=== design 1 ===
--- src/rtl/gate_chk_settle_timer.sv ---
// Loadable down-counter that times how long each vector is held before sampling.
// The counter stops at zero; zero is flagged combinationally from the register.
module gate_chk_settle_timer #(
   parameter int W = 2
) (
   input  logic         clk,
   input  logic         rst_n,
   input  logic         load,
   input  logic [W-1:0] load_val,
   input  logic         dec,
   output logic         zero
);

   logic [W-1:0] cnt_q;
   logic [W-1:0] cnt_d;

   always_comb begin
      cnt_d = cnt_q;
      if (load) begin
         cnt_d = load_val;
      end else if (dec && (cnt_q != '0)) begin
         cnt_d = cnt_q - W'(1);
      end
   end

   always_ff @(posedge clk or negedge rst_n) begin
      if (!rst_n) begin
         cnt_q <= '0;
      end else begin
         cnt_q <= cnt_d;
      end
   end

   assign zero = (cnt_q == '0);

endmodule

--- config.mk ---
export PLATFORM = sky130hd
export DESIGN_NAME = gate_chk_settle_timer
export DESIGN_NICKNAME = d
export VERILOG_FILES = /design/src/rtl/gate_chk_settle_timer.sv
export SDC_FILE = /design/constraint.sdc
export NUM_CORES = 1
export LEC_CHECK = 0
export ABC_AREA = 1
export CORE_AREA = 2 2 39 41
export CTS_CLUSTER_DIAMETER = 120
export CTS_CLUSTER_SIZE = 14
export DETAILED_ROUTE_END_ITERATION = 10
export DIE_AREA = 0 0 41 43
export PLACE_DENSITY = 0.3
export SETUP_SLACK_MARGIN = 0.3
export SYNTH_ARGS = -nofsm -noshare
export SYNTH_HDL_FRONTEND = slang
export SYNTH_SLANG_ARGS = --single-unit
export TNS_END_PERCENT = 20
--- constraint.sdc ---
create_clock -name clk -period 1.4 [get_ports clk]
set_input_delay 0.28 -clock clk [delete_from_list [all_inputs] [get_ports clk]]
set_output_delay 0.28 -clock clk [all_outputs]
set_load 0.03 [all_outputs]
Design 1, I/O nets highlighted:
Drawn at 8 px/um.
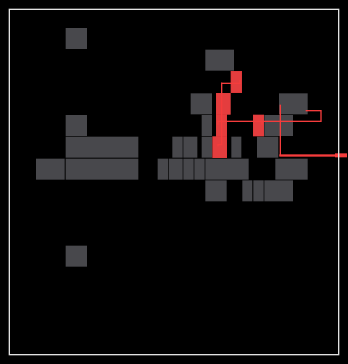
[red] `load` | bits: 1 | direction: input | end cells: 5 | buffers: 1 | wire: 40.8 um

Design 1, clock wires, drivers and flops:
Drawn at 12 px/um.
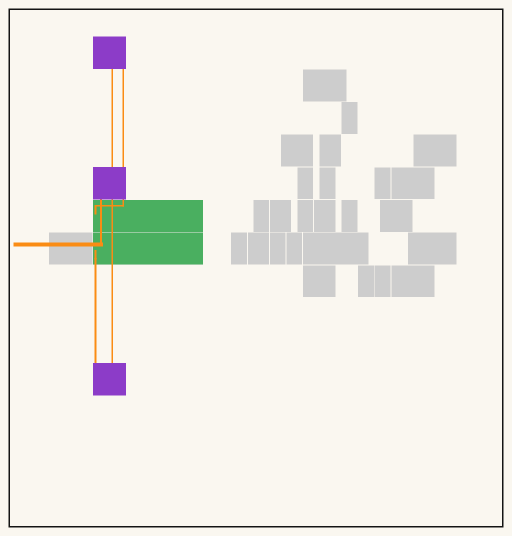
[green] flip-flops | count: 2
[purple] clock drivers | count: 3
[orange] clock wires | length: 68.9 um
routed clock nets: 4

==> flow_summary.yaml <==
# generated from flow reports
routing:
  met1_length_um: 147
global_routing:
  grtUsageMet2_pct: 5.31
  grt-ovfl-total: 0
  track_usage_pct: 5.13
run_status:
  outcome: "completed"
final_layout:
  seq_cells: 2
  buf_share_pct: 32.7
  largestRegisters: "cnt_q (2)"
logic_synthesis:
  synth_area_um2: 128
  yosysMostFrequentCell: "nand2_1"
  synth_top_area_share_pct: 39.2
clocking:
  clk_latency_ps: 220
  cts_sinks: 2
  cts.clk_slew.worst_paths_ps: 30
sta:
  timing.fmax_mhz: 806
placement:
  place_inst: 41
power:
  leakagePower_uw: 0.000131
worst_setup_path:
  timing.rr.end: "cnt_q[0]"
  endpoint: "zero"
floorplanning:
  core_um2: 1380
==> kinds of logic (layout without fill, tap and decap cells) <==
group | after synthesis | after routing | share of synthesized area [%]
buffers and inverters | 4 | 16 | 11.8
adder cells (fa/ha/maj) | 1 | 1 | 9.80
AND/OR/NAND/NOR | 10 | 10 | 31.4
flip-flops | 2 | 2 | 39.2
AND-OR/OR-AND | 2 | 2 | 7.84
==> repair_timing <==
| item | in CTS | in global routing |
|---|---|---|
| setup buffers | 2 | 1 |
| setup endpoints to repair | 1 | 3 |
| pin swaps | 1 | 0 |
| resized | 1 | 0 |
==> cell usage in the layout (no fill, tap or decap), drive strengths merged <==
cell and count:
dfrtp 2, inv 4, clkbuf 3, o21ai 2
buf 4, clkdlybuf4s50 5, nand2 8, ha 1
nand3 2
==> how the worst min path moves through the flow <==
stage / start / endpoint / slack (ps) / cells after the start
2_1_floorplan: rst_n / cnt_q[0] / -20 / 0
3_3_place_gp: rst_n / cnt_q[1] / 450 / 1
3_5_place_dp: rst_n / cnt_q[1] / 450 / 1
4_1_cts: rst_n / cnt_q[0] / 210 / 1
5_1_grt: rst_n / cnt_q[1] / 210 / 1
6_report: rst_n / cnt_q[0] / 220 / 1

=== design 2 ===
Design 2, I/O nets highlighted:
Drawn at 2 px/um.
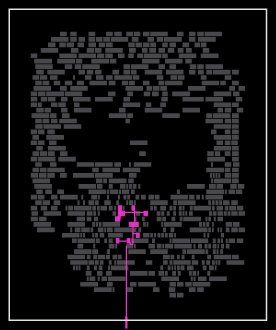
Design 2, clock wires, drivers and flops:
Drawn at 3 px/um.
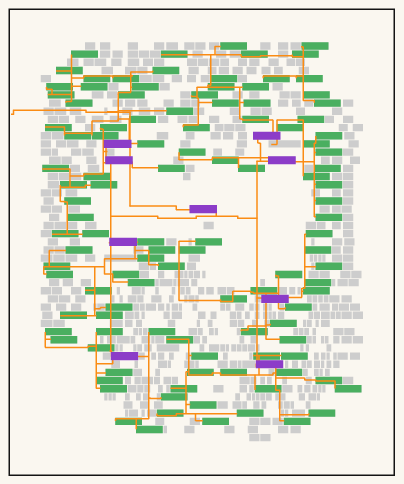
[src/rtl/tpum_apb_master.sv]
// APB master that issues single/burst register transfers to the TPUM register file.
// Each beat is one APB transfer at an auto-incremented address; stalled slaves abort after TIMEOUT ACCESS cycles.
module tpum_apb_master #(
   parameter int unsigned ADDR_W   = 16,
   parameter int unsigned DATA_W   = 32,
   parameter int unsigned LEN_W    = 6,
   parameter int unsigned ADDR_INC = 4,
   parameter int unsigned TIMEOUT  = 255
) (
   input  logic              clk,
   input  logic              rst,
   input  logic              cmd_valid,
   output logic              cmd_ready,
   input  logic              cmd_write,
   input  logic [ADDR_W-1:0] cmd_addr,
   input  logic [LEN_W-1:0]  cmd_len,
   input  logic              wr_valid,
   output logic              wr_ready,
   input  logic [DATA_W-1:0] wr_data,
   output logic              rd_valid,
   output logic [DATA_W-1:0] rd_data,
   output logic              rd_err,
   output logic              done,
   output logic              done_err,
   output logic              psel,
   output logic              penable,
   output logic              pwrite,
   output logic [ADDR_W-1:0] paddr,
   output logic [DATA_W-1:0] pwdata,
   input  logic [DATA_W-1:0] prdata,
   input  logic              pready,
   input  logic              pslverr
);

   typedef enum logic [1:0] {IDLE, WDATA, SETUP, ACCESS} state_t;

   localparam logic [ADDR_W-1:0] INC     = ADDR_W'(ADDR_INC);
   localparam logic [15:0]       TO_LAST = 16'(TIMEOUT - 1);

   state_t              state_q, state_d;
   logic                write_q, write_d;
   logic [LEN_W-1:0]    cnt_q, cnt_d;
   logic                err_q, err_d;
   logic [15:0]         to_q, to_d;
   logic                psel_q, psel_d;
   logic                penable_q, penable_d;
   logic                pwrite_q, pwrite_d;
   logic [ADDR_W-1:0]   paddr_q, paddr_d;
   logic [DATA_W-1:0]   pwdata_q, pwdata_d;
   logic                rd_valid_q, rd_valid_d;
   logic [DATA_W-1:0]   rd_data_q, rd_data_d;
   logic                rd_err_q, rd_err_d;
   logic                done_q, done_d;
   logic                done_err_q, done_err_d;

   always_comb begin
      state_d    = state_q;
      write_d    = write_q;
      cnt_d      = cnt_q;
      err_d      = err_q;
      to_d       = to_q;
      pwrite_d   = pwrite_q;
      paddr_d    = paddr_q;
      pwdata_d   = pwdata_q;
      rd_valid_d = 1'b0;
      rd_data_d  = rd_data_q;
      rd_err_d   = rd_err_q;
      done_d     = 1'b0;
      done_err_d = done_err_q;

      case (state_q)
         IDLE: begin
            if (cmd_valid) begin
               write_d  = cmd_write;
               pwrite_d = cmd_write;
               paddr_d  = cmd_addr;
               cnt_d    = cmd_len;
               err_d    = 1'b0;
               state_d  = cmd_write ? WDATA : SETUP;
            end
         end
         WDATA: begin
            if (wr_valid) begin
               pwdata_d = wr_data;
               state_d  = SETUP;
            end
         end
         SETUP: state_d = ACCESS;
         ACCESS: begin
            if (pready) begin
               if (!write_q) begin
                  rd_valid_d = 1'b1;
                  rd_data_d  = prdata;
                  rd_err_d   = pslverr;
               end
               err_d = err_q | pslverr;
               if (cnt_q != '0) begin
                  paddr_d = paddr_q + INC;
                  cnt_d   = cnt_q - 1'b1;
                  state_d = write_q ? WDATA : SETUP;
               end else begin
                  done_d     = 1'b1;
                  done_err_d = err_q | pslverr;
                  state_d    = IDLE;
               end
            end else if (to_q == TO_LAST) begin
               // Abort: the stalled beat and any remaining beats are dropped.
               if (!write_q) begin
                  rd_valid_d = 1'b1;
                  rd_data_d  = '0;
                  rd_err_d   = 1'b1;
               end
               done_d     = 1'b1;
               done_err_d = 1'b1;
               state_d    = IDLE;
            end else begin
               to_d = to_q + 16'd1;
            end
         end
         default: state_d = IDLE;
      endcase

      if (state_d == SETUP) to_d = '0;
      psel_d    = (state_d == SETUP) || (state_d == ACCESS);
      penable_d = (state_d == ACCESS);
   end

   always_ff @(posedge clk or posedge rst) begin
      if (rst) begin
         state_q    <= IDLE;
         write_q    <= 1'b0;
         cnt_q      <= '0;
         err_q      <= 1'b0;
         to_q       <= '0;
         psel_q     <= 1'b0;
         penable_q  <= 1'b0;
         pwrite_q   <= 1'b0;
         paddr_q    <= '0;
         pwdata_q   <= '0;
         rd_valid_q <= 1'b0;
         rd_data_q  <= '0;
         rd_err_q   <= 1'b0;
         done_q     <= 1'b0;
         done_err_q <= 1'b0;
      end else begin
         state_q    <= state_d;
         write_q    <= write_d;
         cnt_q      <= cnt_d;
         err_q      <= err_d;
         to_q       <= to_d;
         psel_q     <= psel_d;
         penable_q  <= penable_d;
         pwrite_q   <= pwrite_d;
         paddr_q    <= paddr_d;
         pwdata_q   <= pwdata_d;
         rd_valid_q <= rd_valid_d;
         rd_data_q  <= rd_data_d;
         rd_err_q   <= rd_err_d;
         done_q     <= done_d;
         done_err_q <= done_err_d;
      end
   end

   assign cmd_ready = (state_q == IDLE);
   assign wr_ready  = (state_q == WDATA);
   assign psel      = psel_q;
   assign penable   = penable_q;
   assign pwrite    = pwrite_q;
   assign paddr     = paddr_q;
   assign pwdata    = pwdata_q;
   assign rd_valid  = rd_valid_q;
   assign rd_data   = rd_data_q;
   assign rd_err    = rd_err_q;
   assign done      = done_q;
   assign done_err  = done_err_q;

endmodule
[config.mk]
export PLATFORM = sky130hd
export DESIGN_NAME = tpum_apb_master
export DESIGN_NICKNAME = d
export VERILOG_FILES = /design/src/rtl/tpum_apb_master.sv
export SDC_FILE = /design/constraint.sdc
export NUM_CORES = 1
export LEC_CHECK = 0
export CAP_MARGIN = 10
export CORE_ASPECT_RATIO = 1.25
export CORE_MARGIN = 10
export CORE_UTILIZATION = 34
export CTS_CLUSTER_SIZE = 14
export DETAILED_ROUTE_END_ITERATION = 16
export PLACE_DENSITY = 0.75
export SETUP_SLACK_MARGIN = 0.3
export SLEW_MARGIN = 10
export SYNTH_ARGS = -nofsm -noshare
export SYNTH_HDL_FRONTEND = slang
export SYNTH_SLANG_ARGS = --single-unit
export TNS_END_PERCENT = 20
[constraint.sdc]
create_clock -name clk -period 7.6 [get_ports clk]
set_input_delay 1.52 -clock clk [delete_from_list [all_inputs] [get_ports clk]]
set_output_delay 1.52 -clock clk [all_outputs]
set_load 0.01 [all_outputs]
==> flow_summary.yaml <==
# generated from flow reports
power:
  power_frac_comb_pct: 46.0
global_routing:
  grt_first_pass_wirelength_um: 23300
  grtUsageMet2_pct: 23.5
sta:
  finalSetupTns_ps: 0
hold_path:
  min_path_type: "reg2reg"
floorplanning:
  rows: 49
  chip_area_um2: 19800
  die-height_um: 155
logic_synthesis:
  synth_async_sr_flop_share_pct: 100
  synthCells: 441
worst_setup_path:
  critPathMaxFanout: 16
  rr_worst_depth: 5
  critPathRequiredTime_ps: 7790
  cp-start-kind: "input port"
placement:
  gp_congestion: 0.802
routing:
  route.detailed.drc: 0
run_status:
  outcome: "completed"
final_layout:
  stdcell_count: 794
  logic_gates: 294
Notes on 'I/O nets highlighted' of design 2 above:
[magenta] `pready` | bits: 1 | direction: input | end cells: 10 | buffers: 1 | wire: 89.2 um
PortBufs: 181
I/O Pins: 182

Notes on 'clock wires, drivers and flops' of design 2 above:
[purple] clock drivers | count: 9
[orange] clock wires | length: 1,410 um
[green] flip-flops | count: 112
routed clock nets: 10
flops lie: all over the die
Latency at later pin: 350 ps
power in the clock group: 501 uW

[logic make-up after synthesis]
logic type | Yosys count | synth area share [%]
mux | 34 | 7.70
compound gates | 107 | 14.7
buf+inv | 35 | 3.65
simple gates | 134 | 13.6
fa+ha+maj | 4 | 1.01
flops | 112 | 56.7
xor+xnor | 15 | 2.66
[power by group through the flow]
stage          Combinational, uW  Clock, uW  Sequential [uW]
6_report                    1310        501             1040
5_1_grt                     1430        541             1070
4_1_cts                     1330        520             1030
3_5_place_dp                1330          0             1040
3_3_place_gp                1290          0             1030
2_1_floorplan                594          0             1110
[per-stage QoR]
stage	instance area [um2]	worst slack (ps)	total power (uW)
finish	7190	3930	2850
CTS	7180	3970	2890
global route	7190	3730	3050
floorplan	4940	3120	1700
global placement	6870	3680	2320
detailed placement	6870	3590	2370
[worst max path at each step]
stage / depth (start not counted) / to / slack (ps)
final: 6 / to_q[1] / 3930
after global routing: 6 / to_q[1] / 3730
after CTS: 6 / to_q[4] / 3970
after detailed placement: 6 / to_q[15] / 3590
after global placement: 6 / to_q[13] / 3680
after floorplan: 1 / cnt_q[0] / 3120

=== design 3 ===
Design 3, M2 wires:
Drawn at 4 px/um. Cells faint in the background.
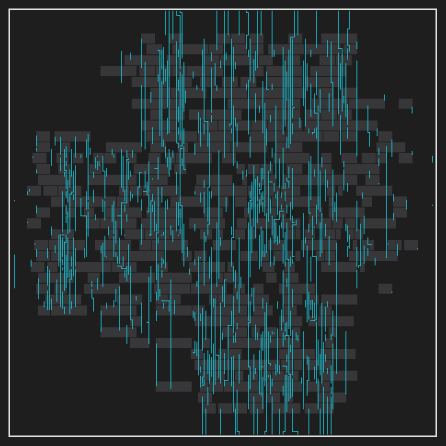
[src/rtl/spi_ram_ctrl.sv]
// Serial-RAM controller: one 16-bit word per request as an SPI mode-0 READ/WRITE frame.
// Latency: accept edge -> rsp_valid in cycle 2N+1 (97 cycles at ADDR_BITS=24).
// Backpressure: req_ready is high only in IDLE; requests are ignored while a frame runs.
module spi_ram_ctrl #(
    parameter int         ADDR_BITS = 24,
    parameter logic [7:0] CMD_READ  = 8'h03,
    parameter logic [7:0] CMD_WRITE = 8'h02
) (
    input  logic        clk,
    input  logic        rst,
    input  logic        req_valid,
    output logic        req_ready,
    input  logic        req_write,
    input  logic [15:0] req_addr,
    input  logic [15:0] req_wdata,
    output logic        rsp_valid,
    output logic [15:0] rsp_rdata,
    output logic        busy,
    output logic        spi_select,
    output logic        spi_clk,
    output logic        spi_mosi,
    input  logic        spi_miso
);

    // Frame = opcode | byte address | 16 data bits.
    localparam int N  = 24 + ADDR_BITS;
    localparam int CW = $clog2(N);
    localparam logic [CW-1:0] LAST_BIT  = CW'(N - 1);
    localparam logic [CW-1:0] DATA_BIT0 = CW'(N - 16);

    typedef enum logic [1:0] {
        IDLE,
        SHIFT,
        DONE
    } state_t;

    state_t                 state;
    logic [N-1:0]           tx_sr;
    logic [15:0]            rx_sr;
    logic [CW-1:0]          bit_cnt;
    logic                   phase;
    logic                   is_write;

    logic [23:0]            addr_wide;
    logic [ADDR_BITS-1:0]   addr_field;
    logic [N-1:0]           frame;

    // Build the outgoing frame from the request; word address becomes a byte address.
    always_comb begin
        addr_wide  = {7'b0, req_addr, 1'b0};
        addr_field = addr_wide[ADDR_BITS-1:0];
        frame      = {(req_write ? CMD_WRITE : CMD_READ), addr_field,
                      (req_write ? req_wdata : 16'h0000)};
    end

    // Transaction FSM: two clk cycles per SPI bit (SCK low then high), then one DONE cycle.
    always_ff @(posedge clk or posedge rst) begin
        if (rst) begin
            state      <= IDLE;
            req_ready  <= 1'b1;
            busy       <= 1'b0;
            rsp_valid  <= 1'b0;
            rsp_rdata  <= '0;
            spi_select <= 1'b1;
            spi_clk    <= 1'b0;
            spi_mosi   <= 1'b0;
            tx_sr      <= '0;
            rx_sr      <= '0;
            bit_cnt    <= '0;
            phase      <= 1'b0;
            is_write   <= 1'b0;
        end else begin
            case (state)
                IDLE: begin
                    if (req_valid && req_ready) begin
                        state      <= SHIFT;
                        req_ready  <= 1'b0;
                        busy       <= 1'b1;
                        is_write   <= req_write;
                        spi_select <= 1'b0;
                        spi_clk    <= 1'b0;
                        spi_mosi   <= frame[N-1];
                        tx_sr      <= {frame[N-2:0], 1'b0};
                        bit_cnt    <= '0;
                        phase      <= 1'b0;
                    end
                end
                SHIFT: begin
                    if (!phase) begin
                        // Rising SCK; MOSI stays put for the whole bit.
                        spi_clk <= 1'b1;
                        phase   <= 1'b1;
                    end else begin
                        // End of the high phase: sample MISO, then drop SCK.
                        phase   <= 1'b0;
                        spi_clk <= 1'b0;
                        if (bit_cnt >= DATA_BIT0) begin
                            rx_sr <= {rx_sr[14:0], spi_miso};
                        end
                        if (bit_cnt == LAST_BIT) begin
                            state      <= DONE;
                            spi_select <= 1'b1;
                            spi_mosi   <= 1'b0;
                            rsp_valid  <= 1'b1;
                            if (!is_write) begin
                                rsp_rdata <= {rx_sr[14:0], spi_miso};
                            end
                        end else begin
                            bit_cnt  <= bit_cnt + CW'(1);
                            spi_mosi <= tx_sr[N-1];
                            tx_sr    <= {tx_sr[N-2:0], 1'b0};
                        end
                    end
                end
                DONE: begin
                    state     <= IDLE;
                    rsp_valid <= 1'b0;
                    busy      <= 1'b0;
                    req_ready <= 1'b1;
                end
                default: begin
                    state <= IDLE;
                end
            endcase
        end
    end

endmodule

[config.mk]
export PLATFORM = sky130hd
export DESIGN_NAME = spi_ram_ctrl
export DESIGN_NICKNAME = d
export VERILOG_FILES = /design/src/rtl/spi_ram_ctrl.sv
export SDC_FILE = /design/constraint.sdc
export NUM_CORES = 1
export LEC_CHECK = 0
export CORE_MARGIN = 4
export CORE_UTILIZATION = 40
export DETAILED_ROUTE_END_ITERATION = 8
export PLACE_DENSITY = 0.74
export SKIP_CTS_REPAIR_TIMING = 1
export SLEW_MARGIN = 20
export SYNTH_ARGS = -nofsm -noshare
export SYNTH_HDL_FRONTEND = slang
export SYNTH_SLANG_ARGS = --single-unit
[constraint.sdc]
create_clock -name clk -period 2.75 [get_ports clk]
set_input_delay 0.4125 -clock clk [delete_from_list [all_inputs] [get_ports clk]]
set_output_delay 0.4125 -clock clk [all_outputs]
set_load 0.05 [all_outputs]
==> flow_summary.yaml <==
# generated from flow reports
routing:
  vias_per_cell: 5.31
  antenna_left: 0
  wire_per_inst_um: 15.7
run_status:
  outcome: "completed"
hold_path:
  min_path_type: "reg2reg"
sta:
  finalWorstSetupSlack_ps: 513
  fin_crit_ps: 2240
  relSlewSlack_pct: 51.0
logic_synthesis:
  syn-num-nets: 329
  yosysMostFrequentCell: "dfrtp_1"
  synth_top_area_share_pct: 58.8
  ys_chip_area_um2: 3870
global_routing:
  grt-ovfl-total: 0
floorplanning:
  chip_area_um2: 11300
  die-height_um: 106
worst_setup_path:
  critPathArrivalTime_ps: 1820
  r2r-start: "bit_cnt[0]"
flow_run:
  maxCapViolations: 0
power:
  total_power_uw: 3950
placement:
  placed_cell_area_um2: 4580
  gp_congestion: 0.793
clocking:
  cts_tree: "yes"
final_layout:
  layout_top_cell: "dfrtp_1"
Notes on 'M2 wires' of design 3 above:
share of all routed wire: 48%
main direction: vertical
M2 GR Usage: 21.0%
vias: 2,554
overall routed net length: 7550 um

## routing by layer
| layer | up-vias | GRT usage (%) | part of all wire [%] |
|---|---|---|---|
| li1 | 1220 | - | - |
| met1 | 1268 | 19.9 | 46 |
| met2 | 54 | 21.0 | 48 |
| met3 | 12 | 2.19 | 3.9 |
| met4 | 0 | 6.11 | 1.6 |
| met5 | - | 0 | 0 |
## cell families after synthesis
kind of cell | synth area share (%)
flops | 60.2
xor+xnor | 0.452
compound gates | 20.7
fa+ha+maj | 0.646
mux | 9.56
buf+inv | 3.81
simple gates | 4.62
## sequential cells by signal, indices dropped and copies added (netlist names)
register,flops
tx_sr,47
rsp_rdata,16
rx_sr,15
bit_cnt,6
state,2
busy,1
is_write,1
phase,1
req_ready,1
rsp_valid,1
spi_mosi,1
spi_select,1
## area by class of cell
| type | count | area [um2] | area share [%] |
|---|---|---|---|
| repair buffers | 67 | 661 | 13.9 |
| flip-flops and latches | 93 | 2330 | 48.9 |
| inverters | 6 | 26.3 | 0.552 |
| well taps | 129 | 161 | 3.39 |
| multi-input cells | 170 | 1400 | 29.4 |
| clock inverters | 7 | 62.6 | 1.31 |
| clock buffers | 9 | 124 | 2.60 |

=== design 4 ===
**config.mk**
```make
export PLATFORM = sky130hd
export DESIGN_NAME = lr35902_irq_ctrl
export DESIGN_NICKNAME = d
export VERILOG_FILES = /design/src/rtl/lr35902_irq_ctrl.sv
export SDC_FILE = /design/constraint.sdc
export NUM_CORES = 1
export LEC_CHECK = 0
export ABC_AREA = 0
export CELL_PAD_IN_SITES_DETAIL_PLACEMENT = 2
export CELL_PAD_IN_SITES_GLOBAL_PLACEMENT = 2
export CORE_ASPECT_RATIO = 0.8
export CORE_MARGIN = 3
export CORE_UTILIZATION = 29
export CTS_CLUSTER_SIZE = 16
export DETAILED_ROUTE_END_ITERATION = 12
export PLACE_DENSITY_LB_ADDON = 0.1
export SLEW_MARGIN = 20
export SYNTH_ARGS = -nofsm -noshare
export SYNTH_HDL_FRONTEND = slang
export SYNTH_SLANG_ARGS = --single-unit
```
**constraint.sdc**
```tcl
create_clock -name clk_i -period 2.7 [get_ports clk_i]
set_input_delay 0.54 -clock clk_i [delete_from_list [all_inputs] [get_ports clk_i]]
set_output_delay 0.54 -clock clk_i [all_outputs]
set_load 0.005 [all_outputs]
```
**src/rtl/lr35902_irq_ctrl.sv**
```systemverilog
`default_nettype none
// ============================================================================
// Module   : lr35902_irq_ctrl
// Purpose  : LR35902 interrupt controller. Latches peripheral interrupt
//            requests into IF (FF0F), holds the IE mask (FFFF), selects the
//            highest-priority enabled pending request and runs the
//            request/acknowledge handshake with the CPU.
// Ports    : clk_i       system clock
//            reset_i     synchronous active-high reset
//            dout_o[7:0] registered read data (adr 0 = IF, adr 1 = IE)
//            din_i[7:0]  write data
//            adr_i       register select
//            write_i     write strobe, commits on its falling edge
//            irq_in_i[4:0] requests: VBLANK, STAT, TIMER, SERIAL, JOYPAD
//            int_req_o   enabled interrupt pending and no grant active
//            int_ack_i   CPU acknowledge level
//            int_vec_o[7:0] dispatch vector, valid while granted
// Config   : define LR35902_IRQ_EDGE_EN to treat irq_in_i as levels that are
//            edge-detected internally; otherwise every high cycle sets IF.
// Revision : 1.0 - initial release
// ============================================================================
module lr35902_irq_ctrl (
  input  logic       clk_i,
  input  logic       reset_i,
  output logic [7:0] dout_o,
  input  logic [7:0] din_i,
  input  logic       adr_i,
  input  logic       write_i,
  input  logic [4:0] irq_in_i,
  output logic       int_req_o,
  input  logic       int_ack_i,
  output logic [7:0] int_vec_o
);

  typedef enum logic [0:0] {
    ST_IDLE  = 1'b0,
    ST_GRANT = 1'b1
  } state_e;

  state_e     state_q, state_d;
  logic [4:0] if_q, if_d;
  logic [7:0] ie_q, ie_d;
  logic [7:0] int_vec_q, int_vec_d;
  logic [7:0] dout_q;
  logic       pwrite_q;
  logic       pack_q;

  logic [4:0] w_set;
  logic [4:0] w_pending;
  logic [4:0] w_clr;
  logic [2:0] w_n;
  logic       w_commit;

`ifdef LR35902_IRQ_EDGE_EN
  logic [4:0] irq_prev_q;

  always_ff @(posedge clk_i) begin
    if (reset_i) irq_prev_q <= 5'b0;
    else         irq_prev_q <= irq_in_i;
  end

  // Only a rising edge of a level request sets the flag.
  assign w_set = irq_in_i & ~irq_prev_q;
`else
  assign w_set = irq_in_i;
`endif

  assign w_pending = if_q & ie_q[4:0];
  assign w_commit  = pwrite_q & ~write_i;
  assign int_req_o = (state_q == ST_IDLE) && (|w_pending);
  assign dout_o    = dout_q;
  assign int_vec_o = int_vec_q;

  // Lowest set pending bit: scan downward so the lowest index is written last.
  always_comb begin
    w_n = 3'd0;
    for (int i = 4; i >= 0; i--) begin
      if (w_pending[i]) w_n = i[2:0];
    end
  end

  always_comb begin
    state_d   = state_q;
    int_vec_d = int_vec_q;
    w_clr     = 5'b0;
    unique case (state_q)
      ST_IDLE: begin
        if (int_ack_i && !pack_q) begin
          state_d = ST_GRANT;
          if (|w_pending) begin
            int_vec_d = 8'h40 + {2'b00, w_n, 3'b000};
            w_clr     = 5'b00001 << w_n;
          end else begin
            // Request vanished before acknowledge: cancelled dispatch.
            int_vec_d = 8'h00;
          end
        end
      end
      ST_GRANT: begin
        if (!int_ack_i) state_d = ST_IDLE;
      end
      default: state_d = ST_IDLE;
    endcase
  end

  // A new request always wins over a same-cycle clear from write or grant.
  always_comb begin
    if_d = if_q;
    ie_d = ie_q;
    if (w_commit) begin
      if (adr_i) ie_d = din_i;
      else       if_d = din_i[4:0];
    end
    if_d = (if_d & ~w_clr) | w_set;
  end

  always_ff @(posedge clk_i) begin
    if (reset_i) begin
      state_q   <= ST_IDLE;
      if_q      <= 5'b0;
      ie_q      <= 8'h00;
      int_vec_q <= 8'h00;
      dout_q    <= 8'h00;
      pwrite_q  <= 1'b0;
      pack_q    <= 1'b0;
    end else begin
      state_q   <= state_d;
      if_q      <= if_d;
      ie_q      <= ie_d;
      int_vec_q <= int_vec_d;
      dout_q    <= adr_i ? ie_q : {3'b111, if_q};
      pwrite_q  <= write_i;
      pack_q    <= int_ack_i;
    end
  end

endmodule
`default_nettype wire

```
Design 4, placement by cell class:
Drawn at 4 px/um. Fill, decap, tap and diode cells in grey.
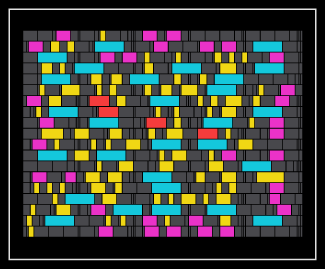
[cyan] flops | cells: 28 | share of their area: 38%
[red] clock drivers and dummy loads | cells: 4 | share of their area: 3.7%
[yellow] combinational and other logic | cells: 83 | share of their area: 37%
[magenta] other buffers and delay cells | cells: 32 | share of their area: 21%
share of the core filled with cells: 42.5%
area of the core: 3610 um2
# rows: 19
Seq area share: 36.5%
Final Cell Area: 1530 um2

==> flow_summary.yaml <==
# generated from flow reports
power:
  clkPwrFrac_pct: 32.5
  top_power_group: "registers"
  power.share.sequential_pct: 55.0
  ir_worst_vdd_uv: 307
worst_setup_path:
  startpoint: "if_q[2]"
logic_synthesis:
  ys.flops: 28
  ys_chip_area_um2: 1140
  synth.distinct_cells: 29
clocking:
  cts_setup_buffers: 0
  cts-root-buf: "clkbuf_8"
  h-tree-depth: 1
run_status:
  outcome: "completed"
final_layout:
  mi_logic_area_um2: 512
  fillers: 408
global_routing:
  grt_max_degree: 17
  grtUsageMet2_pct: 22.5
[final cells by class]
type                       instances  area share (%)
sequential                        28            36.5
tap                               52            4.24
timing repair buffer              32            20.6
inverter                           7            1.71
clock buffer                       4            3.59
multi-input combinational         76            33.4
[registers in the layout (all words and copies together) (netlist names)]
register,count
pack_q,1
int_vec_o,4
pwrite_q,1
ie_q,8
state_q,1
if_q,5
dout_o,8
[cells in the mapped netlist (2+ instances only)]
| cell type | n | area share, % |
|---|---|---|
| dfxtp_1 | 28 | 49 |
| nor2_1 | 19 | 6.2 |
| mux2i_1 | 15 | 13 |
| a21oi_1 | 10 | 4.4 |
| inv_1 | 7 | 2.3 |
| nand2_1 | 5 | 1.6 |
| buf_4 | 4 | 2.6 |
| mux2_2 | 3 | 3.0 |
| nand3_1 | 3 | 1.3 |
| a22oi_1 | 2 | 1.3 |
| clkbuf_1 | 2 | 0.66 |
| nor2b_1 | 2 | 1.1 |
[critical path: stages (launching register included)]
cell and delay, ps:
dfxtp_1 360, a22o_1 280, a21oi_1 220, a21oi_1 100, clkdlybuf4s50_1 450

=== design 5 ===
Design 5, clock routing:
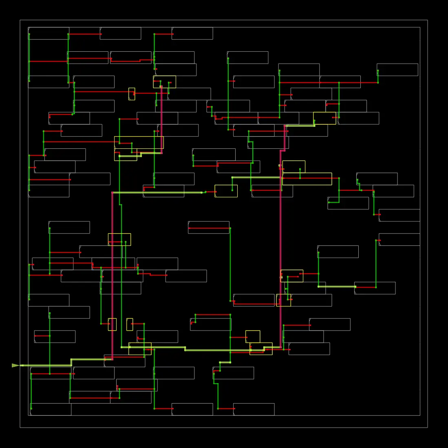
--- src/rtl/pcmcia_host_initiator.sv ---
// Host-side initiator for the 8-bit PC Card / CompactFlash bus: card reset sequencing
// plus attribute/common memory and I/O cycles with programmable setup/strobe/hold timing.
//
// state   | meaning
// POR     | first cycle after RESETB release
// RST     | card RESET held high for RST_CYCLES
// RDYWAIT | waiting for READY, bounded by READY_TIMEOUT
// IDLE    | cmd_ready high, waiting for a command
// SETUP   | address, CE1, REG (and write data) valid before the strobe
// STROBE  | one strobe low, extended while WAIT is low
// HOLD    | address/data held after the strobe rises
// DONE    | one-cycle completion pulse
module pcmcia_host_initiator #(
  parameter int T_SETUP       = 2,
  parameter int T_STROBE      = 6,
  parameter int T_HOLD        = 2,
  parameter int WAIT_TIMEOUT  = 1024,
  parameter int RST_CYCLES    = 260,
  parameter int READY_TIMEOUT = 65535
) (
  input  logic        clk_26,
  input  logic        RESETB,
  input  logic        cmd_valid,
  output logic        cmd_ready,
  input  logic [1:0]  cmd_op,
  input  logic        cmd_write,
  input  logic        cmd_attr,
  input  logic [15:0] cmd_addr,
  input  logic [7:0]  cmd_wdata,
  output logic        rsp_valid,
  output logic [7:0]  rsp_rdata,
  output logic [1:0]  rsp_err,
  output logic [15:0] A,
  output logic [7:0]  D_out,
  output logic        D_oe,
  input  logic [7:0]  D_in,
  output logic        CE1,
  output logic        CE2,
  output logic        REG,
  output logic        OE,
  output logic        WE,
  output logic        IORD,
  output logic        IOWR,
  output logic        RESET,
  input  logic        WAIT,
  input  logic        INPACK,
  input  logic        READY
);

  localparam int CNT_W  = 17;
  localparam int WCNT_W = $clog2(WAIT_TIMEOUT + 1);

  localparam logic [2:0] S_POR     = 3'd0;
  localparam logic [2:0] S_RST     = 3'd1;
  localparam logic [2:0] S_RDYWAIT = 3'd2;
  localparam logic [2:0] S_IDLE    = 3'd3;
  localparam logic [2:0] S_SETUP   = 3'd4;
  localparam logic [2:0] S_STROBE  = 3'd5;
  localparam logic [2:0] S_HOLD    = 3'd6;
  localparam logic [2:0] S_DONE    = 3'd7;

  logic [2:0]        state_q, state_d;
  logic [CNT_W-1:0]  cnt_q, cnt_d;
  logic [WCNT_W-1:0] wcnt_q, wcnt_d;
  logic [1:0]        op_q, op_d;
  logic              wr_q, wr_d;
  logic              rstcmd_q, rstcmd_d;
  logic [15:0]       a_q, a_d;
  logic [7:0]        dout_q, dout_d;
  logic              doe_q, doe_d;
  logic              ce1_q, ce1_d;
  logic              reg_q, reg_d;
  logic              oe_q, oe_d, we_q, we_d, iord_q, iord_d, iowr_q, iowr_d;
  logic              reset_q, reset_d;
  logic              ready_q, ready_d;
  logic              rv_q, rv_d;
  logic [7:0]        rdata_q, rdata_d;
  logic [1:0]        err_q, err_d;
  logic              op_is_write;

  assign op_is_write = (op_q == 2'b01) || ((op_q == 2'b10) && wr_q);

  always_comb begin
    state_d  = state_q;
    cnt_d    = cnt_q;
    wcnt_d   = wcnt_q;
    op_d     = op_q;
    wr_d     = wr_q;
    rstcmd_d = rstcmd_q;
    a_d      = a_q;
    dout_d   = dout_q;
    doe_d    = doe_q;
    ce1_d    = ce1_q;
    reg_d    = reg_q;
    oe_d     = oe_q;
    we_d     = we_q;
    iord_d   = iord_q;
    iowr_d   = iowr_q;
    reset_d  = reset_q;
    ready_d  = ready_q;
    rv_d     = 1'b0;
    rdata_d  = rdata_q;
    err_d    = err_q;
    case (state_q)
      S_POR: begin
        state_d  = S_RST;
        cnt_d    = CNT_W'(RST_CYCLES - 1);
        reset_d  = 1'b1;
        rstcmd_d = 1'b0;
      end
      S_RST: begin
        if (cnt_q == '0) begin
          reset_d = 1'b0;
          state_d = S_RDYWAIT;
          cnt_d   = CNT_W'(READY_TIMEOUT - 1);
        end else begin
          cnt_d = cnt_q - 1'b1;
        end
      end
      S_RDYWAIT: begin
        if (READY || (cnt_q == '0)) begin
          // Only a commanded reset reports completion; power-on goes straight to IDLE.
          if (rstcmd_q) begin
            state_d = S_DONE;
            err_d   = READY ? 2'b00 : 2'b11;
          end else begin
            state_d = S_IDLE;
            ready_d = 1'b1;
          end
        end else begin
          cnt_d = cnt_q - 1'b1;
        end
      end
      S_IDLE: begin
        if (cmd_valid && ready_q) begin
          ready_d = 1'b0;
          op_d    = cmd_op;
          wr_d    = cmd_write;
          wcnt_d  = '0;
          if (cmd_op == 2'b11) begin
            state_d  = S_RST;
            cnt_d    = CNT_W'(RST_CYCLES - 1);
            reset_d  = 1'b1;
            rstcmd_d = 1'b1;
          end else begin
            state_d  = S_SETUP;
            cnt_d    = CNT_W'(T_SETUP - 1);
            rstcmd_d = 1'b0;
            a_d      = cmd_addr;
            ce1_d    = 1'b0;
            reg_d    = (cmd_op == 2'b10) ? 1'b0 : ~cmd_attr;
            if ((cmd_op == 2'b01) || ((cmd_op == 2'b10) && cmd_write)) begin
              dout_d = cmd_wdata;
              doe_d  = 1'b1;
            end
          end
        end
      end
      S_SETUP: begin
        if (cnt_q == '0) begin
          state_d = S_STROBE;
          cnt_d   = CNT_W'(T_STROBE - 1);
          case (op_q)
            2'b00:   oe_d = 1'b0;
            2'b01:   we_d = 1'b0;
            default: if (wr_q) iowr_d = 1'b0; else iord_d = 1'b0;
          endcase
        end else begin
          cnt_d = cnt_q - 1'b1;
        end
      end
      S_STROBE: begin
        if (cnt_q != '0) begin
          cnt_d = cnt_q - 1'b1;
        end else if (!WAIT && (wcnt_q != WCNT_W'(WAIT_TIMEOUT))) begin
          wcnt_d = wcnt_q + 1'b1;
        end else begin
          // Strobe rises here; WAIT still low means the extension budget ran out.
          oe_d    = 1'b1;
          we_d    = 1'b1;
          iord_d  = 1'b1;
          iowr_d  = 1'b1;
          state_d = S_HOLD;
          cnt_d   = CNT_W'(T_HOLD - 1);
          if (!op_is_write) rdata_d = D_in;
          if (!WAIT)                                  err_d = 2'b01;
          else if ((op_q == 2'b10) && !wr_q && INPACK) err_d = 2'b10;
          else                                        err_d = 2'b00;
        end
      end
      S_HOLD: begin
        if (cnt_q == '0) begin
          state_d = S_DONE;
          ce1_d   = 1'b1;
          reg_d   = 1'b1;
          doe_d   = 1'b0;
        end else begin
          cnt_d = cnt_q - 1'b1;
        end
      end
      S_DONE: begin
        rv_d    = 1'b1;
        ready_d = 1'b1;
        state_d = S_IDLE;
      end
      default: state_d = S_POR;
    endcase
  end

  always_ff @(posedge clk_26 or negedge RESETB) begin
    if (!RESETB) begin
      state_q  <= S_POR;
      cnt_q    <= '0;
      wcnt_q   <= '0;
      op_q     <= 2'b00;
      wr_q     <= 1'b0;
      rstcmd_q <= 1'b0;
      a_q      <= 16'h0000;
      dout_q   <= 8'h00;
      doe_q    <= 1'b0;
      ce1_q    <= 1'b1;
      reg_q    <= 1'b1;
      oe_q     <= 1'b1;
      we_q     <= 1'b1;
      iord_q   <= 1'b1;
      iowr_q   <= 1'b1;
      reset_q  <= 1'b1;
      ready_q  <= 1'b0;
      rv_q     <= 1'b0;
      rdata_q  <= 8'h00;
      err_q    <= 2'b00;
    end else begin
      state_q  <= state_d;
      cnt_q    <= cnt_d;
      wcnt_q   <= wcnt_d;
      op_q     <= op_d;
      wr_q     <= wr_d;
      rstcmd_q <= rstcmd_d;
      a_q      <= a_d;
      dout_q   <= dout_d;
      doe_q    <= doe_d;
      ce1_q    <= ce1_d;
      reg_q    <= reg_d;
      oe_q     <= oe_d;
      we_q     <= we_d;
      iord_q   <= iord_d;
      iowr_q   <= iowr_d;
      reset_q  <= reset_d;
      ready_q  <= ready_d;
      rv_q     <= rv_d;
      rdata_q  <= rdata_d;
      err_q    <= err_d;
    end
  end

  assign cmd_ready = ready_q;
  assign rsp_valid = rv_q;
  assign rsp_rdata = rdata_q;
  assign rsp_err   = err_q;
  assign A         = a_q;
  assign D_out     = dout_q;
  assign D_oe      = doe_q;
  assign CE1       = ce1_q;
  assign CE2       = 1'b1;
  assign REG       = reg_q;
  assign OE        = oe_q;
  assign WE        = we_q;
  assign IORD      = iord_q;
  assign IOWR      = iowr_q;
  assign RESET     = reset_q;

endmodule
--- config.mk ---
export PLATFORM = sky130hd
export DESIGN_NAME = pcmcia_host_initiator
export DESIGN_NICKNAME = d
export VERILOG_FILES = /design/src/rtl/pcmcia_host_initiator.sv
export SDC_FILE = /design/constraint.sdc
export NUM_CORES = 1
export LEC_CHECK = 0
export CORE_MARGIN = 1.5
export CORE_UTILIZATION = 51
export DETAILED_ROUTE_END_ITERATION = 12
export PLACE_DENSITY = 0.8
export SLEW_MARGIN = 25
export SYNTH_ARGS = -nofsm -noshare
export SYNTH_HDL_FRONTEND = slang
export SYNTH_SLANG_ARGS = --single-unit
export TNS_END_PERCENT = 30
--- constraint.sdc ---
create_clock -name clk_26 -period 3.71 [get_ports clk_26]
set_input_delay 0.5565 -clock clk_26 [delete_from_list [all_inputs] [get_ports clk_26]]
set_output_delay 0.5565 -clock clk_26 [all_outputs]
set_load 0.05 [all_outputs]
==> flow_summary.yaml <==
# generated from flow reports
run_status:
  outcome: "completed"
sta:
  rsz0062_at_grt: "false"
  tightestPinTransition_ps: 905
  fin_hold_ws_ps: 224
  slew_violations: 0
routing:
  antenna_left: 0
  wirelength_um: 9510
  vias_per_cell: 5.75
  drtPass1Iterations: 4
clocking:
  cts_sinks: 79
  clk_latency_ps: 360
  cts_tree: "yes"
  h-tree-depth: 3
  cts-root-buf: "clkbuf_8"
global_routing:
  grt-ovfl-total: 0
  track_usage_pct: 24.6
  antenna_found_initial: 0
floorplanning:
  rows: 32
  fp_util_pct: 52.1
  core_um2: 7650
placement:
  hpwl_um: 6630
power:
  total_power_uw: 1830
worst_setup_path:
  endpoint_kind: "flip-flop"
  critPathArrivalTime_ps: 3150
final_layout:
  utilization_pct: 66.8
flow_run:
  maxCapViolations: 0
logic_synthesis:
  synth_stat.cells: 404
  yosysMostFrequentCell: "dfrtp_1"
  synthCells: 404
  syn-num-nets: 450
## Picture notes: 'clock routing' of design 5
clock buffers: 11
skew final: 11.2 ps

[final cells by class]
| class | count | area (um2) | share of cell area (%) |
|---|---|---|---|
| flip-flops and latches | 79 | 1990 | 38.9 |
| multi-input cells | 294 | 1850 | 36.3 |
| repair buffers | 90 | 890 | 17.4 |
| clock buffers | 11 | 131 | 2.57 |
| well taps | 102 | 128 | 2.50 |
| clock inverters | 5 | 82.6 | 1.62 |
| inverters | 10 | 37.5 | 0.735 |
[sequential cells by signal (all words and copies together), names as in the netlist, 2 cells and up]
register / count
state_q: 3
D_out: 8
A: 16
wcnt_q: 11
cnt_q: 17
rsp_rdata: 8
op_q: 2
rsp_err: 2
[worst max-delay path, cell delays in order (launching register included)]
cell      delay (ps)
dfrtp_1          450
or3_4            360
or4_4            550
or2_1            430
o21ai_2          650
o21ai_0          210
o311ai_0         130
[report_power, final]
part	switching (uW)	internal [uW]	leakage (uW)	total [uW]
Combinational	91.9	96.0	0.00109	188
Clock	318	382	0.000108	700
Sequential	42.8	900	0.00104	943
[logic make-up after synthesis]
group / synth area share [%]
mux: 9.61
compound gates: 16.2
simple gates: 17.6
buf+inv: 3.67
flops: 49.8
fa+ha+maj: 1.26
xor+xnor: 1.76
other cells: 0.0941

=== design 6 ===
Design 6, placement by cell class:
Drawn at 1 px/um. Fill, decap, tap and diode cells in grey.
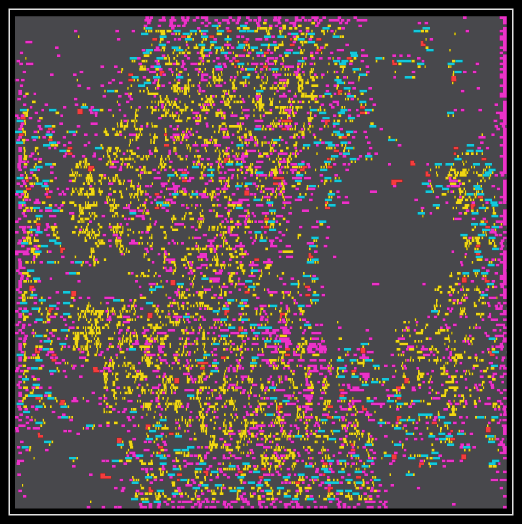
Design 6, clock wires, drivers and flops:
Drawn at 1 px/um.
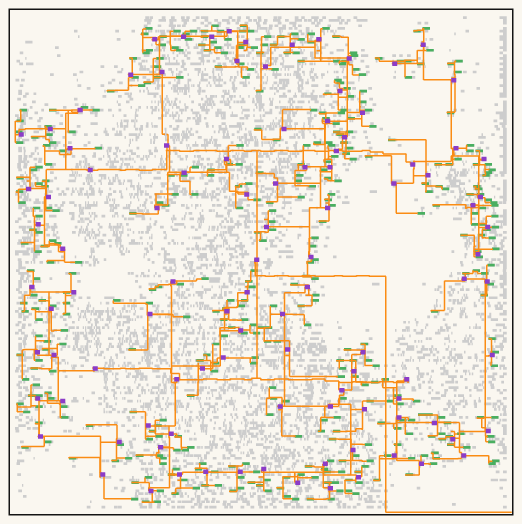
Design 6, M2 wires:
Drawn at 1 px/um. Cells faint in the background.
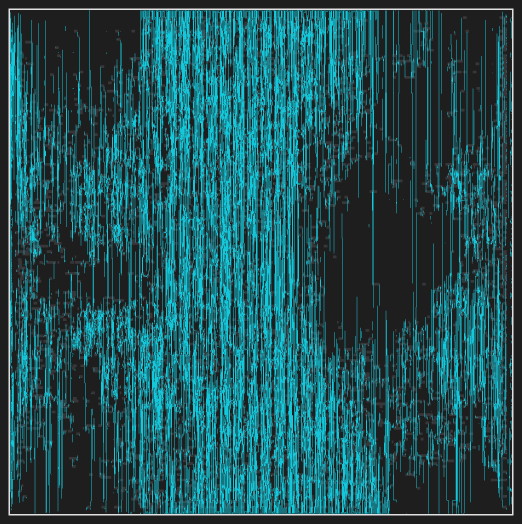
[src/rtl/spu_decode_issue_stage.sv]
// SPU decode/issue stage: field decode, immediate generation, operand forwarding,
// load-use stall, in-stage branch-equal resolution and a registered ID/EX slot.
module spu_decode_issue_stage #(
    parameter int unsigned DATA_W    = 128,
    parameter int unsigned PC_W      = 11,
    parameter int unsigned RADDR_W   = 7,
    parameter int unsigned FWD_N     = 2,
    parameter bit          IMM_SPLAT = 1'b0
) (
    input  logic                       clk,
    input  logic                       reset,
    input  logic                       in_valid,
    output logic                       in_ready,
    input  logic [31:0]                in_instr,
    input  logic [PC_W-1:0]            in_pc_plus8,
    input  logic [1:0]                 imm_sel,
    input  logic [2:0]                 use_mask,
    input  logic                       branch_ctrl,
    output logic [RADDR_W-1:0]         rf_ra_addr,
    output logic [RADDR_W-1:0]         rf_rb_addr,
    output logic [RADDR_W-1:0]         rf_rc_addr,
    input  logic [DATA_W-1:0]          rf_ra_data,
    input  logic [DATA_W-1:0]          rf_rb_data,
    input  logic [DATA_W-1:0]          rf_rc_data,
    input  logic [FWD_N-1:0]           fwd_valid,
    input  logic [FWD_N*RADDR_W-1:0]   fwd_reg,
    input  logic [FWD_N*DATA_W-1:0]    fwd_data,
    input  logic                       ex_load_valid,
    input  logic [RADDR_W-1:0]         ex_load_rt,
    output logic                       out_valid,
    input  logic                       out_ready,
    output logic [DATA_W-1:0]          out_opa,
    output logic [DATA_W-1:0]          out_opb,
    output logic [DATA_W-1:0]          out_opc,
    output logic [DATA_W-1:0]          out_imm,
    output logic [RADDR_W-1:0]         out_rt,
    output logic [RADDR_W-1:0]         out_rrr,
    output logic [PC_W-1:0]            out_pc_plus8,
    output logic                       branch_taken,
    output logic [PC_W-1:0]            branch_target
);

    localparam int unsigned Lanes = DATA_W / 32;

    logic [RADDR_W-1:0] ra_addr, rb_addr, rc_addr, rt_addr, rrr_addr;
    logic [31:0]        imm32;
    logic [DATA_W-1:0]  imm_full;
    logic [DATA_W-1:0]  opa, opb, opc;
    logic [PC_W-1:0]    imm_lo, target_d;
    logic               stall, accept, take;
    logic               unused_instr_hi;

    logic               out_valid_q;
    logic [DATA_W-1:0]  opa_q, opb_q, opc_q, imm_q;
    logic [RADDR_W-1:0] rt_q, rrr_q;
    logic [PC_W-1:0]    pc_q, target_q;
    logic               taken_q;
    // Set by a taken branch; the next accepted instruction is dropped.
    logic               squash_q;

    assign ra_addr  = RADDR_W'(in_instr[13:7]);
    assign rb_addr  = RADDR_W'(in_instr[20:14]);
    assign rc_addr  = RADDR_W'(in_instr[6:0]);
    assign rt_addr  = RADDR_W'(in_instr[6:0]);
    assign rrr_addr = RADDR_W'(in_instr[27:21]);
    assign unused_instr_hi = ^in_instr[31:28];

    assign rf_ra_addr = ra_addr;
    assign rf_rb_addr = rb_addr;
    assign rf_rc_addr = rc_addr;

    always_comb begin
        imm32 = '0;
        unique case (imm_sel)
            2'b00: imm32 = {{25{in_instr[20]}}, in_instr[20:14]};
            2'b01: imm32 = {{22{in_instr[23]}}, in_instr[23:14]};
            2'b10: imm32 = {{16{in_instr[22]}}, in_instr[22:7]};
            2'b11: imm32 = {14'b0, in_instr[24:7]};
            default: imm32 = '0;
        endcase
    end

    // Mode 11 always leaves bit 31 clear, so bit 31 is the extension bit in every mode.
    always_comb begin
        imm_full = '0;
        if (IMM_SPLAT) begin
            for (int unsigned l = 0; l < Lanes; l++) begin
                imm_full[l*32 +: 32] = imm32;
            end
        end else begin
            imm_full[31:0] = imm32;
            for (int unsigned b = 32; b < DATA_W; b++) begin
                imm_full[b] = imm32[31];
            end
        end
    end

    // Scan from the oldest source down so the lowest matching index wins.
    function automatic logic [DATA_W-1:0] fwd_pick(input logic [RADDR_W-1:0] addr,
                                                   input logic [DATA_W-1:0]  rf_data);
        logic [DATA_W-1:0] res;
        res = rf_data;
        for (int i = int'(FWD_N) - 1; i >= 0; i--) begin
            if (fwd_valid[i] && (fwd_reg[i*RADDR_W +: RADDR_W] == addr)) begin
                res = fwd_data[i*DATA_W +: DATA_W];
            end
        end
        return res;
    endfunction

    assign opa = fwd_pick(ra_addr, rf_ra_data);
    assign opb = fwd_pick(rb_addr, rf_rb_data);
    assign opc = fwd_pick(rc_addr, rf_rc_data);

    assign stall = in_valid && ex_load_valid &&
                   ((use_mask[0] && (ra_addr == ex_load_rt)) ||
                    (use_mask[1] && (rb_addr == ex_load_rt)) ||
                    (use_mask[2] && (rc_addr == ex_load_rt)));

    assign in_ready = !reset && !stall && (!out_valid_q || out_ready);
    assign accept   = in_valid && in_ready;
    assign take     = accept && !squash_q && branch_ctrl && (opa == opb);

    assign imm_lo   = imm_full[PC_W-1:0];
    assign target_d = in_pc_plus8 + (imm_lo << 3);

    always_ff @(posedge clk) begin
        if (reset) begin
            out_valid_q <= 1'b0;
            opa_q       <= '0;
            opb_q       <= '0;
            opc_q       <= '0;
            imm_q       <= '0;
            rt_q        <= '0;
            rrr_q       <= '0;
            pc_q        <= '0;
            taken_q     <= 1'b0;
            target_q    <= '0;
            squash_q    <= 1'b0;
        end else begin
            taken_q <= take;
            if (take) begin
                target_q <= target_d;
            end

            if (take) begin
                squash_q <= 1'b1;
            end else if (accept) begin
                squash_q <= 1'b0;
            end

            if (accept && !squash_q) begin
                out_valid_q <= 1'b1;
                opa_q       <= opa;
                opb_q       <= opb;
                opc_q       <= opc;
                imm_q       <= imm_full;
                rt_q        <= rt_addr;
                rrr_q       <= rrr_addr;
                pc_q        <= in_pc_plus8;
            end else if (!out_valid_q || out_ready) begin
                out_valid_q <= 1'b0;
            end
        end
    end

    assign out_valid     = out_valid_q;
    assign out_opa       = opa_q;
    assign out_opb       = opb_q;
    assign out_opc       = opc_q;
    assign out_imm       = imm_q;
    assign out_rt        = rt_q;
    assign out_rrr       = rrr_q;
    assign out_pc_plus8  = pc_q;
    assign branch_taken  = taken_q;
    assign branch_target = target_q;

endmodule

[config.mk]
export PLATFORM = sky130hd
export DESIGN_NAME = spu_decode_issue_stage
export DESIGN_NICKNAME = d
export VERILOG_FILES = /design/src/rtl/spu_decode_issue_stage.sv
export SDC_FILE = /design/constraint.sdc
export NUM_CORES = 2
export LEC_CHECK = 0
export ABC_AREA = 1
export CAP_MARGIN = 0
export CORE_AREA = 5 5 497 499
export CTS_BUF_LIST = sky130_fd_sc_hd__clkbuf_4 sky130_fd_sc_hd__clkbuf_8
export DETAILED_ROUTE_END_ITERATION = 8
export DIE_AREA = 0 0 502 504
export PLACE_DENSITY_LB_ADDON = 0.2
export SETUP_SLACK_MARGIN = 0.3
export SYNTH_ARGS = -nofsm -noshare
export SYNTH_HDL_FRONTEND = slang
export SYNTH_SLANG_ARGS = --single-unit
[constraint.sdc]
create_clock -name clk -period 3.4 [get_ports clk]
set_clock_uncertainty 0.05 [all_clocks]
set_input_delay 0.34 -clock clk [delete_from_list [all_inputs] [get_ports clk]]
set_output_delay 0.34 -clock clk [all_outputs]
set_load 0.01 [all_outputs]
==> flow_summary.yaml <==
# generated from flow reports
run_status:
  outcome: "completed"
final_layout:
  utilization_pct: 25.2
  mi_logic_area_um2: 20100
floorplanning:
  fp_util_pct: 13.4
  die-height_um: 504
clocking:
  cts-root-buf: "clkbuf_8"
  clockBufferDepth: 3
sta:
  fin_hold_ws_ps: 59.6
  fin_crit_ps: 3100
  relSlewSlack_pct: 32.0
  rsz0062_at_grt: "false"
logic_synthesis:
  edf_count: 0
  synthCells: 5559
  ys.flops: 442
  xor_area_share_pct: 0.810
  ys_chip_area_um2: 32400
  synth_top_area_share_pct: 27.3
  synth_area_per_cell_um2: 5.84
worst_setup_path:
  crit_family: "simple AND/OR/NAND/NOR gates"
  endpoint_kind: "flip-flop"
  startpoint: "fwd_reg[4]"
  crit_type: "in2reg"
  critical_path_buf_inv_count: 9
  timing.rr.end: "branch_target[8]"
  r2r-start: "out_valid"
routing:
  routed-wl-met2_um: 158000
  drtPass1Iterations: 6
global_routing:
  grt-ovfl-total: 0
flow_run:
  maxCapViolations: 0
About 'placement by cell class' of design 6:
[cyan] flops | cells: 442 | share of their area: 16%
[magenta] other buffers and delay cells | cells: 2,331 | share of their area: 41%
[yellow] combinational and other logic | cells: 4,619 | share of their area: 39%
[red] clock drivers and dummy loads | cells: 189 | share of their area: 4.2%
# rows: 181
area of the core: 242,000 um2
Final Cell Area: 61,100 um2
Seq area share: 14.5%

About 'clock wires, drivers and flops' of design 6:
[purple] clock drivers | count: 104
[orange] clock wires | length: 11,800 um
[green] flip-flops | count: 442
flops lie: all over the die
clock power share: 37.8%
Latency at later pin: 910 ps
power in the clock group: 7600 uW

About 'M2 wires' of design 6:
wire length on this layer: 158 mm
main direction: vertical
share of all routed wire: 44%
longest straight run: 263 um
nets with wire on the layer: 6,769
vias: 47,800
M2 GR Usage: 41.6%

[area by class of cell]
class,instances,area share (%)
antenna,68,0.279
clock buffer,169,3.48
clock inverter,20,0.432
inverter,534,3.38
multi-input combinational,4084,33.0
sequential,442,14.5
tap,3202,6.56
timing repair buffer,2331,38.4
timing repair inverter,1,0.0143
[tightest hold or removal path, cell delays in order]
cell            delay [ps]
dlymetal6s2s_1         150
buf_12                 150
buf_4                  150
nand2_1                 60
a31oi_1                 70
[registers in the layout, summed over array words and instances (netlist names)]
name and flops:
out_imm 19, branch_target 11, out_valid 1, out_opc 128, branch_taken 1, out_rt 7
out_pc_plus8 11, out_opa 128, squash_q 1, out_opb 128, out_rrr 7
[per-layer routing]
layer	vias to the layer above	global-route usage [%]
li1	21800	-
met1	23000	32.9
met2	2258	41.6
met3	581	11.1
met4	146	9.03
met5	-	0
[power breakdown]
part	internal, uW	switching, uW
Clock	4330	3280
Sequential	5510	199
Combinational	2970	3850
[timing repair]
action	in CTS	in global routing
gates resized	122	378
endpoints found under the setup margin	36	14
gates cloned	6	17
hold buffers	8	2
buffers inserted	29	60
pin swaps	17	104
hold endpoints to repair	38	2

=== design 7 ===
Design 7, placement by cell class:
Drawn at 6 px/um. Fill, decap, tap and diode cells in grey.
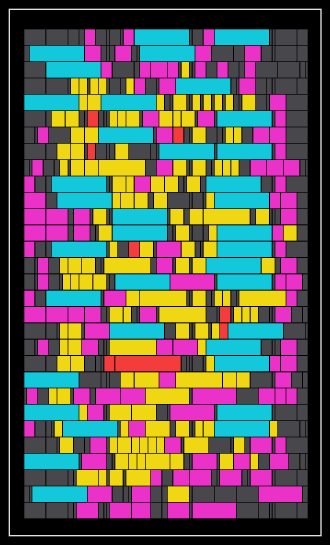
Design 7, I/O nets highlighted:
Drawn at 6 px/um.
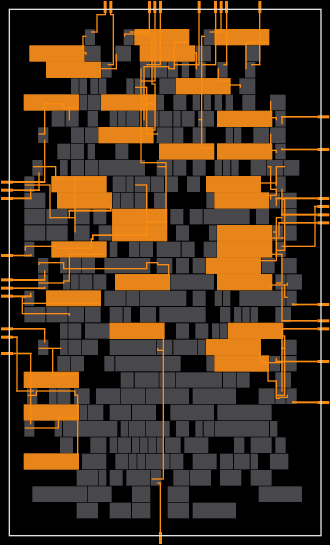
==> config.mk <==
export PLATFORM = sky130hd
export DESIGN_NAME = demux_stream_n_flat
export DESIGN_NICKNAME = d
export VERILOG_FILES = /design/src/rtl/demux_stream_n_pkg.sv /design/src/rtl/demux_stream_n_if.sv /design/src/rtl/demux_slot.sv /design/src/rtl/demux_stream_n.sv /design/src/flat_wrapper.sv
export SDC_FILE = /design/constraint.sdc
export NUM_CORES = 1
export LEC_CHECK = 0
export ABC_AREA = 1
export CAP_MARGIN = 5
export CORE_ASPECT_RATIO = 1.75
export CORE_MARGIN = 2
export CORE_UTILIZATION = 43
export CTS_BUF_LIST = sky130_fd_sc_hd__clkbuf_2
export CTS_CLUSTER_SIZE = 20
export DETAILED_ROUTE_END_ITERATION = 10
export PLACE_DENSITY_LB_ADDON = 0.15
export SLEW_MARGIN = 20
export SYNTH_ARGS = -nofsm -noshare
export SYNTH_HDL_FRONTEND = slang
export SYNTH_SLANG_ARGS = --single-unit
==> constraint.sdc <==
create_clock -name clk -period 1.1 [get_ports clk]
set_input_delay 0.22 -clock clk [delete_from_list [all_inputs] [get_ports clk]]
set_output_delay 0.22 -clock clk [all_outputs]
set_load 0.01 [all_outputs]
==> src/rtl/demux_stream_n_pkg.sv <==
// -----------------------------------------------------------------------------
// demux_stream_n_pkg
// Shared types and constants for the demux_stream_n block.
//   - MAX_SEL_W : largest supported key width (32 channels)
//   - slot_op_e : per-edge action taken by a holding slot
// Optional feature macro used elsewhere in this slice: DEMUX_STREAM_BCAST_EN.
// -----------------------------------------------------------------------------
package demux_stream_n_pkg;

  localparam int MAX_SEL_W = 5;

  // What a holding slot does on the coming clock edge.
  typedef enum logic [1:0] {
    OP_HOLD  = 2'd0,
    OP_LOAD  = 2'd1,
    OP_DRAIN = 2'd2
  } slot_op_e;

endpackage

==> src/rtl/demux_stream_n_if.sv <==
// -----------------------------------------------------------------------------
// demux_stream_n_if
// Handshake bundle between one producer, the demux and N consumers.
//   in_valid/in_ready/in_data/in_key : producer side
//   in_bcast                         : broadcast request (DEMUX_STREAM_BCAST_EN)
//   out_valid/out_ready/out_data     : N consumer lanes, lane k at
//                                      out_data[k*DATA_W +: DATA_W]
// Modports: master = environment (producer + consumers), slave = demux.
// -----------------------------------------------------------------------------
interface demux_stream_n_if #(
  parameter int DATA_W = 8,
  parameter int SEL_W  = 2
);
  localparam int N = 32'sd1 << SEL_W;

  logic                in_valid;
  logic                in_ready;
  logic [DATA_W-1:0]   in_data;
  logic [SEL_W-1:0]    in_key;
  logic [N-1:0]        out_valid;
  logic [N-1:0]        out_ready;
  logic [N*DATA_W-1:0] out_data;
`ifdef DEMUX_STREAM_BCAST_EN
  logic                in_bcast;

  modport master (
    output in_valid, in_data, in_key, in_bcast, out_ready,
    input  in_ready, out_valid, out_data
  );
  modport slave (
    input  in_valid, in_data, in_key, in_bcast, out_ready,
    output in_ready, out_valid, out_data
  );
`else
  modport master (
    output in_valid, in_data, in_key, out_ready,
    input  in_ready, out_valid, out_data
  );
  modport slave (
    input  in_valid, in_data, in_key, out_ready,
    output in_ready, out_valid, out_data
  );
`endif
endinterface

==> src/rtl/demux_slot.sv <==
// -----------------------------------------------------------------------------
// demux_slot
// One-entry holding register for a single demux output lane.
//   clk, rst_n : clock, asynchronous active-low reset
//   load       : capture load_data and mark the slot full (wins over drain)
//   drain      : consumer takes the word; slot empties unless reloaded
//   load_data  : word to capture
//   valid      : slot holds a word
//   data       : held word (keeps its last value once drained)
// -----------------------------------------------------------------------------
module demux_slot
  import demux_stream_n_pkg::*;
#(
  parameter int DATA_W = 8
) (
  input  logic              clk,
  input  logic              rst_n,
  input  logic              load,
  input  logic              drain,
  input  logic [DATA_W-1:0] load_data,
  output logic              valid,
  output logic [DATA_W-1:0] data
);

  slot_op_e          op_s;
  logic              valid_r;
  logic [DATA_W-1:0] data_r;

  // Choose the slot action; a load in the same cycle as a drain keeps it full.
  always_comb begin
    op_s = OP_HOLD;
    if (load) begin
      op_s = OP_LOAD;
    end else if (drain) begin
      op_s = OP_DRAIN;
    end else begin
      op_s = OP_HOLD;
    end
  end

  // Slot state register.
  always_ff @(posedge clk or negedge rst_n) begin
    if (!rst_n) begin
      valid_r <= 1'b0;
      data_r  <= {DATA_W{1'b0}};
    end else begin
      case (op_s)
        OP_LOAD: begin
          valid_r <= 1'b1;
          data_r  <= load_data;
        end
        OP_DRAIN: begin
          valid_r <= 1'b0;
        end
        default: begin
          valid_r <= valid_r;
          data_r  <= data_r;
        end
      endcase
    end
  end

  assign valid = valid_r;
  assign data  = data_r;

endmodule

==> src/rtl/demux_stream_n.sv <==
// -----------------------------------------------------------------------------
// demux_stream_n
// Registered, handshaked 1-to-N demultiplexer. A word accepted with key k is
// held in slot k until consumer k takes it; a full, stalled slot only blocks
// inputs keyed to that slot.
//   clk, rst_n : clock, asynchronous active-low reset
//   enable     : 0 blocks new acceptances; held words keep draining
//   bus        : demux_stream_n_if.slave (producer + N consumer lanes)
// Optional feature: DEMUX_STREAM_BCAST_EN adds in_bcast; an accepted broadcast
// word is loaded into every slot and needs all slots free-or-draining.
// The demux_defs block below is the shared, include-guarded macro header.
// -----------------------------------------------------------------------------
`ifndef DEMUX_DEFS_V
`define DEMUX_DEFS_V
// Channel count from key width.
`define DEMUX_CHANS(sel_w) (32'sd1 << (sel_w))
// Part-select of lane k within a packed N*w vector.
`define DEMUX_LANE(k, w) ((k) * (w)) +: (w)
`endif

module demux_stream_n
  import demux_stream_n_pkg::*;
#(
  parameter int DATA_W = 8,
  parameter int SEL_W  = 2
) (
  input  logic                 clk,
  input  logic                 rst_n,
  input  logic                 enable,
  demux_stream_n_if.slave      bus
);

  localparam int N = `DEMUX_CHANS(SEL_W);

  logic [N-1:0]        free_s;
  logic [N-1:0]        sel_s;
  logic [N-1:0]        tgt_s;
  logic [N-1:0]        load_s;
  logic [N-1:0]        drain_s;
  logic [N-1:0]        valid_s;
  logic [N*DATA_W-1:0] data_s;
  logic                in_ready_s;
  logic                accept_s;

  // A slot can take a new word if it is empty or being emptied this cycle.
  assign free_s  = ~valid_s | bus.out_ready;
  assign drain_s = valid_s & bus.out_ready;

  // One-hot key decoder.
  always_comb begin
    sel_s = {N{1'b0}};
    for (int k = 0; k < N; k++) begin
      sel_s[k] = (bus.in_key == SEL_W'(k));
    end
  end

  // Ready mux and target-slot selection; never looks at in_valid.
  always_comb begin
    in_ready_s = 1'b0;
    tgt_s      = {N{1'b0}};
`ifdef DEMUX_STREAM_BCAST_EN
    if (bus.in_bcast) begin
      in_ready_s = enable & (&free_s);
      tgt_s      = {N{1'b1}};
    end else begin
      in_ready_s = enable & free_s[bus.in_key];
      tgt_s      = sel_s;
    end
`else
    in_ready_s = enable & free_s[bus.in_key];
    tgt_s      = sel_s;
`endif
  end

  assign accept_s = bus.in_valid & in_ready_s;
  assign load_s   = tgt_s & {N{accept_s}};

  for (genvar g = 0; g < N; g++) begin : g_slot
    demux_slot #(
      .DATA_W (DATA_W)
    ) u_slot (
      .clk       (clk),
      .rst_n     (rst_n),
      .load      (load_s[g]),
      .drain     (drain_s[g]),
      .load_data (bus.in_data),
      .valid     (valid_s[g]),
      .data      (data_s[`DEMUX_LANE(g, DATA_W)])
    );
  end

  assign bus.in_ready  = in_ready_s;
  assign bus.out_valid = valid_s;
  assign bus.out_data  = data_s;

endmodule

==> src/flat_wrapper.sv <==
// flat-port wrapper written by rule: the top's interface ports become plain ports
module demux_stream_n_flat import demux_stream_n_pkg::*;
#(
  parameter int DATA_W = 8,
  parameter int SEL_W  = 2
)
  (clk, rst_n, enable, bus_in_valid, bus_in_data, bus_in_key, bus_out_ready, bus_in_ready, bus_out_valid, bus_out_data);
  demux_stream_n_if #(.DATA_W(DATA_W), .SEL_W(SEL_W)) bus_i ();
  input  logic clk;
  input  logic rst_n;
  input  logic enable;
  input wire logic [$bits(bus_i.in_valid)-1:0] bus_in_valid;
  input wire logic [$bits(bus_i.in_data)-1:0] bus_in_data;
  input wire logic [$bits(bus_i.in_key)-1:0] bus_in_key;
  input wire logic [$bits(bus_i.out_ready)-1:0] bus_out_ready;
  output wire logic [$bits(bus_i.in_ready)-1:0] bus_in_ready;
  output wire logic [$bits(bus_i.out_valid)-1:0] bus_out_valid;
  output wire logic [$bits(bus_i.out_data)-1:0] bus_out_data;
  assign bus_i.in_valid = bus_in_valid;
  assign bus_i.in_data = bus_in_data;
  assign bus_i.in_key = bus_in_key;
  assign bus_i.out_ready = bus_out_ready;
  assign bus_in_ready = bus_i.in_ready;
  assign bus_out_valid = bus_i.out_valid;
  assign bus_out_data = bus_i.out_data;
  demux_stream_n #(.DATA_W(DATA_W), .SEL_W(SEL_W)) u_core (.clk(clk), .rst_n(rst_n), .enable(enable), .bus(bus_i));
endmodule
==> flow_summary.yaml <==
# generated from flow reports
run_status:
  outcome: "complete, but fails checks"
  violations: "setup timing"
sta:
  final-setup-viol-count: 73
  slew_violations: 0
  finalWorstSetupSlack_ps: -430
  tightestPinTransition_ps: 290
  relSlewSlack_pct: 80.7
  fin_crit_ps: 1530
  timing.fmax_mhz: 654
power:
  powerDensity_nw_per_um2: 1430
  top_power_group: "registers"
  swShare_pct: 32.0
  power_frac_comb_pct: 36.6
logic_synthesis:
  syn-num-nets: 198
  synth_top_area_share_pct: 52.6
  yosysSeqAreaShare_pct: 52.6
  yosysMostFrequentCell: "nand2_1"
  synth_stat.cells: 180
placement:
  place_inst: 286
final_layout:
  utilization_pct: 71.7
  nClkBuffers: 5
  regArea_um2: 901
routing:
  top_layer: "met4"
clocking:
  cts-resized-gates: 164
  cts_setup_buffers: 17
  cts.clk_slew.worst_paths_ps: 200
floorplanning:
  die_x_um: 51.7
hold_path:
  min_path_type: "in2async"
global_routing:
  grt-ovfl-total: 0
About 'placement by cell class' of design 7:
[red] clock drivers and dummy loads | cells: 8 | share of their area: 2.3%
[yellow] combinational and other logic | cells: 137 | share of their area: 33%
[cyan] flops | cells: 36 | share of their area: 33%
[magenta] other buffers and delay cells | cells: 107 | share of their area: 32%

About 'I/O nets highlighted' of design 7:
[orange] `bus_out_data` | bits: 32 | direction: output | end cells: 32 | buffers: 32 | wire: 731 um
PortBufs: 54
I/O Pins: 55

==> cell usage in the layout (no fill, tap or decap), types with 2 or more instances in the layout <==
cell type / netlist / routed
buf_12: 0 / 5
buf_2: 3 / 33
buf_4: 4 / 43
buf_6: 3 / 8
clkbuf_2: 0 / 5
clkdlybuf4s50_1: 0 / 15
clkinv_1: 1 / 3
dfrtp_1: 36 / 36
dlygate4sd2_1: 0 / 3
inv_1: 4 / 3
inv_2: 3 / 4
nand2_1: 70 / 46
nand2_2: 4 / 27
nand3_2: 3 / 3
nand4_1: 32 / 32
nand4_4: 4 / 8
nor2_2: 1 / 3
nor2_4: 4 / 5
o21ai_1: 2 / 2
==> how the worst max path moves through the flow <==
stage,from,end,slack [ps],cells past startpoint
2_1_floorplan,u_core.g_slot[2].u_slot.valid,u_core.g_slot[1].u_slot.data[0],-70,6
3_3_place_gp,bus_in_key[0],bus_in_ready,-880,7
3_5_place_dp,bus_in_key[1],bus_in_ready,-910,7
4_1_cts,u_core.g_slot[1].u_slot.valid,bus_in_ready,-420,6
5_1_grt,u_core.g_slot[0].u_slot.valid,bus_in_ready,-540,6
6_report,u_core.g_slot[1].u_slot.valid,bus_in_ready,-430,6


==> screenshots <==
M2 wires.
Plate I
Drawn at 3 px/um. Cells faint in the background.
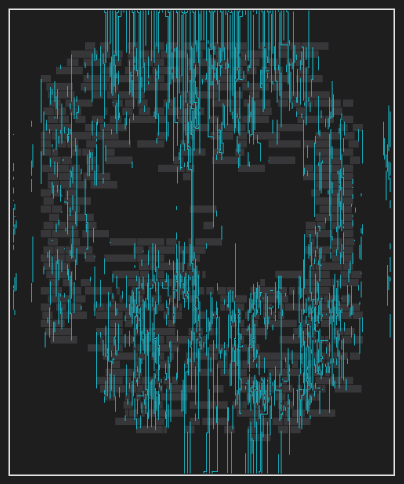
Plate II
Drawn at 8 px/um. Cells faint in the background.
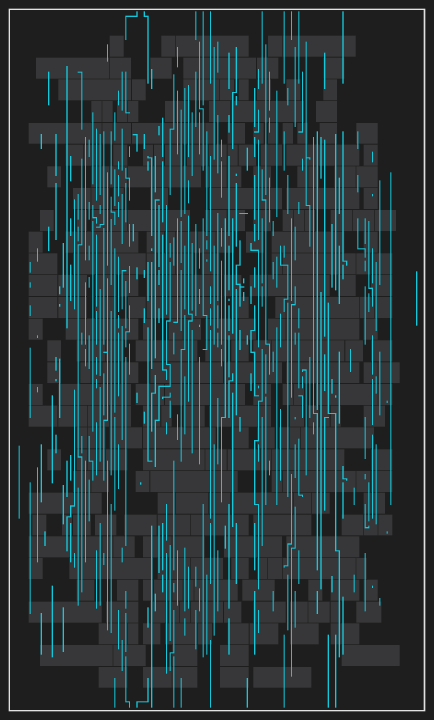
Plate III
Drawn at 6 px/um. Cells faint in the background.
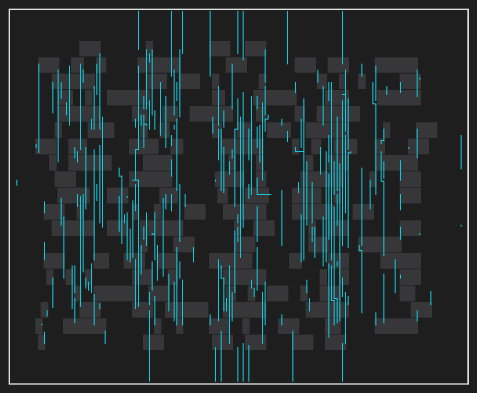
Plate IV
Drawn at 4 px/um. Cells faint in the background.
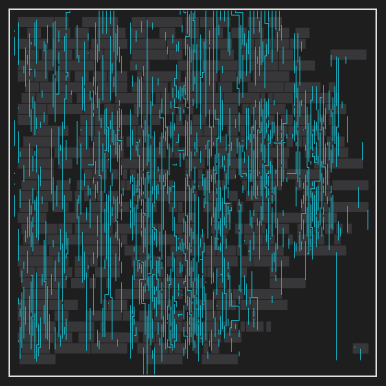
Plate V
Drawn at 12 px/um. Cells faint in the background.
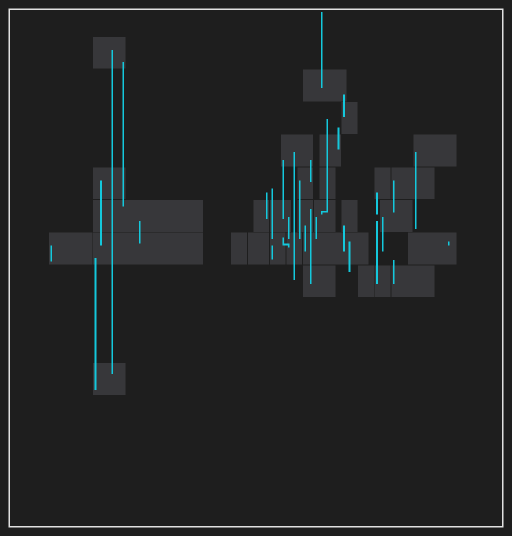
Plate III comes from design 4.
Plate IV comes from design 5.
Plate II comes from design 7.
Plate V comes from design 1.
Plate I comes from design 2.
The one with the largest die is Plate I.
The one with the smallest die is Plate V.

Key to Plate V:
longest straight run: 26.9 um
nets with wire on the layer: 29
share of all routed wire: 43%


==> layout pictures side by side <==
Placement by cell class.
shot_01.png
Drawn at 2 px/um. Fill, decap, tap and diode cells in grey.
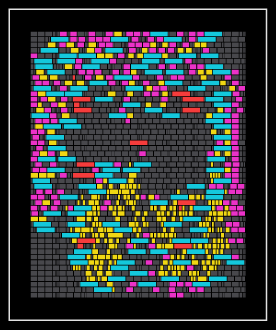
shot_02.png
Drawn at 8 px/um. Fill, decap, tap and diode cells in grey.
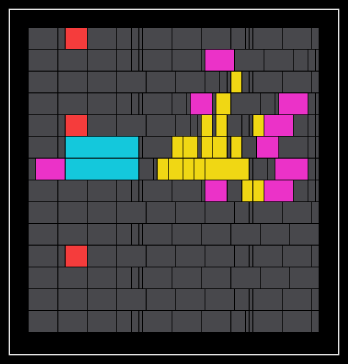
shot_03.png
Drawn at 4 px/um. Fill, decap, tap and diode cells in grey.
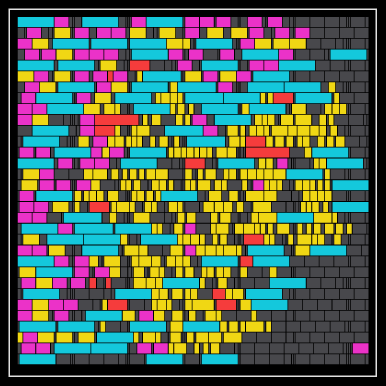
shot_04.png
Drawn at 4 px/um. Fill, decap, tap and diode cells in grey.
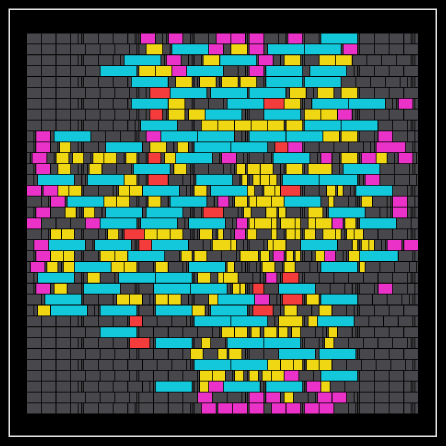
The one with the most sequential cells is shot_01.png.
The one with the smallest die is shot_02.png.
shot_01.png comes from design 2.
shot_02.png comes from design 1.
shot_04.png comes from design 3.
shot_03.png comes from design 5.

Key to shot_04.png:
[red] clock drivers and dummy loads | cells: 16 | share of their area: 4.1%
[cyan] flops | cells: 93 | share of their area: 51%
[yellow] combinational and other logic | cells: 176 | share of their area: 31%
[magenta] other buffers and delay cells | cells: 67 | share of their area: 14%

Power figures rest on the tool's default switching activity, not on a simulated workload.
